=== block 1 ===
Figure 1. Cell area per tile (block 1).
Scale bar: 50 µm. The die is cut into 14 by 11 equal tiles; dark blue is low, red is high, 0 to 100% covered.
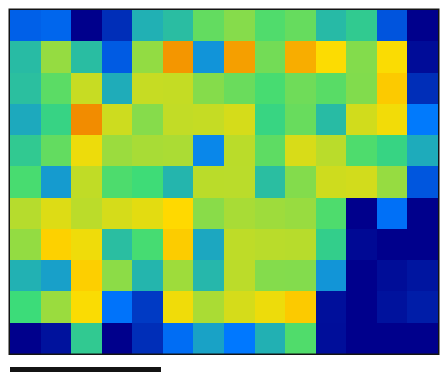

**config.mk**
```make
export PLATFORM = sky130hd
export DESIGN_NAME = edulent_datapath_p
export DESIGN_NICKNAME = d
export VERILOG_FILES = /design/src/rtl/edulent_datapath_p.sv
export SDC_FILE = /design/constraint.sdc
export NUM_CORES = 1
export LEC_CHECK = 0
export CAP_MARGIN = 5
export CORE_ASPECT_RATIO = 0.8
export CORE_UTILIZATION = 40
export CTS_CLUSTER_DIAMETER = 30
export DETAILED_ROUTE_END_ITERATION = 16
export SLEW_MARGIN = 10
export SYNTH_ARGS = -nofsm -noshare
export SYNTH_HDL_FRONTEND = slang
export SYNTH_SLANG_ARGS = --single-unit
export TNS_END_PERCENT = 1
```
**constraint.sdc**
```tcl
create_clock -name i_clk -period 3.14 [get_ports i_clk]
set_input_delay 0.314 -clock i_clk [delete_from_list [all_inputs] [get_ports i_clk]]
set_output_delay 0.314 -clock i_clk [all_outputs]
set_load 0.02 [all_outputs]
```
**src/rtl/edulent_datapath_p.sv**
```systemverilog
// EduLent accumulator data path: programmer-visible registers, register-transfer commands,
// req/ack memory port and a Z/N/C/V ALU. Define EDULENT_MUL_EN for the multi-cycle multiply (op B).
module edulent_datapath_p #(
   parameter int unsigned         DATA_W  = 8,
   parameter int unsigned         ADDR_W  = 8,
   parameter logic [ADDR_W-1:0]   SP_INIT = {ADDR_W{1'b1}}
) (
   input  logic              i_clk,
   input  logic              i_rstn,
   input  logic              i_xfer_valid,
   input  logic [3:0]        i_xfer_cmd,
   input  logic              i_dst_ap,
   output logic              o_xfer_ready,
   input  logic              i_alu_start,
   input  logic [3:0]        i_alu_op,
   output logic              o_alu_busy,
   input  logic              i_inc_pc,
   input  logic [1:0]        i_sp_op,
   input  logic [DATA_W-1:0] i_in,
   output logic [DATA_W-1:0] o_out,
   output logic [DATA_W-1:0] o_ir,
   output logic [3:0]        o_flags,
   output logic [1:0]        o_sp_err,
   output logic              o_mem_req,
   output logic              o_mem_we,
   output logic [ADDR_W-1:0] o_mem_addr,
   output logic [DATA_W-1:0] o_mem_wdata,
   input  logic [DATA_W-1:0] i_mem_rdata,
   input  logic              i_mem_ack
);

   localparam int unsigned MSB = DATA_W - 1;

   localparam logic [3:0] CMD_MA_PC = 4'h1, CMD_MD_MEM = 4'h2, CMD_IR_MD = 4'h3, CMD_MA_MD = 4'h4;
   localparam logic [3:0] CMD_A_MD  = 4'h5, CMD_MA_AP  = 4'h6, CMD_MA_SP = 4'h7, CMD_MD_A  = 4'h8;
   localparam logic [3:0] CMD_MEM_MD = 4'h9, CMD_A_R  = 4'hA, CMD_PC_MD = 4'hB, CMD_A_IN  = 4'hC;
   localparam logic [3:0] CMD_OUT_A = 4'hD, CMD_PC_AP  = 4'hE, CMD_MD_PC = 4'hF;

   localparam logic [3:0] ALU_ADD = 4'h0, ALU_SUB = 4'h1, ALU_NOT = 4'h2, ALU_OR  = 4'h3;
   localparam logic [3:0] ALU_AND = 4'h4, ALU_XOR = 4'h5, ALU_PASS = 4'h6, ALU_SHL = 4'h7;
   localparam logic [3:0] ALU_SHR = 4'h8, ALU_ADC = 4'h9, ALU_SBB = 4'hA, ALU_MUL = 4'hB;

   typedef enum logic [1:0] {ST_IDLE, ST_ISSUE, ST_WAIT} mem_state_t;

   mem_state_t        state;
   logic              mem_wr;
   logic [ADDR_W-1:0] pc_q, sp_q, ma_q;
   logic [DATA_W-1:0] md_q, ir_q, a_q, ap_q, r_q, in_q, out_q;

   logic              cmd_acc, mem_start, mem_done, alu_go, busy_nxt;
   logic              mul_last, mul_hi_nz;
   logic [DATA_W-1:0] mul_res;

   assign cmd_acc   = i_xfer_valid && o_xfer_ready;
   assign mem_start = cmd_acc && ((i_xfer_cmd == CMD_MD_MEM) || (i_xfer_cmd == CMD_MEM_MD));
   assign mem_done  = (state == ST_WAIT) && i_mem_ack;
   assign alu_go    = i_alu_start && !o_alu_busy;

   assign o_out       = out_q;
   assign o_ir        = ir_q;
   assign o_mem_addr  = ma_q;
   assign o_mem_wdata = md_q;

   // Single-cycle ALU result and flags
   logic [DATA_W:0]   alu_sum;
   logic [DATA_W-1:0] alu_res;
   logic              alu_c, alu_v, alu_hit;

   always_comb begin
      alu_sum = '0;
      alu_res = '0;
      alu_c   = 1'b0;
      alu_v   = 1'b0;
      alu_hit = 1'b1;
      case (i_alu_op)
         ALU_ADD, ALU_ADC: begin
            alu_sum = {1'b0, a_q} + {1'b0, md_q}
                    + ((i_alu_op == ALU_ADC) ? (DATA_W+1)'(o_flags[1]) : '0);
            alu_res = alu_sum[MSB:0];
            alu_c   = alu_sum[DATA_W];
            alu_v   = (a_q[MSB] == md_q[MSB]) && (alu_res[MSB] != a_q[MSB]);
         end
         ALU_SUB, ALU_SBB: begin
            alu_sum = {1'b0, a_q} - {1'b0, md_q}
                    - ((i_alu_op == ALU_SBB) ? (DATA_W+1)'(o_flags[1]) : '0);
            alu_res = alu_sum[MSB:0];
            alu_c   = alu_sum[DATA_W];
            alu_v   = (a_q[MSB] != md_q[MSB]) && (alu_res[MSB] != a_q[MSB]);
         end
         ALU_NOT:  alu_res = ~a_q;
         ALU_OR:   alu_res = a_q | md_q;
         ALU_AND:  alu_res = a_q & md_q;
         ALU_XOR:  alu_res = a_q ^ md_q;
         ALU_PASS: alu_res = a_q;
         ALU_SHL: begin
            alu_res = {a_q[MSB-1:0], 1'b0};
            alu_c   = a_q[MSB];
         end
         ALU_SHR: begin
            alu_res = {1'b0, a_q[MSB:1]};
            alu_c   = a_q[0];
         end
         default:  alu_hit = 1'b0;
      endcase
   end

`ifdef EDULENT_MUL_EN
   // Shift-add multiplier: one partial product per cycle, DATA_W cycles
   localparam int unsigned CNT_W = $clog2(DATA_W + 1);

   logic                mul_busy;
   logic [CNT_W-1:0]    mul_cnt;
   logic [2*DATA_W-1:0] mul_acc, mul_mcand, mul_sum;
   logic [DATA_W-1:0]   mul_mplier;
   logic                mul_start;

   assign mul_start  = alu_go && (i_alu_op == ALU_MUL);
   assign mul_last   = mul_busy && (mul_cnt == CNT_W'(1));
   assign mul_sum    = mul_acc + (mul_mplier[0] ? mul_mcand : '0);
   assign mul_res    = mul_sum[MSB:0];
   assign mul_hi_nz  = |mul_sum[2*DATA_W-1:DATA_W];
   assign busy_nxt   = mul_start || (mul_busy && !mul_last);
   assign o_alu_busy = mul_busy;

   always_ff @(posedge i_clk or negedge i_rstn) begin
      if (!i_rstn) begin
         mul_busy   <= 1'b0;
         mul_cnt    <= '0;
         mul_acc    <= '0;
         mul_mcand  <= '0;
         mul_mplier <= '0;
      end else if (mul_start) begin
         mul_busy   <= 1'b1;
         mul_cnt    <= CNT_W'(DATA_W);
         mul_acc    <= '0;
         mul_mcand  <= (2*DATA_W)'(a_q);
         mul_mplier <= md_q;
      end else if (mul_busy) begin
         mul_acc    <= mul_sum;
         mul_mcand  <= {mul_mcand[2*DATA_W-2:0], 1'b0};
         mul_mplier <= {1'b0, mul_mplier[MSB:1]};
         mul_cnt    <= mul_cnt - CNT_W'(1);
         mul_busy   <= !mul_last;
      end
   end
`else
   assign mul_last   = 1'b0;
   assign mul_res    = '0;
   assign mul_hi_nz  = 1'b0;
   assign busy_nxt   = 1'b0;
   assign o_alu_busy = 1'b0;
`endif

   // Memory handshake FSM: one issue cycle, then request held until ack
   always_ff @(posedge i_clk or negedge i_rstn) begin
      if (!i_rstn) begin
         state        <= ST_IDLE;
         mem_wr       <= 1'b0;
         o_mem_req    <= 1'b0;
         o_mem_we     <= 1'b0;
         o_xfer_ready <= 1'b1;
      end else begin
         case (state)
            ST_IDLE: begin
               if (mem_start) begin
                  state        <= ST_ISSUE;
                  mem_wr       <= (i_xfer_cmd == CMD_MEM_MD);
                  o_xfer_ready <= 1'b0;
               end else begin
                  o_xfer_ready <= !busy_nxt;
               end
            end
            ST_ISSUE: begin
               state     <= ST_WAIT;
               o_mem_req <= 1'b1;
               o_mem_we  <= mem_wr;
            end
            ST_WAIT: begin
               if (i_mem_ack) begin
                  state        <= ST_IDLE;
                  o_mem_req    <= 1'b0;
                  o_mem_we     <= 1'b0;
                  o_xfer_ready <= !busy_nxt;
               end
            end
            default: begin
               state     <= ST_IDLE;
               o_mem_req <= 1'b0;
               o_mem_we  <= 1'b0;
            end
         endcase
      end
   end

   // Register file: transfer commands, PC/SP counters, ALU write-back
   always_ff @(posedge i_clk or negedge i_rstn) begin
      if (!i_rstn) begin
         pc_q     <= '0;
         sp_q     <= SP_INIT;
         ma_q     <= '0;
         md_q     <= '0;
         ir_q     <= '0;
         a_q      <= '0;
         ap_q     <= '0;
         r_q      <= '0;
         in_q     <= '0;
         out_q    <= '0;
         o_flags  <= '0;
         o_sp_err <= '0;
      end else begin
         in_q <= i_in;

         if (i_inc_pc) pc_q <= pc_q + ADDR_W'(1);

         case (i_sp_op)
            2'b01: begin
               sp_q <= sp_q + ADDR_W'(1);
               if (sp_q == {ADDR_W{1'b1}}) o_sp_err[1] <= 1'b1;
            end
            2'b10: begin
               sp_q <= sp_q - ADDR_W'(1);
               if (sp_q == '0) o_sp_err[0] <= 1'b1;
            end
            default: ;
         endcase

         if (mem_done && !mem_wr) md_q <= i_mem_rdata;

         if (cmd_acc) begin
            case (i_xfer_cmd)
               CMD_MA_PC:  ma_q <= pc_q;
               CMD_IR_MD:  ir_q <= md_q;
               CMD_MA_MD:  ma_q <= ADDR_W'(md_q);
               CMD_A_MD:   if (i_dst_ap) ap_q <= md_q; else a_q <= md_q;
               CMD_MA_AP:  ma_q <= ADDR_W'(ap_q);
               CMD_MA_SP:  ma_q <= sp_q;
               CMD_MD_A:   md_q <= i_dst_ap ? ap_q : a_q;
               CMD_A_R:    if (i_dst_ap) ap_q <= r_q; else a_q <= r_q;
               CMD_PC_MD:  pc_q <= ADDR_W'(md_q);
               CMD_A_IN:   a_q <= in_q;
               CMD_OUT_A:  out_q <= a_q;
               CMD_PC_AP:  pc_q <= ADDR_W'(ap_q);
               CMD_MD_PC:  md_q <= DATA_W'(pc_q);
               default: ;
            endcase
         end

         if (mul_last) begin
            r_q     <= mul_res;
            o_flags <= {mul_res == '0, mul_res[MSB], mul_hi_nz, mul_hi_nz};
         end else if (alu_go && alu_hit) begin
            r_q     <= alu_res;
            o_flags <= {alu_res == '0, alu_res[MSB], alu_c, alu_v};
         end
      end
   end

endmodule

```
=== block 2 ===
File: config.mk
export PLATFORM = sky130hd
export DESIGN_NAME = fwd_hazard_ctrl_flat
export DESIGN_NICKNAME = d
export VERILOG_FILES = /design/src/rtl/fwd_hazard_ctrl_if.sv /design/src/rtl/fwd_hazard_ctrl.sv /design/src/flat_wrapper.sv
export SDC_FILE = /design/constraint.sdc
export NUM_CORES = 1
export LEC_CHECK = 0
export ABC_CLOCK_PERIOD_IN_PS = 2200
export CAP_MARGIN = 20
export CORE_MARGIN = 10
export CORE_UTILIZATION = 47
export DETAILED_ROUTE_END_ITERATION = 10
export PLACE_DENSITY = 0.77
export SYNTH_ARGS = -nofsm -noshare
export SYNTH_HDL_FRONTEND = slang
export SYNTH_SLANG_ARGS = --single-unit
File: constraint.sdc
create_clock -name clk -period 2.2 [get_ports clk]
set_input_delay 0.44 -clock clk [delete_from_list [all_inputs] [get_ports clk]]
set_output_delay 0.44 -clock clk [all_outputs]
set_load 0.05 [all_outputs]
File: src/rtl/fwd_hazard_ctrl_if.sv
// ID-stage instruction info in, ALU-operand mux selects and stall out, for the
// forwarding / load-use hazard controller.
interface fwd_hazard_ctrl_if #(
  parameter int REG_W = 5,
  parameter int CNT_W = 16
);
  logic             id_valid;
  logic [REG_W-1:0] id_rs;
  logic [REG_W-1:0] id_rt;
  logic             id_uses_rs;
  logic             id_uses_rt;
  logic [REG_W-1:0] id_dest;
  logic             id_reg_write;
  logic             id_mem_read;
  logic             flush;
  logic [1:0]       fwd_a_sel;
  logic [1:0]       fwd_b_sel;
  logic             stall;
  logic [CNT_W-1:0] stall_count;

  modport master (
    output id_valid, id_rs, id_rt, id_uses_rs, id_uses_rt, id_dest,
           id_reg_write, id_mem_read, flush,
    input  fwd_a_sel, fwd_b_sel, stall, stall_count
  );

  modport slave (
    input  id_valid, id_rs, id_rt, id_uses_rs, id_uses_rt, id_dest,
           id_reg_write, id_mem_read, flush,
    output fwd_a_sel, fwd_b_sel, stall, stall_count
  );
endinterface

File: src/rtl/fwd_hazard_ctrl.sv
// Forwarding and load-use hazard controller: shadows EX/MEM destination info,
// registers the operand-mux selects and raises a same-cycle load-use stall.
module fwd_hazard_ctrl #(
  parameter int REG_W = 5,
  parameter int CNT_W = 16
) (
  input logic              clk,
  input logic              reset,
  fwd_hazard_ctrl_if.slave bus
);

  // Encoding follows the physical mux port order; 2'b11 floats the mux.
  typedef enum logic [1:0] {
    SEL_RF    = 2'b00,
    SEL_EXMEM = 2'b01,
    SEL_MEMWB = 2'b10
  } sel_e;

  logic             ex_valid, ex_wr, ex_ld;
  logic [REG_W-1:0] ex_dest;
  logic             mem_valid, mem_wr;
  logic [REG_W-1:0] mem_dest;

  sel_e             a_sel, b_sel;
  sel_e             a_next, b_next;
  logic             stall;
  logic [CNT_W-1:0] stall_count;

  logic ex_fwd_ok, mem_fwd_ok, take_id;

  assign ex_fwd_ok  = ex_valid && ex_wr && (ex_dest != '0);
  assign mem_fwd_ok = mem_valid && mem_wr && (mem_dest != '0);

  assign stall = ex_fwd_ok && ex_ld && bus.id_valid && !bus.flush &&
                 ((bus.id_uses_rs && bus.id_rs == ex_dest) ||
                  (bus.id_uses_rt && bus.id_rt == ex_dest));

  assign take_id = bus.id_valid && !bus.flush && !stall;

  // NOTE: every variable driven here gets a default first, so no latch can be inferred.
  always_comb begin
    a_next = SEL_RF;
    b_next = SEL_RF;
    if (bus.id_uses_rs && ex_fwd_ok && ex_dest == bus.id_rs)
      a_next = SEL_EXMEM;
    else if (bus.id_uses_rs && mem_fwd_ok && mem_dest == bus.id_rs)
      a_next = SEL_MEMWB;
    if (bus.id_uses_rt && ex_fwd_ok && ex_dest == bus.id_rt)
      b_next = SEL_EXMEM;
    else if (bus.id_uses_rt && mem_fwd_ok && mem_dest == bus.id_rt)
      b_next = SEL_MEMWB;
  end

  // NOTE: state uses non-blocking assignments so every register samples pre-edge values.
  always_ff @(posedge clk or posedge reset) begin
    if (reset) begin
      ex_valid    <= 1'b0;
      ex_wr       <= 1'b0;
      ex_ld       <= 1'b0;
      ex_dest     <= '0;
      mem_valid   <= 1'b0;
      mem_wr      <= 1'b0;
      mem_dest    <= '0;
      a_sel       <= SEL_RF;
      b_sel       <= SEL_RF;
      stall_count <= '0;
    end else begin
      mem_valid <= ex_valid;
      mem_wr    <= ex_wr;
      mem_dest  <= ex_dest;

      if (take_id) begin
        ex_valid <= 1'b1;
        ex_wr    <= bus.id_reg_write;
        ex_ld    <= bus.id_mem_read;
        ex_dest  <= bus.id_dest;
        a_sel    <= a_next;
        b_sel    <= b_next;
      end else begin
        ex_valid <= 1'b0;
        ex_wr    <= 1'b0;
        ex_ld    <= 1'b0;
        ex_dest  <= '0;
        a_sel    <= SEL_RF;
        b_sel    <= SEL_RF;
      end

      if (stall && stall_count != '1)
        stall_count <= stall_count + 1'b1;
    end
  end

  assign bus.fwd_a_sel   = a_sel;
  assign bus.fwd_b_sel   = b_sel;
  assign bus.stall       = stall;
  assign bus.stall_count = stall_count;

endmodule

File: src/flat_wrapper.sv
// flat-port wrapper written by rule: the top's interface ports become plain ports
module fwd_hazard_ctrl_flat 
#(
  parameter int REG_W = 5,
  parameter int CNT_W = 16
)
  (clk, reset, bus_id_valid, bus_id_rs, bus_id_rt, bus_id_uses_rs, bus_id_uses_rt, bus_id_dest, bus_id_reg_write, bus_id_mem_read, bus_flush, bus_fwd_a_sel, bus_fwd_b_sel, bus_stall, bus_stall_count);
  fwd_hazard_ctrl_if #(.REG_W(REG_W), .CNT_W(CNT_W)) bus_i ();
  input logic clk;
  input logic reset;
  input wire logic [$bits(bus_i.id_valid)-1:0] bus_id_valid;
  input wire logic [$bits(bus_i.id_rs)-1:0] bus_id_rs;
  input wire logic [$bits(bus_i.id_rt)-1:0] bus_id_rt;
  input wire logic [$bits(bus_i.id_uses_rs)-1:0] bus_id_uses_rs;
  input wire logic [$bits(bus_i.id_uses_rt)-1:0] bus_id_uses_rt;
  input wire logic [$bits(bus_i.id_dest)-1:0] bus_id_dest;
  input wire logic [$bits(bus_i.id_reg_write)-1:0] bus_id_reg_write;
  input wire logic [$bits(bus_i.id_mem_read)-1:0] bus_id_mem_read;
  input wire logic [$bits(bus_i.flush)-1:0] bus_flush;
  output wire logic [$bits(bus_i.fwd_a_sel)-1:0] bus_fwd_a_sel;
  output wire logic [$bits(bus_i.fwd_b_sel)-1:0] bus_fwd_b_sel;
  output wire logic [$bits(bus_i.stall)-1:0] bus_stall;
  output wire logic [$bits(bus_i.stall_count)-1:0] bus_stall_count;
  assign bus_i.id_valid = bus_id_valid;
  assign bus_i.id_rs = bus_id_rs;
  assign bus_i.id_rt = bus_id_rt;
  assign bus_i.id_uses_rs = bus_id_uses_rs;
  assign bus_i.id_uses_rt = bus_id_uses_rt;
  assign bus_i.id_dest = bus_id_dest;
  assign bus_i.id_reg_write = bus_id_reg_write;
  assign bus_i.id_mem_read = bus_id_mem_read;
  assign bus_i.flush = bus_flush;
  assign bus_fwd_a_sel = bus_i.fwd_a_sel;
  assign bus_fwd_b_sel = bus_i.fwd_b_sel;
  assign bus_stall = bus_i.stall;
  assign bus_stall_count = bus_i.stall_count;
  fwd_hazard_ctrl #(.REG_W(REG_W), .CNT_W(CNT_W)) u_core (.clk(clk), .reset(reset), .bus(bus_i));
endmodule
=== block 3 ===
`src/rtl/ixu_binfo_alloc.sv`:
```
`default_nettype none
// ============================================================================
//  Module   : ixu_binfo_alloc
//  Purpose  : Allocator / sequencer for the branch-info pack store of the
//             integer execution unit. Slots form a circular buffer:
//             head = allocate pointer, tail = free pointer. Pointers are
//             PACK_W+1 bits wide; the MSB is the wrap bit that separates
//             full from empty.
//
//  Ports    :
//    core_clock_i     in   1         core clock, rising edge
//    core_reset_i     in   1         asynchronous, active-high reset
//    alloc_req_i      in   1         rename requests one pack slot
//    alloc_gnt_o      out  1         request granted this cycle (comb.)
//    alloc_pack_o     out  PACK_W    granted pack ID
//    binfo_wen_o      out  1         branch-info store write enable
//    binfo_pack_o     out  PACK_W    branch-info store write index
//    free_i           in   1         commit retires the oldest slot
//    oldest_pack_o    out  PACK_W    pack ID of the oldest live slot
//    flush_i          in   1         discard all uncommitted slots
//    rollback_i       in   1         discard slots younger than rollback_pack_i
//    rollback_pack_i  in   PACK_W    mispredicting pack (kept)
//    count_o          out  PACK_W+1  slots in use
//    full_o           out  1         all slots in use
//    empty_o          out  1         no slot in use
//    err_o            out  1         one-cycle pulse on illegal free/rollback
//
//  Revision : 1.0  initial release
// ============================================================================
module ixu_binfo_alloc #(
    parameter int PACK_W = 4
) (
    input  logic              core_clock_i,
    input  logic              core_reset_i,
    input  logic              alloc_req_i,
    output logic              alloc_gnt_o,
    output logic [PACK_W-1:0] alloc_pack_o,
    output logic              binfo_wen_o,
    output logic [PACK_W-1:0] binfo_pack_o,
    input  logic              free_i,
    output logic [PACK_W-1:0] oldest_pack_o,
    input  logic              flush_i,
    input  logic              rollback_i,
    input  logic [PACK_W-1:0] rollback_pack_i,
    output logic [PACK_W:0]   count_o,
    output logic              full_o,
    output logic              empty_o,
    output logic              err_o
);

    localparam int             c_DEPTH     = 2 ** PACK_W;
    localparam logic [PACK_W:0] c_DEPTH_CNT = c_DEPTH[PACK_W:0];
    localparam logic [PACK_W:0] c_PTR_ONE   = {{PACK_W{1'b0}}, 1'b1};

    // ------------------------------------------------------------------
    // State
    // ------------------------------------------------------------------
    logic [PACK_W:0] r_head;
    logic [PACK_W:0] r_tail;
    logic            r_err;

    // ------------------------------------------------------------------
    // Occupancy decode
    // ------------------------------------------------------------------
    logic [PACK_W:0] w_count;
    logic            w_full;
    logic            w_empty;

    // Modular subtraction over the extended pointer space yields 0..DEPTH.
    assign w_count = r_head - r_tail;
    assign w_full  = (w_count == c_DEPTH_CNT);
    assign w_empty = (w_count == '0);

    // ------------------------------------------------------------------
    // Grant: flush and rollback both suppress allocation; reset also
    // suppresses it so no store write can escape while reset is held.
    // ------------------------------------------------------------------
    logic w_gnt;

    assign w_gnt = alloc_req_i & ~w_full & ~flush_i & ~rollback_i & ~core_reset_i;

    // ------------------------------------------------------------------
    // Free: applied regardless of flush/rollback/alloc, unless empty.
    // ------------------------------------------------------------------
    logic            w_free_ok;
    logic            w_free_err;
    logic [PACK_W:0] w_tail_next;

    assign w_free_ok   = free_i & ~w_empty;
    assign w_free_err  = free_i &  w_empty;
    assign w_tail_next = r_tail + {{PACK_W{1'b0}}, w_free_ok};

    // ------------------------------------------------------------------
    // Rollback: distance of the mispredicting pack from the oldest slot.
    // The pack is live only if that distance is below the current count;
    // the new head sits just past it, measured from the pre-free tail so a
    // concurrent free simply shrinks the surviving window by one.
    // ------------------------------------------------------------------
    logic [PACK_W-1:0] w_rb_off;
    logic              w_rb_hit;
    logic              w_rb_err;
    logic [PACK_W:0]   w_rb_head;

    assign w_rb_off  = rollback_pack_i - r_tail[PACK_W-1:0];
    assign w_rb_hit  = ({1'b0, w_rb_off} < w_count);
    assign w_rb_err  = rollback_i & ~flush_i & ~w_rb_hit;
    assign w_rb_head = r_tail + {1'b0, w_rb_off} + c_PTR_ONE;

    // ------------------------------------------------------------------
    // Head update: flush > rollback > alloc
    // ------------------------------------------------------------------
    logic [PACK_W:0] w_head_next;

    always_comb begin
        w_head_next = r_head;
        if (flush_i) begin
            // Tracks the post-free tail so the buffer reads empty next cycle.
            w_head_next = w_tail_next;
        end else if (rollback_i) begin
            if (w_rb_hit) begin
                w_head_next = w_rb_head;
            end
        end else if (w_gnt) begin
            w_head_next = r_head + c_PTR_ONE;
        end
    end

    // ------------------------------------------------------------------
    // Registers
    // ------------------------------------------------------------------
    always_ff @(posedge core_clock_i or posedge core_reset_i) begin
        if (core_reset_i) begin
            r_head <= '0;
            r_tail <= '0;
            r_err  <= 1'b0;
        end else begin
            r_head <= w_head_next;
            r_tail <= w_tail_next;
            r_err  <= w_free_err | w_rb_err;
        end
    end

    // ------------------------------------------------------------------
    // Outputs
    // ------------------------------------------------------------------
    assign alloc_gnt_o   = w_gnt;
    assign alloc_pack_o  = r_head[PACK_W-1:0];
    assign binfo_wen_o   = w_gnt;
    assign binfo_pack_o  = r_head[PACK_W-1:0];
    assign oldest_pack_o = r_tail[PACK_W-1:0];
    assign count_o       = w_count;
    assign full_o        = w_full;
    assign empty_o       = w_empty;
    assign err_o         = r_err;

endmodule
`default_nettype wire

```
`config.mk`:
```
export PLATFORM = sky130hd
export DESIGN_NAME = ixu_binfo_alloc
export DESIGN_NICKNAME = d
export VERILOG_FILES = /design/src/rtl/ixu_binfo_alloc.sv
export SDC_FILE = /design/constraint.sdc
export NUM_CORES = 1
export LEC_CHECK = 0
export ABC_CLOCK_PERIOD_IN_PS = 3800
export CAP_MARGIN = 40
export CORE_ASPECT_RATIO = 1.25
export CORE_UTILIZATION = 40
export CTS_CLUSTER_DIAMETER = 40
export DETAILED_ROUTE_END_ITERATION = 10
export PLACE_DENSITY = 0.74
export SLEW_MARGIN = 20
export SYNTH_ARGS = -nofsm -noshare
export SYNTH_HDL_FRONTEND = slang
export SYNTH_SLANG_ARGS = --single-unit
```
`constraint.sdc`:
```
create_clock -name core_clock_i -period 3.8 [get_ports core_clock_i]
set_input_delay 0.76 -clock core_clock_i [delete_from_list [all_inputs] [get_ports core_clock_i]]
set_output_delay 0.76 -clock core_clock_i [all_outputs]
set_load 0.02 [all_outputs]
```
=== block 4 ===
$ cat src/rtl/bpug_seq.sv
// bpug_seq: BPU group layer sequencer (weight/image loads, then CALC0/CALC1/UP steps).
// Define BPUG_SEQ_CSUM_EN to add a 16-bit running sum of forwarded data bytes.
module bpug_seq #(
    parameter int ADDR_W = 12,
    parameter logic [4:0] CALC_OP = 5'h01,
    parameter logic [4:0] NOP_OP = 5'h00
) (
    input  logic              clk,
    input  logic              rst,
    input  logic              start,
    input  logic [ADDR_W-1:0] base_addr,
    input  logic [3:0]        n_steps,
    output logic              mem_rd,
    output logic [ADDR_W-1:0] mem_addr,
    input  logic [7:0]        mem_data,
    output logic [7:0]        data_out,
    output logic [9:0]        instr_out,
    output logic              sel_out,
    output logic              busy,
`ifdef BPUG_SEQ_CSUM_EN
    output logic [15:0]       csum,
`endif
    output logic              done
);
    typedef enum logic [2:0] {IDLE, LD_WGT, LD_IMG0, LD_IMG1, CALC0, CALC1, UP, FIN} state_t;
    state_t state_q, state_d;
    logic [ADDR_W-1:0] base_q;
    logic [3:0] steps_q, step_q, step_d;
    logic [6:0] off_q, off_d;
    logic [9:0] instr_q, instr_d;
    logic rd_q, done_q, accept;
    assign accept = state_q == IDLE && start;
    always_ff @(posedge clk) begin
        if (rst) begin
            state_q <= IDLE;
            base_q  <= '0;
            steps_q <= '0;
            step_q  <= '0;
            off_q   <= '0;
            instr_q <= '0;
            rd_q    <= 1'b0;
            done_q  <= 1'b0;
        end else begin
            state_q <= state_d;
            off_q   <= off_d;
            step_q  <= step_d;
            instr_q <= instr_d;
            rd_q    <= mem_rd;
            done_q  <= state_q == FIN;
            if (accept) begin
                base_q  <= base_addr;
                steps_q <= n_steps == 4'd0 ? 4'd1 : n_steps;
            end
        end
    end
    always_comb begin
        state_d = state_q;
        off_d   = mem_rd ? off_q + 7'd1 : 7'd0;
        step_d  = state_q == UP ? step_q + 4'd1 : (state_q == IDLE ? 4'd0 : step_q);
        case (state_q)
            IDLE:    state_d = start ? LD_WGT : IDLE;
            LD_WGT:  state_d = off_q == 7'd55 ? LD_IMG0 : LD_WGT;
            LD_IMG0: state_d = off_q == 7'd71 ? LD_IMG1 : LD_IMG0;
            LD_IMG1: state_d = off_q == 7'd87 ? CALC0 : LD_IMG1;
            CALC0:   state_d = CALC1;
            CALC1:   state_d = UP;
            UP:      state_d = step_q + 4'd1 == steps_q ? FIN : CALC0;
            default: state_d = IDLE;
        endcase
    end
    // instr layout: {img_reg_sel, img_reg_up, en{img,wgt}, data_sel, op}
    always_comb begin
        mem_rd = state_q inside {LD_WGT, LD_IMG0, LD_IMG1};
        mem_addr = mem_rd ? base_q + ADDR_W'(off_q) : '0;
        case (state_q)
            LD_WGT:  instr_d = {1'b0, 1'b0, 2'b01, 1'b0, NOP_OP};
            LD_IMG0: instr_d = {1'b0, 1'b0, 2'b10, 1'b0, NOP_OP};
            LD_IMG1: instr_d = {1'b1, 1'b0, 2'b10, 1'b0, NOP_OP};
            CALC0:   instr_d = {1'b0, 1'b0, 2'b00, 1'b0, CALC_OP};
            CALC1:   instr_d = {1'b0, 1'b0, 2'b00, 1'b1, CALC_OP};
            UP:      instr_d = {1'b0, 1'b1, 2'b00, 1'b0, NOP_OP};
            default: instr_d = '0;
        endcase
    end
    assign data_out  = rd_q ? mem_data : 8'h00;
    assign instr_out = instr_q;
    assign sel_out   = rd_q;
    assign busy      = state_q != IDLE;
    assign done      = done_q;
`ifdef BPUG_SEQ_CSUM_EN
    logic [15:0] csum_q;
    always_ff @(posedge clk) begin
        csum_q <= (rst || accept) ? 16'h0000 : csum_q + 16'(data_out);
    end
    assign csum = csum_q;
`endif
endmodule

$ cat config.mk
export PLATFORM = sky130hd
export DESIGN_NAME = bpug_seq
export DESIGN_NICKNAME = d
export VERILOG_FILES = /design/src/rtl/bpug_seq.sv
export SDC_FILE = /design/constraint.sdc
export NUM_CORES = 1
export LEC_CHECK = 0
export CAP_MARGIN = 20
export CORE_MARGIN = 2
export CORE_UTILIZATION = 49
export CTS_BUF_LIST = sky130_fd_sc_hd__clkbuf_4 sky130_fd_sc_hd__clkbuf_8
export DETAILED_ROUTE_END_ITERATION = 6
export PLACE_DENSITY = 0.93
export REMOVE_ABC_BUFFERS = 1
export SLEW_MARGIN = 20
export SYNTH_ARGS = -nofsm -noshare
export SYNTH_HDL_FRONTEND = slang
export SYNTH_SLANG_ARGS = --single-unit
$ cat constraint.sdc
create_clock -name clk -period 2.5 [get_ports clk]
set_input_delay 0.5 -clock clk [delete_from_list [all_inputs] [get_ports clk]]
set_output_delay 0.5 -clock clk [all_outputs]
set_load 0.03 [all_outputs]
Figure 2. Met2 routing (block 1).
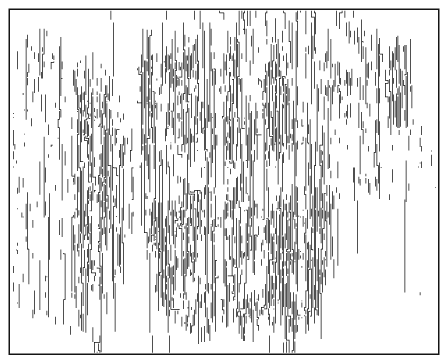
main direction	vertical
nets with wire on the layer	713

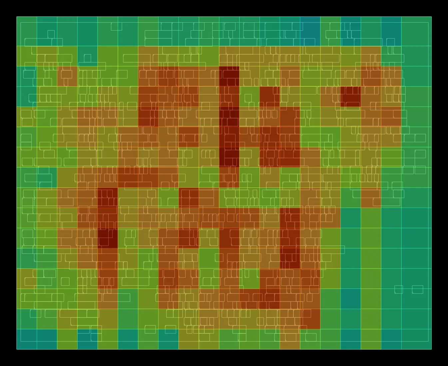
Figure 3: block 1, congestion heat map.
GR Layer Usage met2: 37.95%
GR met1 Demand/Resource: 36.22%
Most Crowded Layer GR: met2
met3 Track Usage GR: 5.080%

About Figure 1:
nearly empty tiles	9.1%
fullest tile	84%
emptiest ninth of the die	south-east
mean over tiles	46%
tiles over 75% full	6.5%

==> impl_metrics.yaml, block 1 <==
# yosys + openroad results
run_status:
  status: "finished, final reports clean"
logic_synthesis:
  top_logic_kind: "AND-OR/OR-AND gates"
  synth_area_leader_cell: "dfrtp_1"
  synth-simple-area-share_pct: 15.52
  yosys_cells: 688
  yosys_warnings: 0
  ys_types: 70
  ys_seq_share_pct: 36.82
  synthCells: 688
critical_path:
  cp_common_cell: "fa_1"
  crit_chain: "clkdlybuf4s50_1 -> nor2b_2 -> nand3_1 -> fa_1 -> fa_1 -> o21a_4 -> nor2_4 -> xnor2_1 -> a2111oi_2 -> and3_1 -> nor4bb_1 -> a32o_1"
  cp_slowest_stage_delay_ns: 0.47
global_route:
  grt.total_usage_pct: 25.07
clock_tree:
  cts_setup_buffers: 0
cells_and_area:
  stdcell_area_um2: 7714
  comb_share_pct: 46.41
  clkCellAreaFrac_pct: 3.942
min_path:
  min_to: "in_q[6]"
timing:
  timing.hold.ws_ns: 0.3884
  setup_viol: 0
floorplan:
  dieWidth_um: 141.4
placement:
  io_buffers: 73
==> block 1: how the worst max path moves through the flow <==
stage / from / end / cells after the start
after global routing: i_alu_op[3] / o_flags[3] / 13
after floorplan: o_mem_wdata[0] / o_flags[3] / 10
final: i_alu_op[3] / o_flags[3] / 12
after global placement: i_alu_op[3] / o_flags[3] / 12
after CTS: i_alu_op[3] / o_flags[3] / 12
after detailed placement: i_alu_op[3] / o_flags[3] / 12
==> block 1: layer usage <==
metal,vias up,routed length (µm),global-route usage [%]
met2,240,8452,37.95
li1,2677,-,-
met4,0,316,7.312
met3,24,1552,5.080
met5,-,0,0
met1,2769,8988,36.22
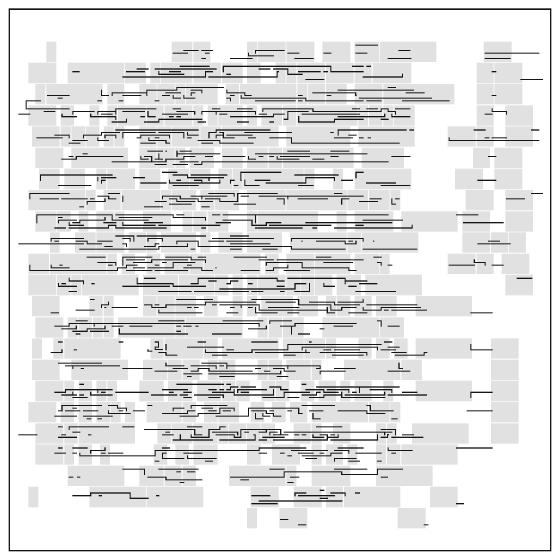
Figure 4: block 4, met1 routing.
Cells faint in the background.
nets with wire on the layer	311
wire length on this layer	2,150 µm

==> impl_metrics.yaml, block 4 <==
# yosys + openroad results
run_status:
  status: "complete, but fails checks"
  violations: "setup timing"
logic_synthesis:
  synth_area_um2: 2088
  ys.flops: 38
  syn_area_per_cell_um2: 7.792
  synthCells: 268
  async_flop_share_pct: 0
cells_and_area:
  clkbuf_count: 6
  fin_util_pct: 70.68
  final_layout_top_logic_cells: "clkdlybuf4s50_1, nand2_1, dfxtp_1"
  lay_top_count: "clkdlybuf4s50_1"
  stdcell_count: 379
critical_path:
  reg2reg_to: "state_q[0]"
  crit_type: "reg -> out"
  crit_chain: "ha_4 -> fa_2 -> a211oi_4 -> o21bai_1 -> a21oi_1 -> mux2i_1 -> buf_4"
  reg2reg_depth: 6
  reg2reg_from: "off_q[0]"
  reg2reg_slack_ns: 0.70
  critPathArrivalTime_ns: 2.10
  startpoint: "base_q[0]"
timing:
  setup_viol: 1
  fin_ws_ns: -0.1029
global_route:
  antenna_found_initial: 0
route:
  drt-pass1-iter-count: 5
  m1WireLength_mm: 2.146
  top_layer_used: "met4"
min_path:
  min_from: "base_q[3]"
  hold_depth: 2
clock_tree:
  cts_tree: "built"
  htree_levels: 2
  cts_buffers: 5
  clk_pin_slew_ns: 0.08
run:
  drv_cap: 0
floorplan:
  nWellTaps: 50
==> block 4: cell families (layout without fill, tap and decap cells) <==
logic type,count (synthesis),count (layout),synth area share (%)
AND-OR/OR-AND,67,67,18.81
multiplexers,4,4,1.917
buffers and inverters,22,80,4.913
other,1,4,0.1796
adder cells (fa/ha/maj),10,10,6.351
flip-flops,38,38,36.43
AND/OR/NAND/NOR,116,116,27.20
XOR/XNOR,10,10,4.194
==> block 4: registers in the layout (all words and copies together), names as in the netlist <==
register   cells
state_q        3
sel_out        1
instr_out      6
done           1
base_q        12
off_q          7
step_q         4
steps_q        4
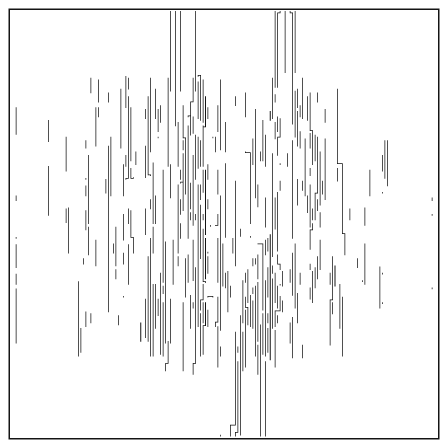
Figure 5: block 2, met2 routing.
wire length on this layer	1,910 µm
longest straight run	30.6 µm
main direction	vertical
share of all routed wire	49%
nets with wire on the layer	206

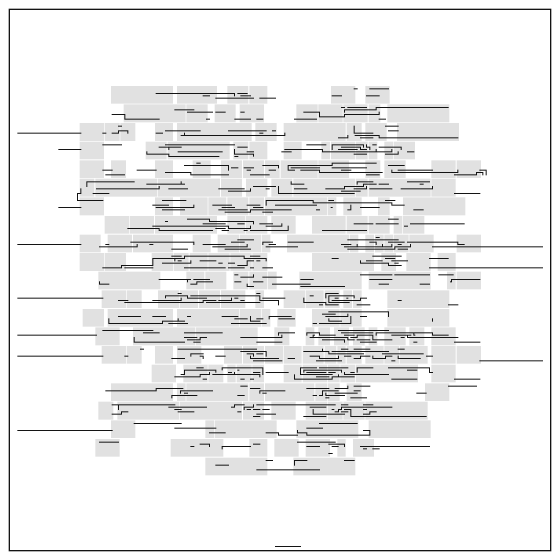
Figure 6: block 2, met1 routing.
Cells faint in the background.
main direction	horizontal
wire length on this layer	1,570 µm
share of all routed wire	41%

==> impl_metrics.yaml, block 2 <==
# yosys + openroad results
global_route:
  grt_max_degree: 36
  grt_pass1_wl_mm: 6.506
  antenna_found_initial: 0
route:
  drt_iter0_markers: 141
  vias: 1304
cells_and_area:
  nonClkBufAreaFrac_pct: 23.92
  regMostFlops: "u_core.bus.stall_count"
  largest_reg_flops: 16
  reg_top3: "u_core.bus.stall_count (16), u_core.ex_dest (5), u_core.mem_dest (5)"
  n_all_buffers: 61
critical_path:
  critPathArrivalTime_ns: 1.75
  cp.required_ns: 1.76
  endpoint_kind: "output pin"
  crit_fanout: 3
logic_synthesis:
  synth-simple-area-share_pct: 20.46
  synth_area_leader_cell: "dfrtp_1"
  top_cell: "dfrtp_1"
  ys_seq_share_pct: 53.44
  ys_sh_mux_pct: 1.603
  top_logic_kind: "simple AND/OR/NAND/NOR gates"
  edf_count: 0
run_status:
  status: "finished, final reports clean"
timing:
  skew_ns: 0.007744
  fin_ws_ns: 0.008873
  final_max_slew_viol_count: 0
  period_needed_ns: 2.191
placement:
  routabilityCongestion: 0.8707
clock_tree:
  post_cts_resized: 8
[block 2: routing by layer]
metal	global-route usage [%]	vias to the layer above	share of wire [%]
li1	-	637	-
met3	6.757	6	8.3
met2	22.27	40	49
met5	0	-	0
met1	13.36	621	41
met4	4.480	0	1.6
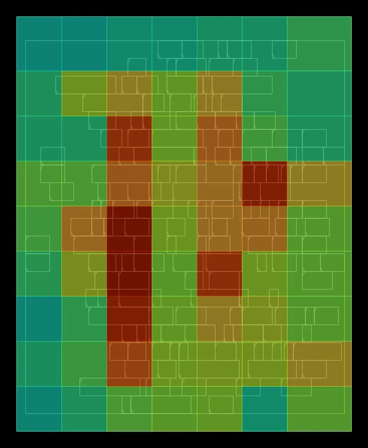
Figure 7: block 3, congestion heat map.
met3 Track Usage GR: 2.657%
global-route usage over all layers: 19.01%
Most Crowded Layer GR: met2
GR Layer Usage met2: 33.22%

==> impl_metrics.yaml, block 3 <==
# yosys + openroad results
route:
  dr_wl_met2_mm: 1.437
  drt_iter0_markers: 15
  vias: 1010
critical_path:
  reg2reg_depth: 15
  endpoint_kind: "output pin"
  startpoint: "r_tail[0]"
  reg2reg_from: "r_tail[0]"
  cp_slowest_stage_delay_ns: 0.45
placement:
  io_buffers: 31
  hpwlAfterDp_mm: 2.347
min_path:
  min_from: "r_tail[4]"
timing:
  fin_tns_setup_ns: 0
  final_max_slew_viol_count: 0
clock_tree:
  htree_levels: 1
  cts_buffer_depth: 2
  clock-root-buffer: "clkbuf_4"
logic_synthesis:
  area_leaders: "dfrtp_1, ha_1, buf_4, xnor2_1, inv_1"
  ys_types: 28
  syn_area_per_cell_um2: 9.175
  yosys_warnings: 0
  synthCells: 132
  synth_nets: 162
run:
  openroad.warnings: 27
cells_and_area:
  stdcell_count: 193
  comb_share_pct: 50.37
  lay_top_count: "clkdlybuf4s50_1"
run_status:
  status: "finished, final reports clean"
block 3: logic make-up (layout without fill, tap and decap cells):
| kind of cell | Yosys count | in the layout | share of synthesized area (%) |
|---|---|---|---|
| buffers and inverters | 32 | 59 | 13.95 |
| AOI/OAI and AO/OA | 23 | 23 | 13.02 |
| and+or+nand+nor | 23 | 23 | 10.23 |
| adders and majority gates | 20 | 20 | 22.52 |
| xor gates and xnor gates | 17 | 17 | 12.29 |
| DFF | 11 | 11 | 22.73 |
| muxes | 6 | 6 | 5.268 |

==> gallery <==
Cell area per tile.
shot_01.png
Scale bar: 20 µm. The die is cut into 8 by 8 equal tiles; dark blue is low, red is high, 0 to 100% covered.
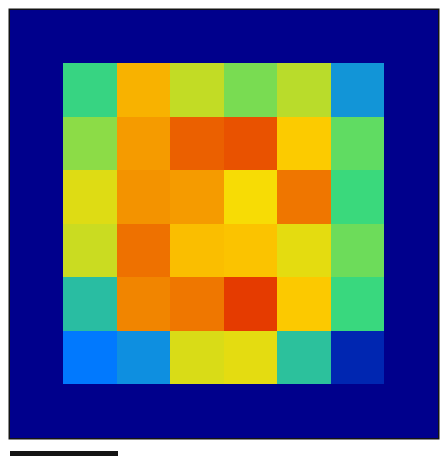
shot_02.png
Scale bar: 20 µm. The die is cut into 5 by 6 equal tiles; dark blue is low, red is high, 0 to 100% covered.
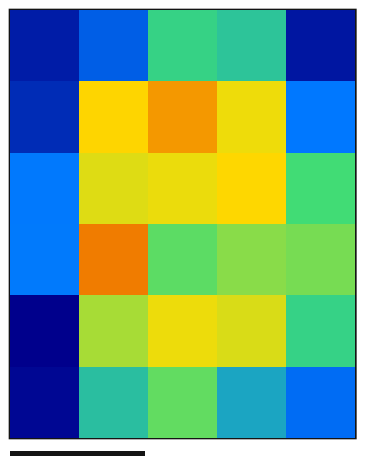
shot_03.png
Scale bar: 20 µm. The die is cut into 7 by 7 equal tiles; dark blue is low, red is high, 0 to 100% covered.
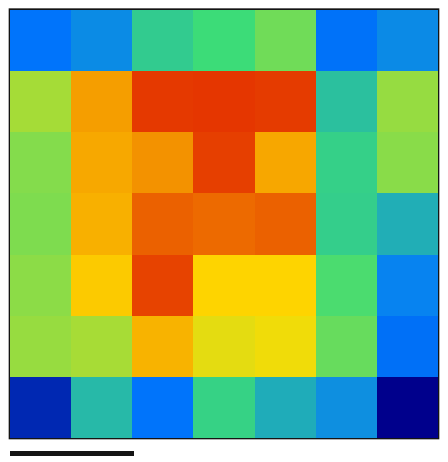
block 4: shot_03.png
block 3: shot_02.png
block 2: shot_01.png
The one with the smallest die is shot_02.png.


=== block 5 ===
Figure 8. Met1 routing (block 5).
Cells faint in the background.
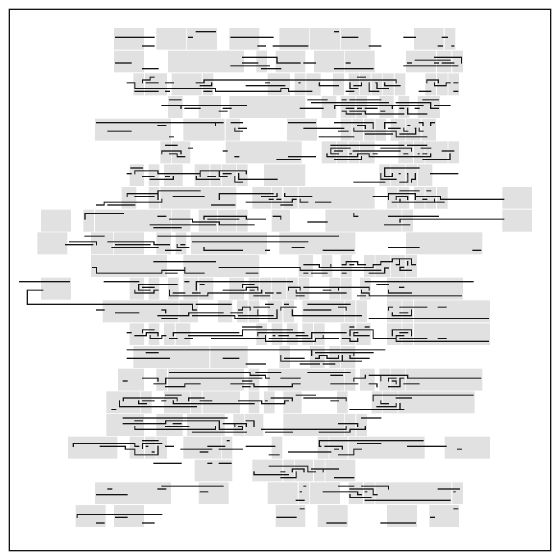

`config.mk`:
```
export PLATFORM = sky130hd
export DESIGN_NAME = nzcv_flag_bank_flat
export DESIGN_NICKNAME = d
export VERILOG_FILES = /design/src/rtl/nzcv_pkg.sv /design/src/rtl/nzcv_flag_bank_if.sv /design/src/rtl/nzcv_cond_eval.sv /design/src/rtl/nzcv_flag_bank.sv /design/src/flat_wrapper.sv
export SDC_FILE = /design/constraint.sdc
export NUM_CORES = 1
export LEC_CHECK = 0
export ABC_AREA = 1
export CAP_MARGIN = 25
export CORE_MARGIN = 2
export CORE_UTILIZATION = 40
export DETAILED_ROUTE_END_ITERATION = 12
export PLACE_DENSITY = 0.74
export SLEW_MARGIN = 20
export SYNTH_ARGS = -nofsm -noshare
export SYNTH_HDL_FRONTEND = slang
export SYNTH_SLANG_ARGS = --single-unit
export TNS_END_PERCENT = 10
```
`constraint.sdc`:
```
create_clock -name clk -period 4.6 [get_ports clk]
set_clock_uncertainty 0.15 [all_clocks]
set_input_delay 0.46 -clock clk [delete_from_list [all_inputs] [get_ports clk]]
set_output_delay 0.46 -clock clk [all_outputs]
set_load 0.01 [all_outputs]
```
`src/rtl/nzcv_pkg.sv`:
```
// nzcv_pkg: constants shared by the NZCV flag bank and the branch unit.
//   - FLAG_* : bit positions of N, Z, C, V inside the flag word.
//   - COND_* : 4-bit ARM condition-field encodings.
package nzcv_pkg;

    localparam int unsigned FLAG_N = 3;
    localparam int unsigned FLAG_Z = 2;
    localparam int unsigned FLAG_C = 1;
    localparam int unsigned FLAG_V = 0;

    localparam logic [3:0] COND_EQ = 4'b0000;
    localparam logic [3:0] COND_NE = 4'b0001;
    localparam logic [3:0] COND_CS = 4'b0010;
    localparam logic [3:0] COND_CC = 4'b0011;
    localparam logic [3:0] COND_MI = 4'b0100;
    localparam logic [3:0] COND_PL = 4'b0101;
    localparam logic [3:0] COND_VS = 4'b0110;
    localparam logic [3:0] COND_VC = 4'b0111;
    localparam logic [3:0] COND_HI = 4'b1000;
    localparam logic [3:0] COND_LS = 4'b1001;
    localparam logic [3:0] COND_GE = 4'b1010;
    localparam logic [3:0] COND_LT = 4'b1011;
    localparam logic [3:0] COND_GT = 4'b1100;
    localparam logic [3:0] COND_LE = 4'b1101;
    localparam logic [3:0] COND_AL = 4'b1110;
    localparam logic [3:0] COND_NV = 4'b1111;

endpackage

```
`src/rtl/nzcv_flag_bank_if.sv`:
```
// nzcv_flag_bank_if: control/status bundle of the flag bank.
//   Requester side (master) drives: we, d, save, restore, err_clr, cond.
//   Bank side (slave) drives: q, top, depth, full, empty, cond_pass, err_ovf, err_unf.
interface nzcv_flag_bank_if #(
    parameter int unsigned NUM_FLAGS   = 4,
    parameter int unsigned STACK_DEPTH = 4
);
    localparam int unsigned DW = $clog2(STACK_DEPTH + 1);

    logic [NUM_FLAGS-1:0] we;
    logic [NUM_FLAGS-1:0] d;
    logic                 save;
    logic                 restore;
    logic                 err_clr;
    logic [3:0]           cond;
    logic [NUM_FLAGS-1:0] q;
    logic [NUM_FLAGS-1:0] top;
    logic [DW-1:0]        depth;
    logic                 full;
    logic                 empty;
    logic                 cond_pass;
    logic                 err_ovf;
    logic                 err_unf;

    modport master (
        output we, d, save, restore, err_clr, cond,
        input  q, top, depth, full, empty, cond_pass, err_ovf, err_unf
    );

    modport slave (
        input  we, d, save, restore, err_clr, cond,
        output q, top, depth, full, empty, cond_pass, err_ovf, err_unf
    );

endinterface

```
`src/rtl/nzcv_cond_eval.sv`:
```
// nzcv_cond_eval: purely combinational ARM condition-field evaluator.
//   flags : {N, Z, C, V}
//   cond  : 4-bit condition field
//   pass  : 1 when the condition holds for the given flags
module nzcv_cond_eval
    import nzcv_pkg::*;
(
    input  logic [3:0] flags,
    input  logic [3:0] cond,
    output logic       pass
);

    logic n, z, c, v;

    assign n = flags[FLAG_N];
    assign z = flags[FLAG_Z];
    assign c = flags[FLAG_C];
    assign v = flags[FLAG_V];

    always_comb begin
        pass = 1'b0;
        case (cond)
            COND_EQ: pass = z;
            COND_NE: pass = ~z;
            COND_CS: pass = c;
            COND_CC: pass = ~c;
            COND_MI: pass = n;
            COND_PL: pass = ~n;
            COND_VS: pass = v;
            COND_VC: pass = ~v;
            COND_HI: pass = c & ~z;
            COND_LS: pass = ~c | z;
            COND_GE: pass = (n == v);
            COND_LT: pass = (n != v);
            COND_GT: pass = ~z & (n == v);
            COND_LE: pass = z | (n != v);
            COND_AL: pass = 1'b1;
            COND_NV: pass = 1'b0;
        endcase
    end

endmodule

```
`src/rtl/nzcv_flag_bank.sv`:
```
// nzcv_flag_bank: live condition flags with per-bit write enables, a LIFO of
// saved copies for exception entry/return, and condition-field evaluation.
//   clk  : clock, rising edge
//   rst  : asynchronous reset, active high
//   bus  : nzcv_flag_bank_if slave modport (controls in, flags/status out)
module nzcv_flag_bank
    import nzcv_pkg::*;
#(
    parameter int unsigned NUM_FLAGS   = 4,
    parameter int unsigned STACK_DEPTH = 4
) (
    input logic            clk,
    input logic            rst,
    nzcv_flag_bank_if.slave bus
);

    localparam int unsigned DW = $clog2(STACK_DEPTH + 1);

    logic [NUM_FLAGS-1:0] q_q, q_d;
    logic [NUM_FLAGS-1:0] stack_q [STACK_DEPTH];
    logic [NUM_FLAGS-1:0] stack_d [STACK_DEPTH];
    logic [DW-1:0]        depth_q, depth_d;
    logic                 err_ovf_q, err_ovf_d;
    logic                 err_unf_q, err_unf_d;

    logic                 full, empty;
    logic                 push_req, pop_req;
    logic                 do_push, do_pop;
    logic [NUM_FLAGS-1:0] top_val;
    logic                 pass;

    assign full  = (depth_q == DW'(STACK_DEPTH));
    assign empty = (depth_q == '0);

    // Simultaneous SAVE and RESTORE cancel each other completely.
    assign push_req = bus.save & ~bus.restore;
    assign pop_req  = bus.restore & ~bus.save;
    assign do_push  = push_req & ~full;
    assign do_pop   = pop_req & ~empty;

    // Compare against each entry index rather than indexing with depth_q,
    // whose width exceeds the array index width.
    always_comb begin
        top_val = '0;
        for (int i = 0; i < int'(STACK_DEPTH); i++) begin
            if (depth_q == DW'(i + 1)) begin
                top_val = stack_q[i];
            end
        end
    end

    always_comb begin
        stack_d = stack_q;
        if (do_push) begin
            for (int i = 0; i < int'(STACK_DEPTH); i++) begin
                if (depth_q == DW'(i)) begin
                    stack_d[i] = q_q;
                end
            end
        end
    end

    always_comb begin
        depth_d = depth_q;
        if (do_push) begin
            depth_d = depth_q + 1'b1;
        end else if (do_pop) begin
            depth_d = depth_q - 1'b1;
        end
    end

    // A successful pop overrides the per-bit write.
    always_comb begin
        q_d = (q_q & ~bus.we) | (bus.d & bus.we);
        if (do_pop) begin
            q_d = top_val;
        end
    end

    // New error events take precedence over a same-cycle clear.
    assign err_ovf_d = (push_req & full) | (err_ovf_q & ~bus.err_clr);
    assign err_unf_d = (pop_req & empty) | (err_unf_q & ~bus.err_clr);

    always_ff @(posedge clk or posedge rst) begin
        if (rst) begin
            q_q       <= '0;
            stack_q   <= '{default: '0};
            depth_q   <= '0;
            err_ovf_q <= 1'b0;
            err_unf_q <= 1'b0;
        end else begin
            q_q       <= q_d;
            stack_q   <= stack_d;
            depth_q   <= depth_d;
            err_ovf_q <= err_ovf_d;
            err_unf_q <= err_unf_d;
        end
    end

    nzcv_cond_eval u_cond_eval (
        .flags (q_q[FLAG_N:FLAG_V]),
        .cond  (bus.cond),
        .pass  (pass)
    );

    assign bus.q         = q_q;
    assign bus.top       = top_val;
    assign bus.depth     = depth_q;
    assign bus.full      = full;
    assign bus.empty     = empty;
    assign bus.cond_pass = pass;
    assign bus.err_ovf   = err_ovf_q;
    assign bus.err_unf   = err_unf_q;

endmodule

```
`src/flat_wrapper.sv`:
```
// flat-port wrapper written by rule: the top's interface ports become plain ports
module nzcv_flag_bank_flat import nzcv_pkg::*;
#(
    parameter int unsigned NUM_FLAGS   = 4,
    parameter int unsigned STACK_DEPTH = 4
)
  (clk, rst, bus_we, bus_d, bus_save, bus_restore, bus_err_clr, bus_cond, bus_q, bus_top, bus_depth, bus_full, bus_empty, bus_cond_pass, bus_err_ovf, bus_err_unf);
  nzcv_flag_bank_if #(.NUM_FLAGS(NUM_FLAGS), .STACK_DEPTH(STACK_DEPTH)) bus_i ();
  input logic clk;
  input logic rst;
  input wire logic [$bits(bus_i.we)-1:0] bus_we;
  input wire logic [$bits(bus_i.d)-1:0] bus_d;
  input wire logic [$bits(bus_i.save)-1:0] bus_save;
  input wire logic [$bits(bus_i.restore)-1:0] bus_restore;
  input wire logic [$bits(bus_i.err_clr)-1:0] bus_err_clr;
  input wire logic [$bits(bus_i.cond)-1:0] bus_cond;
  output wire logic [$bits(bus_i.q)-1:0] bus_q;
  output wire logic [$bits(bus_i.top)-1:0] bus_top;
  output wire logic [$bits(bus_i.depth)-1:0] bus_depth;
  output wire logic [$bits(bus_i.full)-1:0] bus_full;
  output wire logic [$bits(bus_i.empty)-1:0] bus_empty;
  output wire logic [$bits(bus_i.cond_pass)-1:0] bus_cond_pass;
  output wire logic [$bits(bus_i.err_ovf)-1:0] bus_err_ovf;
  output wire logic [$bits(bus_i.err_unf)-1:0] bus_err_unf;
  assign bus_i.we = bus_we;
  assign bus_i.d = bus_d;
  assign bus_i.save = bus_save;
  assign bus_i.restore = bus_restore;
  assign bus_i.err_clr = bus_err_clr;
  assign bus_i.cond = bus_cond;
  assign bus_q = bus_i.q;
  assign bus_top = bus_i.top;
  assign bus_depth = bus_i.depth;
  assign bus_full = bus_i.full;
  assign bus_empty = bus_i.empty;
  assign bus_cond_pass = bus_i.cond_pass;
  assign bus_err_ovf = bus_i.err_ovf;
  assign bus_err_unf = bus_i.err_unf;
  nzcv_flag_bank #(.NUM_FLAGS(NUM_FLAGS), .STACK_DEPTH(STACK_DEPTH)) u_core (.clk(clk), .rst(rst), .bus(bus_i));
endmodule
```
=== block 6 ===
## config.mk

```make
export PLATFORM = sky130hd
export DESIGN_NAME = addrgen_sequencer
export DESIGN_NICKNAME = d
export VERILOG_FILES = /design/src/rtl/addrgen_sequencer.sv
export SDC_FILE = /design/constraint.sdc
export NUM_CORES = 1
export LEC_CHECK = 0
export ABC_AREA = 0
export CELL_PAD_IN_SITES_DETAIL_PLACEMENT = 0
export CELL_PAD_IN_SITES_GLOBAL_PLACEMENT = 1
export CORE_MARGIN = 5
export CORE_UTILIZATION = 48
export DETAILED_ROUTE_END_ITERATION = 8
export PLACE_DENSITY_LB_ADDON = 0.3
export SYNTH_ARGS = -nofsm -noshare
export SYNTH_HDL_FRONTEND = slang
export SYNTH_SLANG_ARGS = --single-unit
```

## constraint.sdc

```tcl
create_clock -name clk_i -period 3.7 [get_ports clk_i]
set_clock_uncertainty 0.15 [all_clocks]
set_input_delay 0.37 -clock clk_i [delete_from_list [all_inputs] [get_ports clk_i]]
set_output_delay 0.37 -clock clk_i [all_outputs]
set_load 0.05 [all_outputs]
```

## src/rtl/addrgen_sequencer.sv

```systemverilog
// Descriptor queue plus sequencer for one address generator: launches queued
// descriptors one at a time, holding config stable while each job runs.
module addrgen_sequencer #(
    parameter int unsigned ADDR_W   = 10,
    parameter int unsigned PERIOD_W = 10,
    parameter int unsigned DELAY_W  = 7,
    parameter int unsigned DEPTH    = 4,
    parameter int unsigned CNT_W    = 16
) (
    input  logic                    clk_i,
    input  logic                    rst_i,
    input  logic                    en_i,
    input  logic                    flush_i,
    input  logic                    desc_valid_i,
    output logic                    desc_ready_o,
    input  logic [ADDR_W-1:0]       desc_iter_i,
    input  logic [PERIOD_W-1:0]     desc_per_i,
    input  logic [PERIOD_W-1:0]     desc_duty_i,
    input  logic [DELAY_W-1:0]      desc_delay_i,
    input  logic [ADDR_W-1:0]       desc_start_i,
    input  logic [ADDR_W-1:0]       desc_shift_i,
    input  logic [ADDR_W-1:0]       desc_incr_i,
    output logic [ADDR_W-1:0]       gen_iter_o,
    output logic [PERIOD_W-1:0]     gen_per_o,
    output logic [PERIOD_W-1:0]     gen_duty_o,
    output logic [DELAY_W-1:0]      gen_delay_o,
    output logic [ADDR_W-1:0]       gen_start_o,
    output logic [ADDR_W-1:0]       gen_shift_o,
    output logic [ADDR_W-1:0]       gen_incr_o,
    output logic                    gen_run_o,
    input  logic                    gen_done_i,
    output logic                    busy_o,
    output logic                    idle_o,
    output logic [$clog2(DEPTH):0]  pending_o,
    output logic [CNT_W-1:0]        jobs_done_o
);
    localparam int unsigned PTR_W = $clog2(DEPTH);
    localparam int unsigned ENT_W = 4 * ADDR_W + 2 * PERIOD_W + DELAY_W;
    localparam logic [PTR_W:0] FULL_CNT = (PTR_W + 1)'(DEPTH);

    typedef enum logic [1:0] {StIdle, StLoad, StArm, StWait} state_e;

    state_e             r_state, w_state_next;
    logic [ENT_W-1:0]   r_mem [DEPTH];
    logic [PTR_W-1:0]   r_wptr, r_rptr, w_rptr_inc;
    logic [PTR_W:0]     r_count;
    logic [CNT_W-1:0]   r_jobs;
    logic [ENT_W-1:0]   w_desc, w_head;
    logic               w_push, w_pop, w_can_launch, w_job_done;

    logic [ADDR_W-1:0]   r_gen_iter, r_gen_start, r_gen_shift, r_gen_incr;
    logic [PERIOD_W-1:0] r_gen_per, r_gen_duty;
    logic [DELAY_W-1:0]  r_gen_delay;

    assign desc_ready_o = (r_count < FULL_CNT);
    assign w_push       = desc_valid_i && desc_ready_o;
    assign w_can_launch = en_i && (r_count != '0);
    assign w_desc       = {desc_iter_i, desc_per_i, desc_duty_i, desc_delay_i,
                           desc_start_i, desc_shift_i, desc_incr_i};
    assign w_head       = r_mem[r_rptr];
    assign w_rptr_inc   = r_rptr + PTR_W'(w_pop);

    always_comb begin
        w_state_next = r_state;
        w_pop        = 1'b0;
        w_job_done   = 1'b0;
        unique case (r_state)
            StIdle: begin
                if (w_can_launch) begin
                    w_pop        = 1'b1;
                    w_state_next = StLoad;
                end
            end
            StLoad: w_state_next = StArm;
            // Generator done is still high from the previous job here; ignore it.
            StArm:  w_state_next = StWait;
            StWait: begin
                if (gen_done_i) begin
                    w_job_done = 1'b1;
                    if (w_can_launch) begin
                        w_pop        = 1'b1;
                        w_state_next = StLoad;
                    end else begin
                        w_state_next = StIdle;
                    end
                end
            end
            default: w_state_next = StIdle;
        endcase
    end

    always_ff @(posedge clk_i or posedge rst_i) begin
        if (rst_i) begin
            r_state <= StIdle;
            r_jobs  <= '0;
        end else begin
            r_state <= w_state_next;
            if (w_job_done) r_jobs <= r_jobs + CNT_W'(1);
        end
    end

    // A flush still lets a same-edge pop go to the generator; everything else is dropped.
    always_ff @(posedge clk_i or posedge rst_i) begin
        if (rst_i) begin
            r_wptr  <= '0;
            r_rptr  <= '0;
            r_count <= '0;
        end else if (flush_i) begin
            r_rptr  <= w_rptr_inc;
            r_wptr  <= w_rptr_inc;
            r_count <= '0;
        end else begin
            if (w_push) r_wptr <= r_wptr + PTR_W'(1);
            r_rptr  <= w_rptr_inc;
            r_count <= r_count + (PTR_W + 1)'(w_push) - (PTR_W + 1)'(w_pop);
        end
    end

    always_ff @(posedge clk_i) begin
        if (w_push && !flush_i) r_mem[r_wptr] <= w_desc;
    end

    always_ff @(posedge clk_i or posedge rst_i) begin
        if (rst_i) begin
            {r_gen_iter, r_gen_per, r_gen_duty, r_gen_delay,
             r_gen_start, r_gen_shift, r_gen_incr} <= '0;
        end else if (w_pop) begin
            {r_gen_iter, r_gen_per, r_gen_duty, r_gen_delay,
             r_gen_start, r_gen_shift, r_gen_incr} <= w_head;
        end
    end

    assign gen_iter_o  = r_gen_iter;
    assign gen_per_o   = r_gen_per;
    assign gen_duty_o  = r_gen_duty;
    assign gen_delay_o = r_gen_delay;
    assign gen_start_o = r_gen_start;
    assign gen_shift_o = r_gen_shift;
    assign gen_incr_o  = r_gen_incr;
    assign gen_run_o   = (r_state == StLoad);
    assign busy_o      = (r_state != StIdle);
    assign idle_o      = (r_state == StIdle) && (r_count == '0);
    assign pending_o   = r_count;
    assign jobs_done_o = r_jobs;

endmodule

```

=== block 7 ===
<file path="src/rtl/fifo_level_pkg.sv">
// ============================================================================
// fifo_level_pkg : shared FIFO sizing helper and parameter legality check
// Revision 1.0
// ============================================================================
`default_nettype none

package fifo_level_pkg;

    // Level and pointer width: one extra bit so a full FIFO is distinguishable from empty.
    function automatic int level_width(input int depth_bits);
        return depth_bits + 1;
    endfunction

    function automatic bit params_legal(
        input int data_bits,
        input int depth_bits,
        input int afull_level,
        input int aempty_level
    );
        int depth;
        depth = 1 << depth_bits;
        return (data_bits >= 1)
            && (depth_bits >= 1) && (depth_bits <= 12)
            && (afull_level >= 1) && (afull_level <= depth)
            && (aempty_level >= 0) && (aempty_level <= depth - 1);
    endfunction

endpackage

`default_nettype wire

</file>
<file path="src/rtl/fifo_level_mem.sv">
// ============================================================================
// fifo_mem : simple dual-port register array, synchronous write, async read
// Revision 1.0
// ============================================================================
`default_nettype none

module fifo_mem #(
    parameter int DATA_BITS  = 8,
    parameter int DEPTH_BITS = 2
) (
    input  logic                  clk,
    input  logic                  i_we,
    input  logic [DEPTH_BITS-1:0] i_waddr,
    input  logic [DATA_BITS-1:0]  i_wdata,
    input  logic [DEPTH_BITS-1:0] i_raddr,
    output logic [DATA_BITS-1:0]  o_rdata
);

    logic [DATA_BITS-1:0] r_mem [0:(1<<DEPTH_BITS)-1];

    always_ff @(posedge clk) begin
        if (i_we) begin
            r_mem[i_waddr] <= i_wdata;
        end
    end

    assign o_rdata = r_mem[i_raddr];

endmodule

`default_nettype wire

</file>
<file path="src/rtl/fifo_level.sv">
// ============================================================================
// fifo_level : FWFT synchronous FIFO with fill level, thresholds, flush and
//              sticky overflow/underflow flags
// Revision 1.0
// ============================================================================
`default_nettype none

module fifo_level
    import fifo_level_pkg::*;
#(
    parameter int DATA_BITS    = 8,
    parameter int DEPTH_BITS   = 2,
    parameter int AFULL_LEVEL  = 3,
    parameter int AEMPTY_LEVEL = 1
) (
    input  logic                  clock,
    input  logic                  reset_n,
    input  logic                  flush_i,
    input  logic                  write_i,
    input  logic [DATA_BITS-1:0]  write_data_i,
    output logic                  write_ready_o,
    input  logic                  read_i,
    output logic [DATA_BITS-1:0]  read_data_o,
    output logic                  read_ready_o,
    output logic [DEPTH_BITS:0]   level_o,
    output logic                  almost_full_o,
    output logic                  almost_empty_o,
    output logic                  overflow_o,
    output logic                  underflow_o
);

    localparam int LW = level_width(DEPTH_BITS);
    localparam logic [LW-1:0] c_afull  = LW'(AFULL_LEVEL);
    localparam logic [LW-1:0] c_aempty = LW'(AEMPTY_LEVEL);

    generate
        if (!params_legal(DATA_BITS, DEPTH_BITS, AFULL_LEVEL, AEMPTY_LEVEL)) begin : g_param_err
            $error("fifo_level: parameter out of legal range");
        end
    endgenerate

    logic [LW-1:0] r_waddr;
    logic [LW-1:0] r_raddr;
    logic [LW-1:0] r_level;
    logic          r_overflow;
    logic          r_underflow;

    logic w_empty;
    logic w_full;
    logic w_do_write;
    logic w_do_read;

    assign w_empty = (r_waddr == r_raddr);
    assign w_full  = (r_waddr[DEPTH_BITS] != r_raddr[DEPTH_BITS])
                  && (r_waddr[DEPTH_BITS-1:0] == r_raddr[DEPTH_BITS-1:0]);

    // Only the full flag gates a write; a same-cycle read never frees a slot early.
    assign w_do_write = write_i & ~w_full;
    assign w_do_read  = read_i & ~w_empty;

    always_ff @(posedge clock or negedge reset_n) begin
        if (!reset_n) begin
            r_waddr     <= '0;
            r_raddr     <= '0;
            r_level     <= '0;
            r_overflow  <= 1'b0;
            r_underflow <= 1'b0;
        end else if (flush_i) begin
            r_waddr     <= '0;
            r_raddr     <= '0;
            r_level     <= '0;
            r_overflow  <= 1'b0;
            r_underflow <= 1'b0;
        end else begin
            if (w_do_write) r_waddr <= r_waddr + LW'(1);
            if (w_do_read)  r_raddr <= r_raddr + LW'(1);
            case ({w_do_write, w_do_read})
                2'b10:   r_level <= r_level + LW'(1);
                2'b01:   r_level <= r_level - LW'(1);
                default: r_level <= r_level;
            endcase
            if (write_i && w_full) r_overflow  <= 1'b1;
            if (read_i && w_empty) r_underflow <= 1'b1;
        end
    end

    fifo_mem #(
        .DATA_BITS  (DATA_BITS),
        .DEPTH_BITS (DEPTH_BITS)
    ) u_mem (
        .clk     (clock),
        .i_we    (w_do_write & ~flush_i),
        .i_waddr (r_waddr[DEPTH_BITS-1:0]),
        .i_wdata (write_data_i),
        .i_raddr (r_raddr[DEPTH_BITS-1:0]),
        .o_rdata (read_data_o)
    );

    assign write_ready_o  = ~w_full;
    assign read_ready_o   = ~w_empty;
    assign level_o        = r_level;
    assign almost_full_o  = (r_level >= c_afull);
    assign almost_empty_o = (r_level <= c_aempty);
    assign overflow_o     = r_overflow;
    assign underflow_o    = r_underflow;

endmodule

`default_nettype wire

</file>
<file path="config.mk">
export PLATFORM = sky130hd
export DESIGN_NAME = fifo_level
export DESIGN_NICKNAME = d
export VERILOG_FILES = /design/src/rtl/fifo_level_pkg.sv /design/src/rtl/fifo_level_mem.sv /design/src/rtl/fifo_level.sv
export SDC_FILE = /design/constraint.sdc
export NUM_CORES = 1
export LEC_CHECK = 0
export CAP_MARGIN = 5
export CORE_UTILIZATION = 45
export CTS_BUF_LIST = sky130_fd_sc_hd__clkbuf_8
export DETAILED_ROUTE_END_ITERATION = 10
export HOLD_SLACK_MARGIN = 0.06
export PLACE_DENSITY = 0.71
export SLEW_MARGIN = 15
export SYNTH_ARGS = -nofsm -noshare
export SYNTH_HDL_FRONTEND = slang
export SYNTH_SLANG_ARGS = --single-unit
export TNS_END_PERCENT = 20
</file>
<file path="constraint.sdc">
create_clock -name clock -period 1.7 [get_ports clock]
set_input_delay 0.255 -clock clock [delete_from_list [all_inputs] [get_ports clock]]
set_output_delay 0.255 -clock clock [all_outputs]
set_load 0.01 [all_outputs]
</file>
=== block 8 ===
$ cat src/rtl/countdown_timer_pkg.sv
// Shared types and defaults for the countdown timer.
package countdown_timer_pkg;

  typedef enum logic [1:0] {
    IDLE = 2'd0,
    RUN  = 2'd1,
    DONE = 2'd2
  } state_t;

  localparam int DEFAULT_WIDTH = 13;

  function automatic int prescale_width(input int prescale);
    return (prescale > 1) ? $clog2(prescale) : 1;
  endfunction

endpackage

$ cat src/rtl/countdown_timer_tick_prescaler.sv
// Modulo-PRESCALE counter; tick is high for the one enabled cycle that wraps it.
module tick_prescaler
  import countdown_timer_pkg::*;
#(
  parameter int PRESCALE = 1
) (
  input  logic clock,
  input  logic reset,
  input  logic clear,
  input  logic enable,
  output logic tick
);

  localparam int PW = prescale_width(PRESCALE);
  localparam logic [PW-1:0] LAST = PW'(PRESCALE - 1);

  logic [PW-1:0] phase;

  // Combinational so the count moves on the same edge the prescaler wraps.
  assign tick = enable && (phase == LAST);

  always_ff @(posedge clock) begin
    if (reset || clear) begin
      phase <= '0;
    end else if (enable) begin
      if (phase == LAST) phase <= '0;
      else               phase <= phase + PW'(1);
    end
  end

endmodule

$ cat src/rtl/countdown_timer.sv
// Loadable down-counter with load and done handshakes.
// Optional auto-reload on expiry: define COUNTDOWN_TIMER_RELOAD_EN.
module countdown_timer
  import countdown_timer_pkg::*;
#(
  parameter int WIDTH    = DEFAULT_WIDTH,
  parameter int PRESCALE = 1
) (
  input  logic             clock,
  input  logic             reset,
  input  logic             load_valid,
  input  logic [WIDTH-1:0] load_value,
  output logic             load_ready,
  input  logic             pause,
  input  logic             abort,
  output logic [WIDTH-1:0] count,
  output logic             busy,
  output logic             done_valid,
  input  logic             done_ready,
  output state_t           state
);

  // Handshakes: a transfer happens on an edge where valid and ready are both
  // high; valid is held by the producer until then and never depends on ready.

  logic tick;
  logic pre_clear;
  logic pre_enable;

  assign pre_clear  = abort || (state != RUN);
  assign pre_enable = (state == RUN) && !pause;

  tick_prescaler #(.PRESCALE(PRESCALE)) u_prescaler (
    .clock  (clock),
    .reset  (reset),
    .clear  (pre_clear),
    .enable (pre_enable),
    .tick   (tick)
  );

`ifdef COUNTDOWN_TIMER_RELOAD_EN
  logic [WIDTH-1:0] reload_value;
`endif

  always_ff @(posedge clock) begin
    if (reset || abort) begin
      state      <= IDLE;
      count      <= '0;
      busy       <= 1'b0;
      done_valid <= 1'b0;
      load_ready <= 1'b1;
`ifdef COUNTDOWN_TIMER_RELOAD_EN
      if (reset) reload_value <= '0;
`endif
    end else begin
      case (state)
        IDLE: begin
          if (load_valid) begin
            count      <= load_value;
            load_ready <= 1'b0;
`ifdef COUNTDOWN_TIMER_RELOAD_EN
            reload_value <= load_value;
`endif
            if (load_value != '0) begin
              state <= RUN;
              busy  <= 1'b1;
            end else begin
              state      <= DONE;
              done_valid <= 1'b1;
            end
          end
        end
        RUN: begin
`ifdef COUNTDOWN_TIMER_RELOAD_EN
          // Clear first so a same-edge expiry overrides the acknowledge.
          if (done_ready) done_valid <= 1'b0;
          if (tick && count != '0) begin
            if (count == WIDTH'(1)) begin
              count      <= reload_value;
              done_valid <= 1'b1;
            end else begin
              count <= count - WIDTH'(1);
            end
          end
`else
          if (tick && count != '0) begin
            count <= count - WIDTH'(1);
            if (count == WIDTH'(1)) begin
              state      <= DONE;
              busy       <= 1'b0;
              done_valid <= 1'b1;
            end
          end
`endif
        end
        DONE: begin
          if (done_ready) begin
            state      <= IDLE;
            done_valid <= 1'b0;
            load_ready <= 1'b1;
          end
        end
        default: begin
          state      <= IDLE;
          count      <= '0;
          busy       <= 1'b0;
          done_valid <= 1'b0;
          load_ready <= 1'b1;
        end
      endcase
    end
  end

endmodule

$ cat config.mk
export PLATFORM = sky130hd
export DESIGN_NAME = countdown_timer
export DESIGN_NICKNAME = d
export VERILOG_FILES = /design/src/rtl/countdown_timer_pkg.sv /design/src/rtl/countdown_timer_tick_prescaler.sv /design/src/rtl/countdown_timer.sv
export SDC_FILE = /design/constraint.sdc
export NUM_CORES = 1
export LEC_CHECK = 0
export CORE_MARGIN = 2
export CORE_UTILIZATION = 49
export CTS_CLUSTER_DIAMETER = 120
export DETAILED_ROUTE_END_ITERATION = 7
export GPL_TIMING_DRIVEN = 0
export MAX_ROUTING_LAYER = met4
export PLACE_DENSITY = 0.88
export SETUP_SLACK_MARGIN = 0.2
export SKIP_CTS_REPAIR_TIMING = 1
export SYNTH_ARGS = -nofsm -noshare
export SYNTH_HDL_FRONTEND = slang
export SYNTH_SLANG_ARGS = --single-unit
$ cat constraint.sdc
create_clock -name clock -period 4.1 [get_ports clock]
set_input_delay 0.615 -clock clock [delete_from_list [all_inputs] [get_ports clock]]
set_output_delay 0.615 -clock clock [all_outputs]
set_load 0.005 [all_outputs]
Figure 9. Met2 routing (block 6).
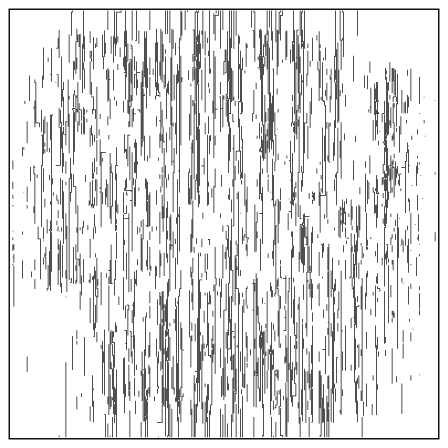
share of all routed wire	53%
nets with wire on the layer	828
longest straight run	64.3 µm
main direction	vertical

==> impl_metrics.yaml, block 6 <==
# yosys + openroad results
route:
  wl_per_cell_um: 21.42
  wirelength_mm: 25.96
  drt_iter0_markers: 384
  top_layer_used: "met5"
timing:
  finalClockPeriodUsage_pct: 78.58
  fmax_mhz: 343.9
  fin_ws_ns: 0.7925
  hold_viol_final: 0
  final_max_slew_viol_count: 0
  relSlewSlack_pct: 29.19
critical_path:
  cp.depth: 5
  critPathLaunchType: "register"
  cp-endpoint: "idle_o"
  reg2reg_to: "pending_o[2]"
  reg2reg_depth: 10
cells_and_area:
  fin_util_pct: 60.91
  sh_seq_area_pct: 61.04
  n_all_buffers: 175
  clkCellAreaFrac_pct: 7.418
  combGateArea_um2: 3033
  largest_reg_flops: 268
logic_synthesis:
  top_logic_kind: "multiplexers"
  synthAdderAreaFrac_pct: 1.071
  yosys_warnings: 0
  synth_area_leader_cell: "edfxtp_1"
  synth_area_um2: 13560
  top_cell: "edfxtp_1"
  syn_area_per_cell_um2: 22.01
  ys.flops: 360
  synth_top_flop_cell: "edfxtp_1"
  async_flop_share_pct: 25.56
run_status:
  status: "finished, final reports clean"
floorplan:
  die_h_um: 178.1
  core_util_floorplan_pct: 48.67
global_route:
  grt_use_met2_pct: 29.47
  antenna_found_initial: 1
  grt_max_degree: 69
clock_tree:
  cts_tree: "built"
min_path:
  min-delay-path-class: "in -> async"
power_and_ir_drop:
  p_comb_share_pct: 33.1
placement:
  routabilityCongestion: 0.7826
run:
  openroad.warnings: 32
block 6: power groups by stage:
| stage | Clock, mW | Sequential [mW] | Combinational, mW |
|---|---|---|---|
| finish | 3.77 | 5.67 | 4.66 |
| global route | 4.05 | 5.78 | 4.92 |
| CTS | 3.87 | 5.70 | 4.74 |
| detailed placement | 0 | 5.77 | 4.73 |
| global placement | 0 | 5.72 | 4.67 |
| floorplan | 0 | 6.84 | 2.08 |
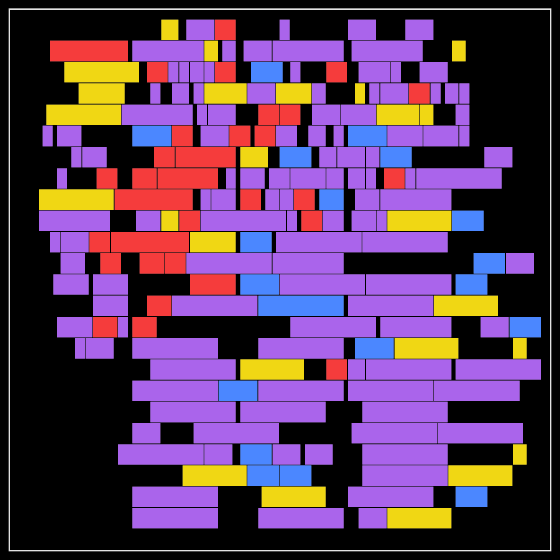
Figure 10: block 7, drive-strength map.
color	size	cells	share
yellow	x2	25	13%
red	x3 and x4	32	16%
blue	x6 and larger	19	9.6%
purple	x1 and smaller	121	61%

==> impl_metrics.yaml, block 7 <==
# yosys + openroad results
timing:
  hold_viol_final: 0
  setup_viol: 43
  fin_ws_ns: -0.07722
  final_max_slew_viol_count: 0
logic_synthesis:
  ys_sh_xor_pct: 5.052
  async_flop_share_pct: 25.58
cells_and_area:
  fin_util_pct: 63.99
  antenna_cells: 0
placement:
  place_area_um2: 2628
run_status:
  violations: "setup timing"
  status: "complete, but fails checks"
floorplan:
  num_rows: 24
critical_path:
  crit_path_top_delay_cell: "mux4_2"
clock_tree:
  cts_buffers: 5
power_and_ir_drop:
  p_comb_share_pct: 35.4
## block 7: worst max-delay path, delay by kind of cell (launching register included)
family / cells / cell delay [ns]
buf+inv: 2 / 0.32
flops: 1 / 0.39
mux: 1 / 0.52
## block 7: worst paths after layout
path / start / end / slack [ns] / depth (start not counted)
setup / recovery: r_raddr[0] / read_data_o[6] / -0.08 / 3
max in group asynchronous: reset_n / r_waddr[2] / 1.01 / 1
hold / removal: reset_n / r_raddr[0] / 0.30 / 1
hold reg to reg: underflow_o / underflow_o / 0.52 / 2
setup reg to reg: r_raddr[2] / level_o[0] / -0.05 / 6
min in group clock: underflow_o / underflow_o / 0.52 / 2
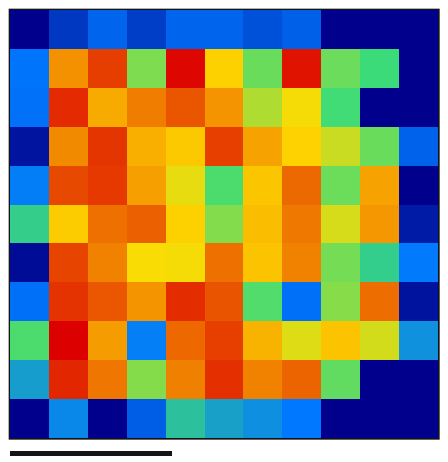
Figure 11: block 8, cell area per tile.
Scale bar: 20 µm. The die is cut into 11 by 11 equal tiles; dark blue is low, red is high, 0 to 100% covered.
densest ninth of the die	center
mean over tiles	56%
tiles over 75% full	44%
emptiest ninth of the die	north-east
fullest tile	100%

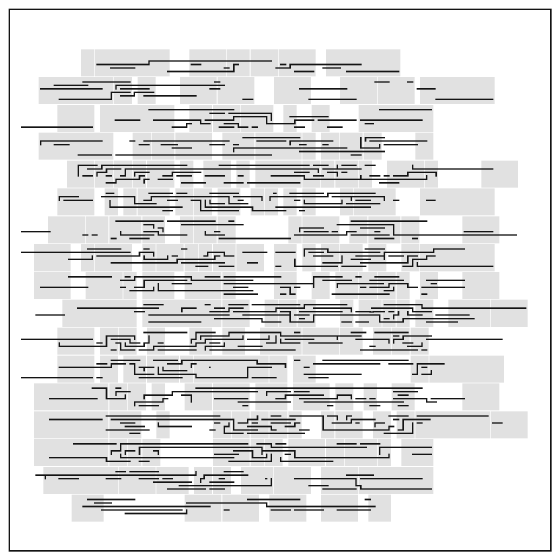
Figure 12: block 8, met1 routing.
Cells faint in the background.
share of all routed wire	44%
main direction	horizontal
nets with wire on the layer	197
longest straight run	22.1 µm

==> impl_metrics.yaml, block 8 <==
# yosys + openroad results
timing:
  fin_ws_ns: 1.557
  skew_ns: 0.008454
  rsz0062_at_grt: "false"
  final_max_slew_viol_count: 0
  finalClockPeriodUsage_pct: 62.03
logic_synthesis:
  async_flop_share_pct: 0
  top_cell: "a21oi_1"
  top_area_share_pct: 30.93
  top_logic_kind: "simple AND/OR/NAND/NOR gates"
  synth_nets: 178
  synth_area_um2: 1165
  synth-simple-area-share_pct: 32.55
  ys.flops: 18
  ys_seq_share_pct: 30.93
power_and_ir_drop:
  finalPower_mw: 0.4314
  p_int_mw: 0.2902
  p_sw_share_pct: 32.74
  power.switching_mw: 0.1412
placement:
  hpwlAfterDp_mm: 2.677
  io_buffers: 36
  dpl.cell_count: 221
route:
  drt-pass1-iter-count: 4
  drt-vias-per-instance: 6.161
  m1WireLength_mm: 1.594
  wl_met3_um: 269
global_route:
  grt_use_met2_pct: 45.00
  grt_use_met3_pct: 4.286
  grt-busiest-layer: "met2"
cells_and_area:
  final_layout_top_logic_cells: "clkdlybuf4s50_1, a21oi_1, nor2_1"
  stdcell_area_um2: 1583
critical_path:
  cp-endpoint: "count[12]"
  crit_fanout: 9
  critPathArrivalTime_ns: 2.78
  endpoint_kind: "register"
  crit_type: "reg -> reg"
floorplan:
  ios: 37
clock_tree:
  clock-root-buffer: "clkbuf_4"
  cts_buffers: 3
  clock_sinks: 18
min_path:
  min-delay-path-class: "reg -> reg"
  min_to: "done_valid"
  hold_depth: 1
run_status:
  status: "finished, final reports clean"
==> block 8: critical path, stage by stage, from the launching register on <==
cell      delay, ns
dfxtp_1        0.42
inv_1          0.11
ha_1           0.28
or4b_2         0.67
nor2_1         0.37
nand4b_1       0.17
a211o_1        0.33
a21oi_1        0.13
==> block 8: final cells by class <==
type                       count  area, µm²  area share (%)
multi-input combinational    125      744.5           47.04
sequential                    18      360.3           22.77
timing repair buffer          36      360.3           22.77
buffer                        10      45.04           2.846
tap                           28      35.03           2.213
clock buffer                   3      22.52           1.423
inverter                       4      15.01          0.9486
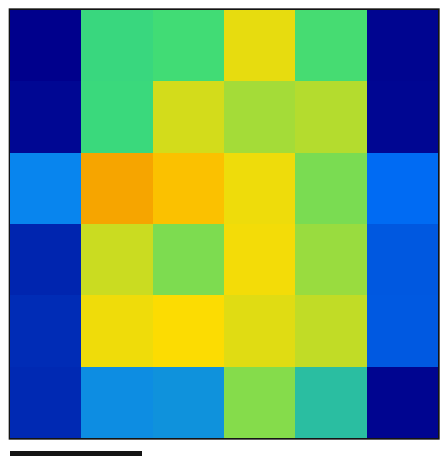
Figure 13: block 5, cell area per tile.
Scale bar: 20 µm. The die is cut into 6 by 6 equal tiles; dark blue is low, red is high, 0 to 100% covered.
emptiest ninth of the die	north-west
mean over tiles	44%
tiles over 75% full	5.6%

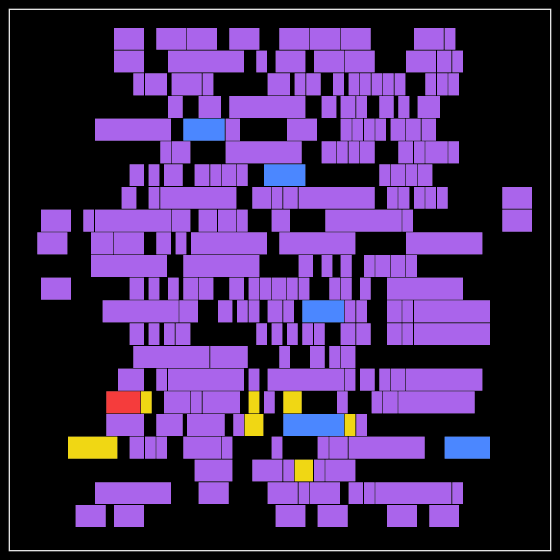
Figure 14: block 5, drive-strength map.
color	size	cells	share
purple	x1 and smaller	216	94%
blue	x6 and larger	5	2.2%
yellow	x2	7	3.1%
red	x3 and x4	1	0.44%

Notes on Figure 8 above:
share of all routed wire	48%
main direction	horizontal

==> impl_metrics.yaml, block 5 <==
# yosys + openroad results
cells_and_area:
  fillers: 348
  synthToLayoutAreaGrowth_pct: 29.42
  ff_latch_area_um2: 625.6
  stdcell_count: 277
critical_path:
  cp-endpoint: "bus_top[0]"
  startpoint: "u_core.bus.depth[0]"
  cp_common_cell: "nand2_1"
power_and_ir_drop:
  comb_power_mw: 0.559
  leakagePower_nw: 0.9061
run_status:
  status: "finished, final reports clean"
logic_synthesis:
  yosys_cells: 193
  ys_seq_share_pct: 42.52
  ys_sh_mux_pct: 0
  ys_sh_xor_pct: 2.296
  top_area_share_pct: 42.52
  ys.flops: 25
  ys_types: 22
  yosys_area_um2: 1471
timing:
  period_needed_ns: 3.031
placement:
  hpwlAfterDp_mm: 2.406
  post-place-ws_ns: 1.834
run:
  openroad.warnings: 30
min_path:
  min_to: "u_core.stack_q[1]"
floorplan:
  core-area_um2: 3606
## block 5: layout make-up
cell class,instances,area share (%)
Multi-Input combinational cell,146,39.88
Sequential cell,25,32.85
Timing Repair Buffer,33,17.61
Inverter,21,4.139
Tap cell,48,3.154
Clock buffer,4,2.365
## block 5: synthesized netlist by cell type, drive strengths merged
cell type and number:
dfrtp 25, nor2 13, o211ai 2, a211oi 4
ha 6, inv 21, o221ai 1, nand3 18
o21ai 21, buf 1, nand2 64, o22ai 1
or2 4, xor2 3, a21oi 5, and2 4

## Gallery

Congestion heat map.
image #1
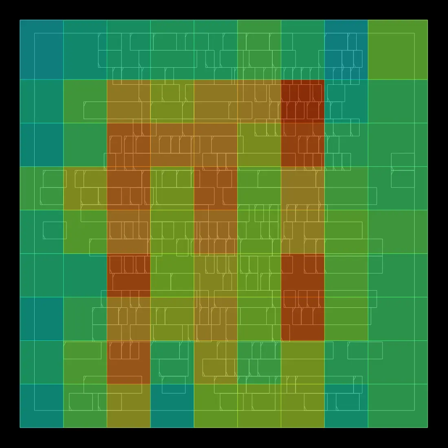
image #2
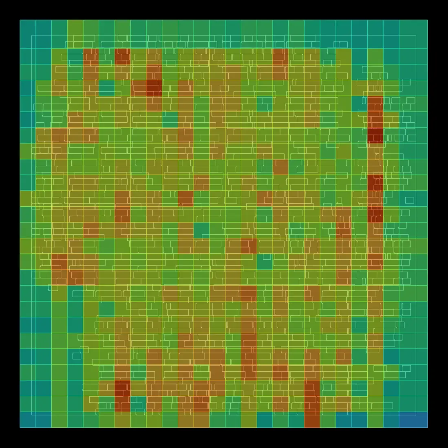
image #3
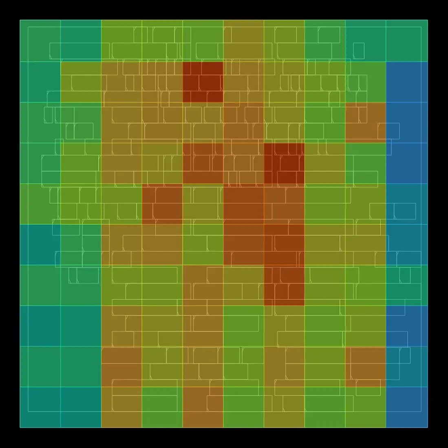
image #4
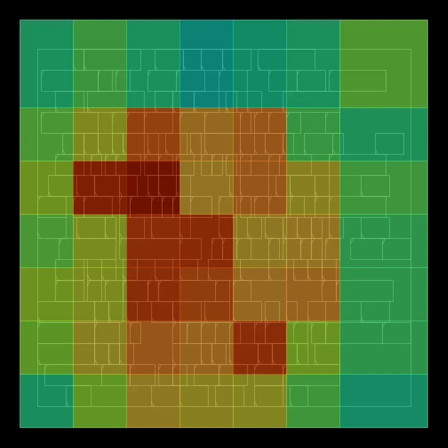
- image #1 = block 5
- image #4 = block 8
- image #3 = block 7
- image #2 = block 6


=== block 9 ===
$ cat src/rtl/ym_bus_pkg.sv
// Shared types and constants for the YM2149 TurboSound bus controller.
package ym_bus_pkg;

    localparam int unsigned CNT_W  = 4;
    localparam int unsigned DATA_W = 8;

    typedef enum logic [2:0] {
        ST_IDLE,
        ST_SETUP,
        ST_STROBE,
        ST_HOLD,
        ST_READ
    } state_t;

    // Bus phases as {bdir, bc1}
    localparam logic [1:0] BUS_IDLE = 2'b00;
    localparam logic [1:0] BUS_ADDR = 2'b11;
    localparam logic [1:0] BUS_WR   = 2'b10;
    localparam logic [1:0] BUS_RD   = 2'b01;

    localparam logic [1:0] REQ_ADDR = 2'b00;
    localparam logic [1:0] REQ_WR   = 2'b01;
    localparam logic [1:0] REQ_RD   = 2'b10;

    localparam logic [4:0] TS_PREFIX = 5'b11111;

endpackage

$ cat src/rtl/ym_phase_timer.sv
// Loadable down-counter timing each bus phase; done_c is high while the count is zero.
module ym_phase_timer
    import ym_bus_pkg::*;
(
    input  logic             cpu_clock,
    input  logic             reset,
    input  logic             load,
    input  logic [CNT_W-1:0] load_val,
    output logic             done_c
);

    logic [CNT_W-1:0] cnt;

    always_ff @(posedge cpu_clock or posedge reset) begin
        if (reset) begin
            cnt <= '0;
        end else if (load) begin
            cnt <= load_val;
        end else if (cnt != '0) begin
            cnt <= cnt - CNT_W'(1);
        end
    end

    assign done_c = (cnt == '0);

endmodule

$ cat src/rtl/ym_bus_ctrl.sv
// Sequences address/write/read accesses onto the YM2149 BDIR/BC1/DA bus
// and owns the TurboSound chip-select register.
module ym_bus_ctrl
    import ym_bus_pkg::*;
#(
    parameter int unsigned SETUP_CYC  = 1,
    parameter int unsigned STROBE_CYC = 2,
    parameter int unsigned HOLD_CYC   = 1,
    parameter int unsigned READ_CYC   = 2
) (
    input  logic              cpu_clock,
    input  logic              reset,
    input  logic              req_valid,
    output logic              req_ready,
    input  logic [1:0]        req_type,
    input  logic [DATA_W-1:0] req_data,
    output logic [DATA_W-1:0] rd_data,
    output logic              rd_valid,
    output logic              bdir,
    output logic              bc1,
    output logic [1:0]        ym_cs,
    output logic [DATA_W-1:0] da_out,
    output logic              da_oe,
    input  logic [DATA_W-1:0] da_in
);

    state_t            state, state_nxt;
    logic [DATA_W-1:0] data_q, data_nxt;
    logic              is_wr_q, is_wr_nxt;
    logic              chip_sel, sel_nxt;
    logic              load;
    logic [CNT_W-1:0]  load_val;
    logic              done_c;
    logic              capture;
    logic [1:0]        bus_nxt;
    logic              oe_nxt;

    ym_phase_timer u_timer (
        .cpu_clock (cpu_clock),
        .reset     (reset),
        .load      (load),
        .load_val  (load_val),
        .done_c    (done_c)
    );

    // Next state, phase timer loads and the bus values for the coming cycle
    always_comb begin
        state_nxt = state;
        data_nxt  = data_q;
        is_wr_nxt = is_wr_q;
        sel_nxt   = chip_sel;
        load      = 1'b0;
        load_val  = '0;
        capture   = 1'b0;
        bus_nxt   = BUS_IDLE;
        oe_nxt    = 1'b0;

        case (state)
            ST_IDLE: begin
                if (req_valid) begin
                    if (req_type == REQ_ADDR && req_data[7:3] == TS_PREFIX) begin
                        sel_nxt = req_data[0];
                    end else if (req_type == REQ_ADDR || req_type == REQ_WR) begin
                        state_nxt = ST_SETUP;
                        load      = 1'b1;
                        load_val  = CNT_W'(SETUP_CYC - 1);
                        data_nxt  = req_data;
                        is_wr_nxt = (req_type == REQ_WR);
                    end else if (req_type == REQ_RD) begin
                        state_nxt = ST_READ;
                        load      = 1'b1;
                        load_val  = CNT_W'(READ_CYC - 1);
                    end
                end
            end
            ST_SETUP: begin
                if (done_c) begin
                    state_nxt = ST_STROBE;
                    load      = 1'b1;
                    load_val  = CNT_W'(STROBE_CYC - 1);
                end
            end
            ST_STROBE: begin
                if (done_c) begin
                    if (HOLD_CYC == 0) begin
                        state_nxt = ST_IDLE;
                    end else begin
                        state_nxt = ST_HOLD;
                        load      = 1'b1;
                        load_val  = CNT_W'(HOLD_CYC - 1);
                    end
                end
            end
            ST_HOLD: begin
                if (done_c) begin
                    state_nxt = ST_IDLE;
                end
            end
            ST_READ: begin
                if (done_c) begin
                    state_nxt = ST_IDLE;
                    capture   = 1'b1;
                end
            end
            default: state_nxt = ST_IDLE;
        endcase

        case (state_nxt)
            ST_SETUP, ST_HOLD: oe_nxt = 1'b1;
            ST_STROBE: begin
                oe_nxt  = 1'b1;
                bus_nxt = is_wr_nxt ? BUS_WR : BUS_ADDR;
            end
            ST_READ: bus_nxt = BUS_RD;
            default: ;
        endcase
    end

    always_ff @(posedge cpu_clock or posedge reset) begin
        if (reset) begin
            state     <= ST_IDLE;
            data_q    <= '0;
            is_wr_q   <= 1'b0;
            chip_sel  <= 1'b0;
            req_ready <= 1'b1;
            bdir      <= 1'b0;
            bc1       <= 1'b0;
            da_oe     <= 1'b0;
            da_out    <= '0;
            ym_cs     <= 2'b01;
            rd_data   <= '0;
            rd_valid  <= 1'b0;
        end else begin
            state     <= state_nxt;
            data_q    <= data_nxt;
            is_wr_q   <= is_wr_nxt;
            chip_sel  <= sel_nxt;
            req_ready <= (state_nxt == ST_IDLE);
            {bdir, bc1} <= bus_nxt;
            da_oe     <= oe_nxt;
            da_out    <= oe_nxt ? data_nxt : '0;
            ym_cs     <= sel_nxt ? 2'b10 : 2'b01;
            rd_valid  <= capture;
            if (capture) begin
                rd_data <= da_in;
            end
        end
    end

endmodule
$ cat config.mk
export PLATFORM = sky130hd
export DESIGN_NAME = ym_bus_ctrl
export DESIGN_NICKNAME = d
export VERILOG_FILES = /design/src/rtl/ym_bus_pkg.sv /design/src/rtl/ym_phase_timer.sv /design/src/rtl/ym_bus_ctrl.sv
export SDC_FILE = /design/constraint.sdc
export NUM_CORES = 1
export LEC_CHECK = 0
export ABC_AREA = 1
export CAP_MARGIN = 40
export CORE_UTILIZATION = 35
export CTS_CLUSTER_DIAMETER = 50
export DETAILED_ROUTE_END_ITERATION = 8
export RECOVER_POWER = 25
export SYNTH_ARGS = -nofsm -noshare
export SYNTH_HDL_FRONTEND = slang
export SYNTH_SLANG_ARGS = --single-unit
$ cat constraint.sdc
create_clock -name cpu_clock -period 4.36 [get_ports cpu_clock]
set_clock_uncertainty 0.15 [all_clocks]
set_input_delay 0.436 -clock cpu_clock [delete_from_list [all_inputs] [get_ports cpu_clock]]
set_output_delay 0.436 -clock cpu_clock [all_outputs]
set_load 0.005 [all_outputs]
=== block 10 ===
### src/rtl/jtag_tap_multi.sv
// jtag_tap_multi: IEEE 1149.1 TAP controller.
// It provides the IDCODE and BYPASS registers plus NUM_USER_DR user data registers.
// Optional feature: define JTAG_TAP_MULTI_OPCODE_ERR_EN to add a sticky flag.
// The flag records that an unknown opcode was loaded into the instruction register.
// When the flag is present, Capture-IR reports it in IR bit 2.
module jtag_tap_multi #(
    parameter int          IR_WIDTH      = 5,
    parameter int          NUM_USER_DR   = 2,
    parameter int          USER_DR_WIDTH = 8,
    parameter logic [31:0] IDCODE_VALUE  = 32'hC0AFE01B
) (
    input  logic                                   tck,
    input  logic                                   trst,
    input  logic                                   tms,
    input  logic                                   tdi,
    output logic                                   tdo,
    output logic                                   tdo_en,
    output logic [3:0]                             tap_state,
    output logic [IR_WIDTH-1:0]                    instruction,
    input  logic [NUM_USER_DR*USER_DR_WIDTH-1:0]   user_dr_d,
    output logic [NUM_USER_DR*USER_DR_WIDTH-1:0]   user_dr_q,
    output logic [NUM_USER_DR-1:0]                 update_strobe
);

    localparam int UW = NUM_USER_DR * USER_DR_WIDTH;
    localparam logic [IR_WIDTH-1:0] OP_IDCODE = IR_WIDTH'(1);
    localparam logic [IR_WIDTH-1:0] OP_BYPASS = '1;

    typedef enum logic [3:0] {
        TLR    = 4'hF, RTI    = 4'hC,
        SEL_DR = 4'h7, CAP_DR = 4'h6, SH_DR  = 4'h2, EX1_DR = 4'h1,
        PAU_DR = 4'h3, EX2_DR = 4'h0, UPD_DR = 4'h5,
        SEL_IR = 4'h4, CAP_IR = 4'hE, SH_IR  = 4'hA, EX1_IR = 4'h9,
        PAU_IR = 4'hB, EX2_IR = 4'h8, UPD_IR = 4'hD
    } tap_state_e;

    tap_state_e           state_q;
    logic [IR_WIDTH-1:0]  ir_sr_q;
    logic [IR_WIDTH-1:0]  instr_q;
    logic [IR_WIDTH-1:0]  ir_capture;
    logic                 bypass_sr_q;
    logic [31:0]          idcode_sr_q;
    logic [UW-1:0]        usr_sr_q;
    logic [UW-1:0]        usr_upd_q;
    logic [NUM_USER_DR-1:0] strobe_q;
    logic [NUM_USER_DR-1:0] usr_sel;
    logic [NUM_USER_DR-1:0] usr_lsb;
    logic                 sel_idcode;
    logic                 sel_bypass;

    // Standard 1149.1 transition graph; tms chooses the branch out of each state.
    function automatic tap_state_e tap_next(input tap_state_e s, input logic m);
        case (s)
            TLR:     return m ? TLR    : RTI;
            RTI:     return m ? SEL_DR : RTI;
            SEL_DR:  return m ? SEL_IR : CAP_DR;
            CAP_DR:  return m ? EX1_DR : SH_DR;
            SH_DR:   return m ? EX1_DR : SH_DR;
            EX1_DR:  return m ? UPD_DR : PAU_DR;
            PAU_DR:  return m ? EX2_DR : PAU_DR;
            EX2_DR:  return m ? UPD_DR : SH_DR;
            UPD_DR:  return m ? SEL_DR : RTI;
            SEL_IR:  return m ? TLR    : CAP_IR;
            CAP_IR:  return m ? EX1_IR : SH_IR;
            SH_IR:   return m ? EX1_IR : SH_IR;
            EX1_IR:  return m ? UPD_IR : PAU_IR;
            PAU_IR:  return m ? EX2_IR : PAU_IR;
            EX2_IR:  return m ? UPD_IR : SH_IR;
            UPD_IR:  return m ? SEL_DR : RTI;
            default: return TLR;
        endcase
    endfunction

    // Shift toward the LSB, with the new bit entering at the MSB.
    // Written as a shift plus a bit set so that it also works for 1-bit registers.
    function automatic logic [USER_DR_WIDTH-1:0] shift_usr(input logic [USER_DR_WIDTH-1:0] v,
                                                          input logic b);
        logic [USER_DR_WIDTH-1:0] r;
        r = v >> 1;
        r[USER_DR_WIDTH-1] = b;
        return r;
    endfunction

    function automatic logic [IR_WIDTH-1:0] shift_ir(input logic [IR_WIDTH-1:0] v, input logic b);
        logic [IR_WIDTH-1:0] r;
        r = v >> 1;
        r[IR_WIDTH-1] = b;
        return r;
    endfunction

    // USERk opcodes are 2+k.
    // An opcode that is also the all-ones BYPASS code stays BYPASS.
    // An opcode too large for the IR can never select a user register.
    for (genvar gi = 0; gi < NUM_USER_DR; gi++) begin : g_usr
        if (gi + 2 < (1 << IR_WIDTH)) begin : g_reach
            assign usr_sel[gi] = (instr_q == IR_WIDTH'(gi + 2)) && (instr_q != OP_BYPASS);
        end else begin : g_unreach
            assign usr_sel[gi] = 1'b0;
        end
        assign usr_lsb[gi] = usr_sr_q[gi*USER_DR_WIDTH];
    end

    assign sel_idcode = (instr_q == OP_IDCODE);
    assign sel_bypass = !sel_idcode && !(|usr_sel);

`ifdef JTAG_TAP_MULTI_OPCODE_ERR_EN
    logic opcode_err_q;

    // Returns true for an opcode that decodes to BYPASS only by falling through.
    // The all-ones code is the real BYPASS opcode and is not flagged.
    function automatic logic is_unknown_op(input logic [IR_WIDTH-1:0] op);
        logic known;
        known = (op == OP_IDCODE) || (op == OP_BYPASS);
        for (int k = 0; k < NUM_USER_DR; k++) begin
            if ((k + 2) < (1 << IR_WIDTH) && op == IR_WIDTH'(k + 2)) known = 1'b1;
        end
        return !known;
    endfunction

    // Capture-IR value: the flag sits in bit 2. It is truncated away when IR_WIDTH is 2.
    assign ir_capture = IR_WIDTH'({opcode_err_q, 2'b01});
`else
    assign ir_capture = IR_WIDTH'(2'b01);
`endif

    // TAP state register; trst takes priority over tms in every state.
    always_ff @(posedge tck) begin
        if (trst) state_q <= TLR;
        else      state_q <= tap_next(state_q, tms);
    end

    // Instruction and data registers, acting on the state being left at this edge.
    always_ff @(posedge tck) begin
        if (trst) begin
            ir_sr_q     <= '0;
            instr_q     <= OP_IDCODE;
            bypass_sr_q <= 1'b0;
            idcode_sr_q <= '0;
            usr_sr_q    <= '0;
            usr_upd_q   <= '0;
            strobe_q    <= '0;
`ifdef JTAG_TAP_MULTI_OPCODE_ERR_EN
            opcode_err_q <= 1'b0;
`endif
        end else begin
            strobe_q <= '0;
            case (state_q)
                CAP_IR: ir_sr_q <= ir_capture;
                SH_IR:  ir_sr_q <= shift_ir(ir_sr_q, tdi);
                UPD_IR: begin
                    instr_q <= ir_sr_q;
`ifdef JTAG_TAP_MULTI_OPCODE_ERR_EN
                    if (is_unknown_op(ir_sr_q)) opcode_err_q <= 1'b1;
`endif
                end
                CAP_DR: begin
                    if (sel_idcode) idcode_sr_q <= IDCODE_VALUE;
                    if (sel_bypass) bypass_sr_q <= 1'b0;
                    for (int k = 0; k < NUM_USER_DR; k++) begin
                        if (usr_sel[k])
                            usr_sr_q[k*USER_DR_WIDTH +: USER_DR_WIDTH] <=
                                user_dr_d[k*USER_DR_WIDTH +: USER_DR_WIDTH];
                    end
                end
                SH_DR: begin
                    if (sel_idcode) idcode_sr_q <= {tdi, idcode_sr_q[31:1]};
                    if (sel_bypass) bypass_sr_q <= tdi;
                    for (int k = 0; k < NUM_USER_DR; k++) begin
                        if (usr_sel[k])
                            usr_sr_q[k*USER_DR_WIDTH +: USER_DR_WIDTH] <=
                                shift_usr(usr_sr_q[k*USER_DR_WIDTH +: USER_DR_WIDTH], tdi);
                    end
                end
                UPD_DR: begin
                    for (int k = 0; k < NUM_USER_DR; k++) begin
                        if (usr_sel[k]) begin
                            usr_upd_q[k*USER_DR_WIDTH +: USER_DR_WIDTH] <=
                                usr_sr_q[k*USER_DR_WIDTH +: USER_DR_WIDTH];
                            strobe_q[k] <= 1'b1;
                        end
                    end
                end
                default: ;
            endcase
            // Entering or staying in Test-Logic-Reset restores IDCODE.
            // It leaves the user update registers alone.
            if (tap_next(state_q, tms) == TLR) begin
                instr_q <= OP_IDCODE;
`ifdef JTAG_TAP_MULTI_OPCODE_ERR_EN
                opcode_err_q <= 1'b0;
`endif
            end
        end
    end

    // Serial output: the LSB of whichever register is currently shifting.
    always_comb begin
        tdo = 1'b0;
        if (state_q == SH_IR) begin
            tdo = ir_sr_q[0];
        end else if (state_q == SH_DR) begin
            if (sel_idcode)      tdo = idcode_sr_q[0];
            else if (sel_bypass) tdo = bypass_sr_q;
            else                 tdo = |(usr_lsb & usr_sel);
        end
    end

    assign tdo_en        = (state_q == SH_DR) || (state_q == SH_IR);
    assign tap_state     = state_q;
    assign instruction   = instr_q;
    assign user_dr_q     = usr_upd_q;
    assign update_strobe = strobe_q;

endmodule

### config.mk
export PLATFORM = sky130hd
export DESIGN_NAME = jtag_tap_multi
export DESIGN_NICKNAME = d
export VERILOG_FILES = /design/src/rtl/jtag_tap_multi.sv
export SDC_FILE = /design/constraint.sdc
export NUM_CORES = 1
export LEC_CHECK = 0
export CORE_MARGIN = 2
export CORE_UTILIZATION = 53
export DETAILED_ROUTE_END_ITERATION = 10
export PLACE_DENSITY = 0.78
export RECOVER_POWER = 25
export SYNTH_ARGS = -nofsm -noshare
export SYNTH_HDL_FRONTEND = slang
export SYNTH_SLANG_ARGS = --single-unit
### constraint.sdc
create_clock -name tck -period 4.77 [get_ports tck]
set_input_delay 0.954 -clock tck [delete_from_list [all_inputs] [get_ports tck]]
set_output_delay 0.954 -clock tck [all_outputs]
set_load 0.02 [all_outputs]
=== block 11 ===
===== src/rtl/pe_demux.sv =====
// PE-side demultiplexer: two per-VC flit FIFOs feeding one PE port with packet-level VC locking.
// Optional macro PE_DEMUX_OVF_CHK_EN enables the sticky overflow flag on err.
//
// state | meaning
// IDLE  | no packet open; pick a VC whose front flit is a head
// LOCK0 | packet in progress on VC0, only VC0 presented
// LOCK1 | packet in progress on VC1, only VC1 presented
module pe_demux #(
  parameter int WIDTH = 34,
  parameter int DEPTH = 4
) (
  input  logic             clk,
  input  logic             rst_,
  input  logic [WIDTH-1:0] idata,
  input  logic             ivalid,
  input  logic             ivch,
  output logic [1:0]       ocredit,
  output logic [WIDTH-1:0] odata,
  output logic             ovalid,
  output logic             ovch,
  input  logic             iready,
  output logic             err
);

  localparam int AW = $clog2(DEPTH);
  localparam logic [AW:0]   FULL_CNT = (AW+1)'(DEPTH);
  localparam logic [AW:0]   CNT_ONE  = (AW+1)'(1);
  localparam logic [AW-1:0] PTR_ONE  = AW'(1);

  localparam logic [1:0] IDLE  = 2'd0;
  localparam logic [1:0] LOCK0 = 2'd1;
  localparam logic [1:0] LOCK1 = 2'd2;

  logic [WIDTH-1:0] mem [2][DEPTH];
  logic [AW-1:0]    wp [2];
  logic [AW-1:0]    rp [2];
  logic [AW:0]      cnt [2];
  logic [WIDTH-1:0] front [2];
  logic [1:0]       empty, full, head_ok, wr, deq;
  logic [1:0]       state;
  logic             last, pend, pend_vc, sel, acc;
  logic [1:0]       ftype;

  always_comb begin
    for (int v = 0; v < 2; v++) begin
      empty[v]   = (cnt[v] == '0);
      full[v]    = (cnt[v] == FULL_CNT);
      front[v]   = mem[v][rp[v]];
      head_ok[v] = !empty[v] && front[v][WIDTH-1];
    end
  end

  assign acc   = ovalid & iready;
  assign deq   = {acc & sel, acc & ~sel};
  // A full FIFO still accepts a write when it is being drained in the same cycle.
  assign wr[0] = ivalid & ~ivch & (~full[0] | deq[0]);
  assign wr[1] = ivalid &  ivch & (~full[1] | deq[1]);

  always_ff @(posedge clk) begin
    for (int v = 0; v < 2; v++) begin
      if (wr[v]) mem[v][wp[v]] <= idata;
    end
  end

  always_ff @(posedge clk or negedge rst_) begin
    if (!rst_) begin
      for (int v = 0; v < 2; v++) begin
        wp[v]  <= '0;
        rp[v]  <= '0;
        cnt[v] <= '0;
      end
    end else begin
      for (int v = 0; v < 2; v++) begin
        if (wr[v])  wp[v] <= wp[v] + PTR_ONE;
        if (deq[v]) rp[v] <= rp[v] + PTR_ONE;
        if (wr[v] && !deq[v])      cnt[v] <= cnt[v] + CNT_ONE;
        else if (!wr[v] && deq[v]) cnt[v] <= cnt[v] - CNT_ONE;
      end
    end
  end

  // pend keeps an unaccepted IDLE grant stable even if the other VC becomes eligible.
  always_comb begin
    sel    = 1'b0;
    ovalid = 1'b0;
    case (state)
      LOCK0: begin
        sel    = 1'b0;
        ovalid = !empty[0];
      end
      LOCK1: begin
        sel    = 1'b1;
        ovalid = !empty[1];
      end
      default: begin
        if (pend) begin
          sel    = pend_vc;
          ovalid = 1'b1;
        end else if (&head_ok) begin
          sel    = ~last;
          ovalid = 1'b1;
        end else if (head_ok[0]) begin
          sel    = 1'b0;
          ovalid = 1'b1;
        end else if (head_ok[1]) begin
          sel    = 1'b1;
          ovalid = 1'b1;
        end
      end
    endcase
  end

  assign odata = sel ? front[1] : front[0];
  assign ovch  = sel;
  assign ftype = odata[WIDTH-1 -: 2];

  always_ff @(posedge clk or negedge rst_) begin
    if (!rst_) begin
      state   <= IDLE;
      last    <= 1'b1;
      pend    <= 1'b0;
      pend_vc <= 1'b0;
      ocredit <= 2'b00;
    end else begin
      ocredit <= deq;
      pend    <= 1'b0;
      case (state)
        IDLE: begin
          pend    <= ovalid & ~iready;
          pend_vc <= sel;
          if (acc) begin
            last <= sel;
            if (ftype == 2'b10) state <= sel ? LOCK1 : LOCK0;
          end
        end
        LOCK0, LOCK1: begin
          if (acc && ftype[0]) state <= IDLE;
        end
        default: state <= IDLE;
      endcase
    end
  end

`ifdef PE_DEMUX_OVF_CHK_EN
  logic ovf;
  assign ovf = ivalid & (ivch ? (full[1] & ~deq[1]) : (full[0] & ~deq[0]));

  always_ff @(posedge clk or negedge rst_) begin
    if (!rst_) err <= 1'b0;
    else if (ovf) err <= 1'b1;
  end
`else
  assign err = 1'b0;
`endif

endmodule

===== config.mk =====
export PLATFORM = sky130hd
export DESIGN_NAME = pe_demux
export DESIGN_NICKNAME = d
export VERILOG_FILES = /design/src/rtl/pe_demux.sv
export SDC_FILE = /design/constraint.sdc
export NUM_CORES = 1
export LEC_CHECK = 0
export ABC_AREA = 0
export CELL_PAD_IN_SITES_DETAIL_PLACEMENT = 0
export CELL_PAD_IN_SITES_GLOBAL_PLACEMENT = 2
export CORE_MARGIN = 3
export CORE_UTILIZATION = 50
export CTS_CLUSTER_SIZE = 24
export DETAILED_ROUTE_END_ITERATION = 8
export PLACE_DENSITY_LB_ADDON = 0.08
export SKIP_LAST_GASP = 1
export SYNTH_ARGS = -nofsm -noshare
export SYNTH_HDL_FRONTEND = slang
export SYNTH_SLANG_ARGS = --single-unit

===== constraint.sdc =====
create_clock -name clk -period 9.75 [get_ports clk]
set_input_delay 0.975 -clock clk [delete_from_list [all_inputs] [get_ports clk]]
set_output_delay 0.975 -clock clk [all_outputs]
set_load 0.005 [all_outputs]


==> notes/layouts.md <==
Pictures saved along the way, in no particular order.

Cell area per tile.
(a)
Scale bar: 50 µm. The die is cut into 16 by 16 equal tiles; dark blue is low, red is high, 0 to 100% covered.
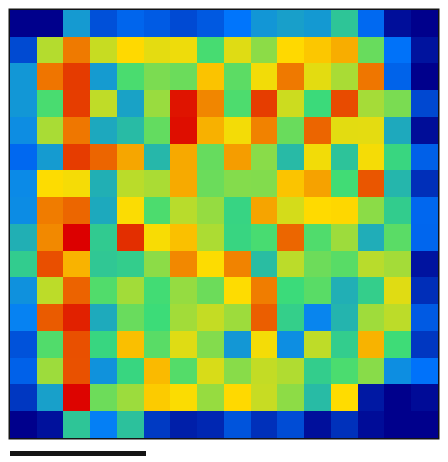
(b)
Scale bar: 20 µm. The die is cut into 8 by 8 equal tiles; dark blue is low, red is high, 0 to 100% covered.
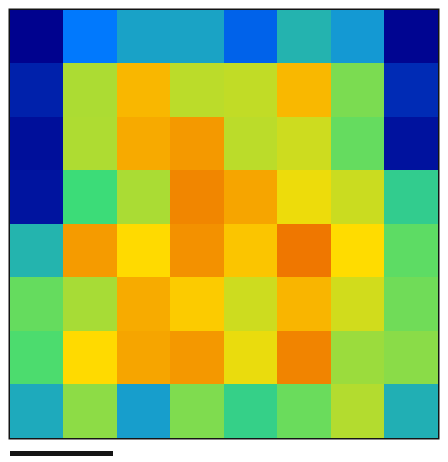
(c)
Scale bar: 20 µm. The die is cut into 7 by 7 equal tiles; dark blue is low, red is high, 0 to 100% covered.
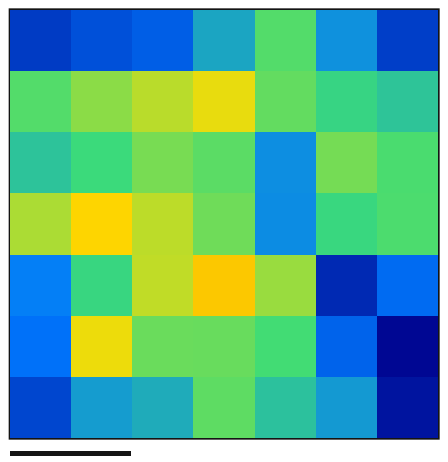
| from | picture |
|---|---|
| block 10 | (b) |
| block 11 | (a) |
| block 9 | (c) |
Of these, lowest utilization: (c)
Of these, largest die: (a)

Figure 15. Met2 routing (block 9).
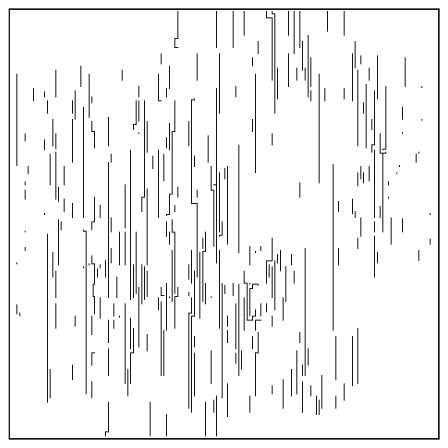
share of all routed wire	45%
wire length on this layer	1,440 µm
nets with wire on the layer	200
main direction	vertical
longest straight run	28.9 µm

==> impl_metrics.yaml, block 9 <==
# yosys + openroad results
power_and_ir_drop:
  p_clk_share_pct: 19.8
  clock_power_mw: 0.303
  leakagePower_nw: 1.147
cells_and_area:
  fin_util_pct: 50.50
  lay_top_count: "nand2_1"
  synthToLayoutAreaGrowth_pct: 35.59
route:
  drc: 5
  drt-pass1-iter-count: 6
  drt_iter0_markers: 60
logic_synthesis:
  edf_count: 0
  top_logic_kind: "simple AND/OR/NAND/NOR gates"
  ys_sh_xor_pct: 1.051
  syn_area_per_cell_um2: 9.058
  synth_nets: 207
global_route:
  first_global_vias: 1275
  grt_pass1_wl_mm: 5.782
timing:
  rsz0062_at_grt: "false"
  tightest_slew_ns: 2.016
  period_needed_ns: 2.613
  final_max_slew_viol_count: 40
  fin_tns_setup_ns: 0
run:
  drv_cap: 1
critical_path:
  reg2reg_to: "da_out[4]"
  crit_buf_inv: 3
  crit_chain: "dlygate4sd3_1 -> inv_1 -> clkbuf_1"
  reg2reg_slack_ns: 2.60
run_status:
  violations: "DRC, capacitance limit, slew limit"
  status: "complete, but fails checks"
min_path:
  min_to: "rd_data[6]"
floorplan:
  num_rows: 24
block 9: layer usage:
metal,up-vias,global-route usage (%),share of wire (%)
li1,661,-,-
met1,578,19.41,47
met2,45,23.40,45
met3,4,4.843,7.0
met4,0,5.333,0.78
met5,-,0,0
block 9: cell type report:
cell class / instances / area, µm²
well taps: 52 / 65.06
flip-flops and latches: 39 / 978.4
clock inverters: 3 / 43.79
multi-input cells: 117 / 571.8
repair buffers: 44 / 434.2
inverters: 26 / 97.59
fillers: 425 / 2215
clock buffers: 5 / 68.82
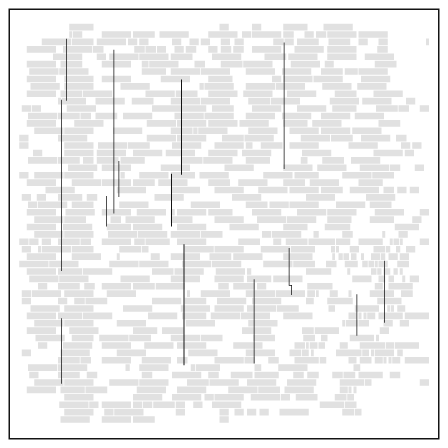
Figure 16: block 11, met4 routing.
Cells faint in the background.
wire length on this layer	423 µm
share of all routed wire	2.0%
longest straight run	62.6 µm
nets with wire on the layer	4
main direction	vertical

==> impl_metrics.yaml, block 11 <==
# yosys + openroad results
power_and_ir_drop:
  comb_power_mw: 1.69
  pwr_density_cell_nw_per_um2: 332.9
critical_path:
  crit_chain: "buf_4 -> mux4_2 -> a41oi_4 -> buf_4 -> inv_2 -> mux2_4 -> clkdlybuf4s50_1"
  crit_type: "reg -> out"
  reg2reg_from: "rp[0]"
  cp_slowest_stage_delay_ns: 0.69
  endpoint_kind: "output pin"
placement:
  routabilityCongestion: 0.7289
timing:
  period_needed_ns: 5.167
  setup_viol: 0
route:
  m1WireLength_mm: 8.993
  drt-pass1-iter-count: 5
  wl_per_cell_um: 23.34
  wl_met3_mm: 1.038
  drt_iter0_markers: 358
  vias: 5076
min_path:
  min_to: "cnt[2]"
  hold_depth: 1
floorplan:
  die_area_um2: 24730
global_route:
  grt-busiest-layer: "met2"
  grt_pass1_wl_mm: 33.13
run_status:
  status: "finished, final reports clean"
logic_synthesis:
  top_logic_kind: "multiplexers"
  aoi_share_pct: 0.9954
  ys.flops: 293
  synthAdderAreaFrac_pct: 1.772
cells_and_area:
  synthToLayoutAreaGrowth_pct: 17.64
==> block 11: cell type report <==
cell class / count / area, µm²
timing repair buffer: 79 / 783.3
clock inverter: 21 / 212.7
tap: 280 / 350.3
inverter: 14 / 52.55
multi-input combinational: 181 / 2611
fill: 1576 / 8705
sequential: 293 / 8700
clock buffer: 32 / 747.0
==> block 11: per-stage QoR <==
step	total power, mW	std cells	hold slack (ns)	setup slack [ns]
detailed placement	3.438	847	0.4963	4.850
global placement	3.409	847	0.4738	4.981
global route	4.718	900	0.5228	4.278
finish	4.479	900	0.5046	4.583
CTS	4.552	900	0.5100	4.420
floorplan	2.695	508	0.4563	6.559
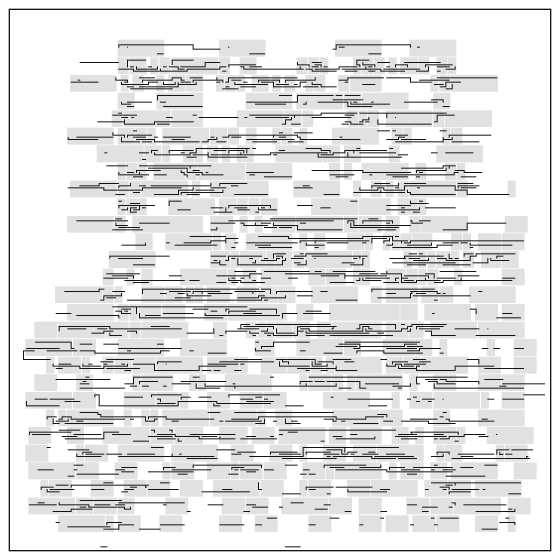
Figure 17: block 10, met1 routing.
Cells faint in the background.
nets with wire on the layer	382
wire length on this layer	3,220 µm

==> impl_metrics.yaml, block 10 <==
# yosys + openroad results
route:
  vias: 2685
  top_layer_used: "met4"
  m1WireLength_mm: 3.224
critical_path:
  reg2reg_slack_ns: 2.41
  cp.required_ns: 3.82
  critPathTopFamily: "buffers and inverters"
  cp_slowest_stage_delay_ns: 0.68
  endpoint_kind: "output pin"
logic_synthesis:
  ys_sh_mux_pct: 11.41
  ys.flops: 81
  synth_top_flop_cell: "dfxtp_1"
  ys_sh_xor_pct: 0
  syn_area_per_cell_um2: 9.060
  edf_count: 0
clock_tree:
  clock-root-buffer: "clkbuf_8"
  cts_buffers: 9
  cts_setup_buffers: 0
  cts_buffer_depth: 2
power_and_ir_drop:
  p_clk_share_pct: 39.1
  seqPwrFrac_pct: 51.8
  power.group.top: "registers"
  comb_power_mw: 0.124
  seq-power_mw: 0.706
  peakVddDrop_uv: 249.8
timing:
  fin_tns_setup_ns: 0
  rsz0062_at_grt: "false"
  tightest_slew_ns: 2.430
  hold_viol_final: 0
  final_max_slew_viol_count: 56
run_status:
  violations: "capacitance limit, slew limit"
  status: "complete, but fails checks"
placement:
  dpl.cell_count: 465
global_route:
  grt_pass1_wl_mm: 11.27
  grt.total_usage_pct: 19.64
  overflow: 0
cells_and_area:
  fin_util_pct: 66.72
  synthToLayoutAreaGrowth_pct: 20.25
  drive_gt1_share_pct: 6.420
  lay_top_count: "dfxtp_1"
floorplan:
  die_h_um: 83.42
  core_util_floorplan_pct: 55.48
run:
  drv_cap: 1
==> block 10: area by class of cell <==
cell class / instances / area (µm²)
well taps: 75 / 93.84
clock buffers: 12 / 145.1
fillers: 493 / 2006
flip-flops and latches: 81 / 1622
clock inverters: 3 / 65.06
inverters: 2 / 7.507
repair buffers: 54 / 515.5
multi-input cells: 253 / 1572
==> block 10: state kept, by name, indices dropped and copies added, names as in the netlist <==
name           cells
instruction        5
idcode_sr_q       32
tap_state          4
usr_sr_q          16
ir_sr_q            5
update_strobe      2
bypass_sr_q        1
user_dr_q         16


==> gallery <==
Met4 routing.
Cells faint in the background.
picture 1
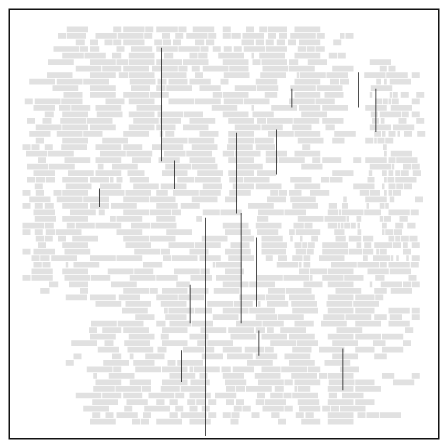
picture 2
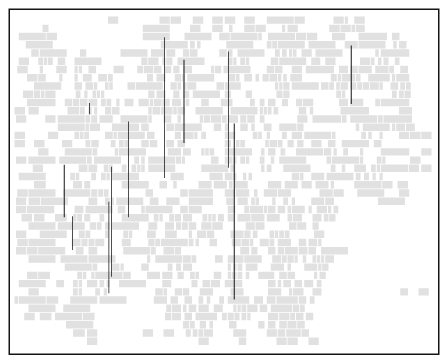
picture 3
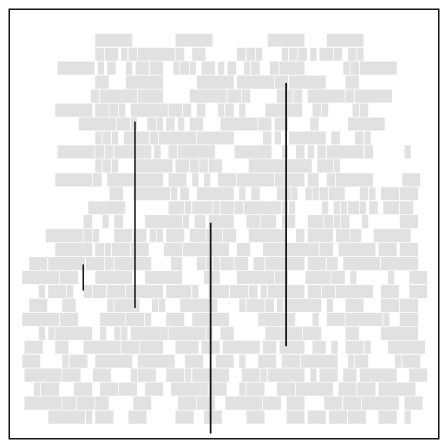
picture 3 -> block 10
picture 1 -> block 6
picture 2 -> block 1


==> layout pictures side by side <==
Drive-strength map.
Plate I
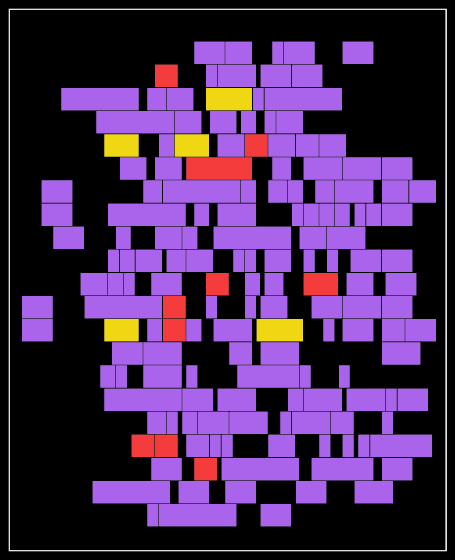
Plate II
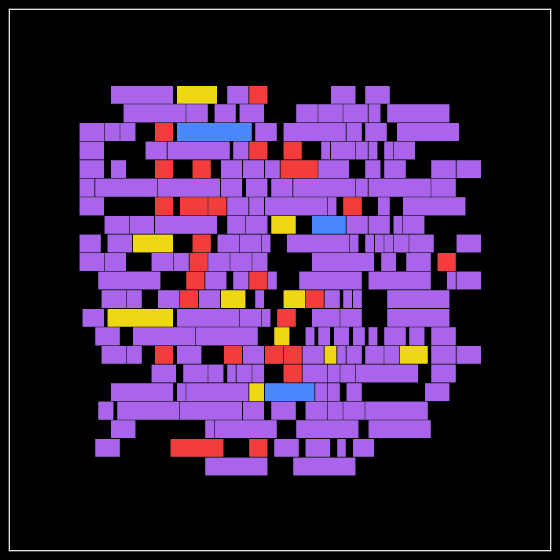
Plate III
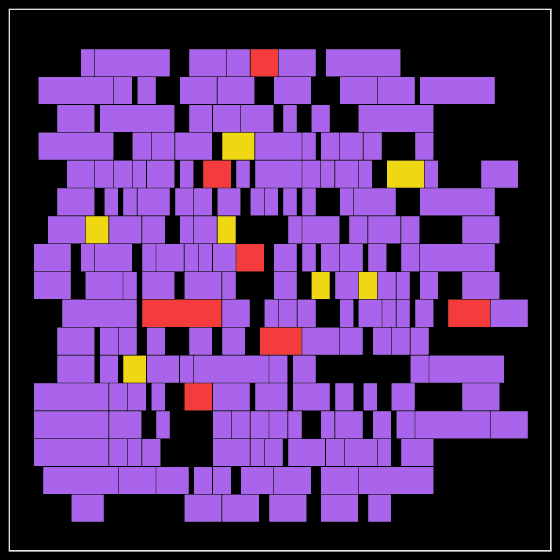
Plate IV
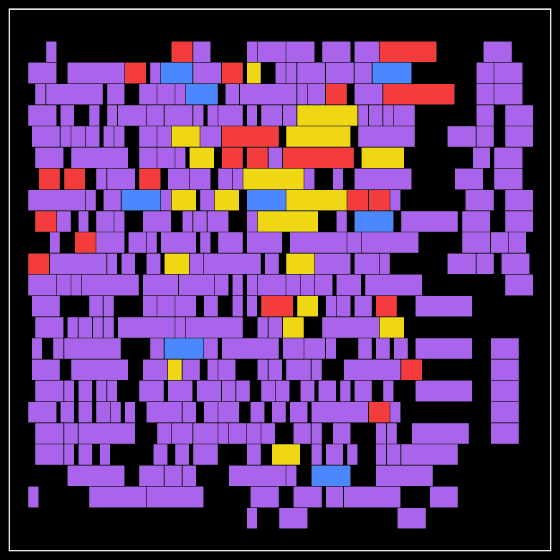
Plate V
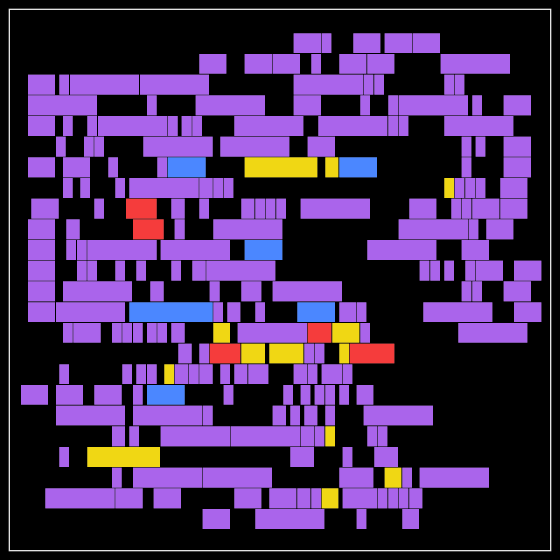
The one with the most cells is Plate IV.
The one with the fewest cells is Plate I.
Block 4 is Plate IV.
Block 3 is Plate I.
Block 9 is Plate V.
Block 8 is Plate III.
Block 2 is Plate II.

Key to Plate V:
color	size	cells	share
blue	x6 and larger	6	2.6%
yellow	x2	13	5.6%
red	x3 and x4	5	2.1%
purple	x1 and smaller	210	90%

No activity file was given, so power comes from the tool's default toggle rates.
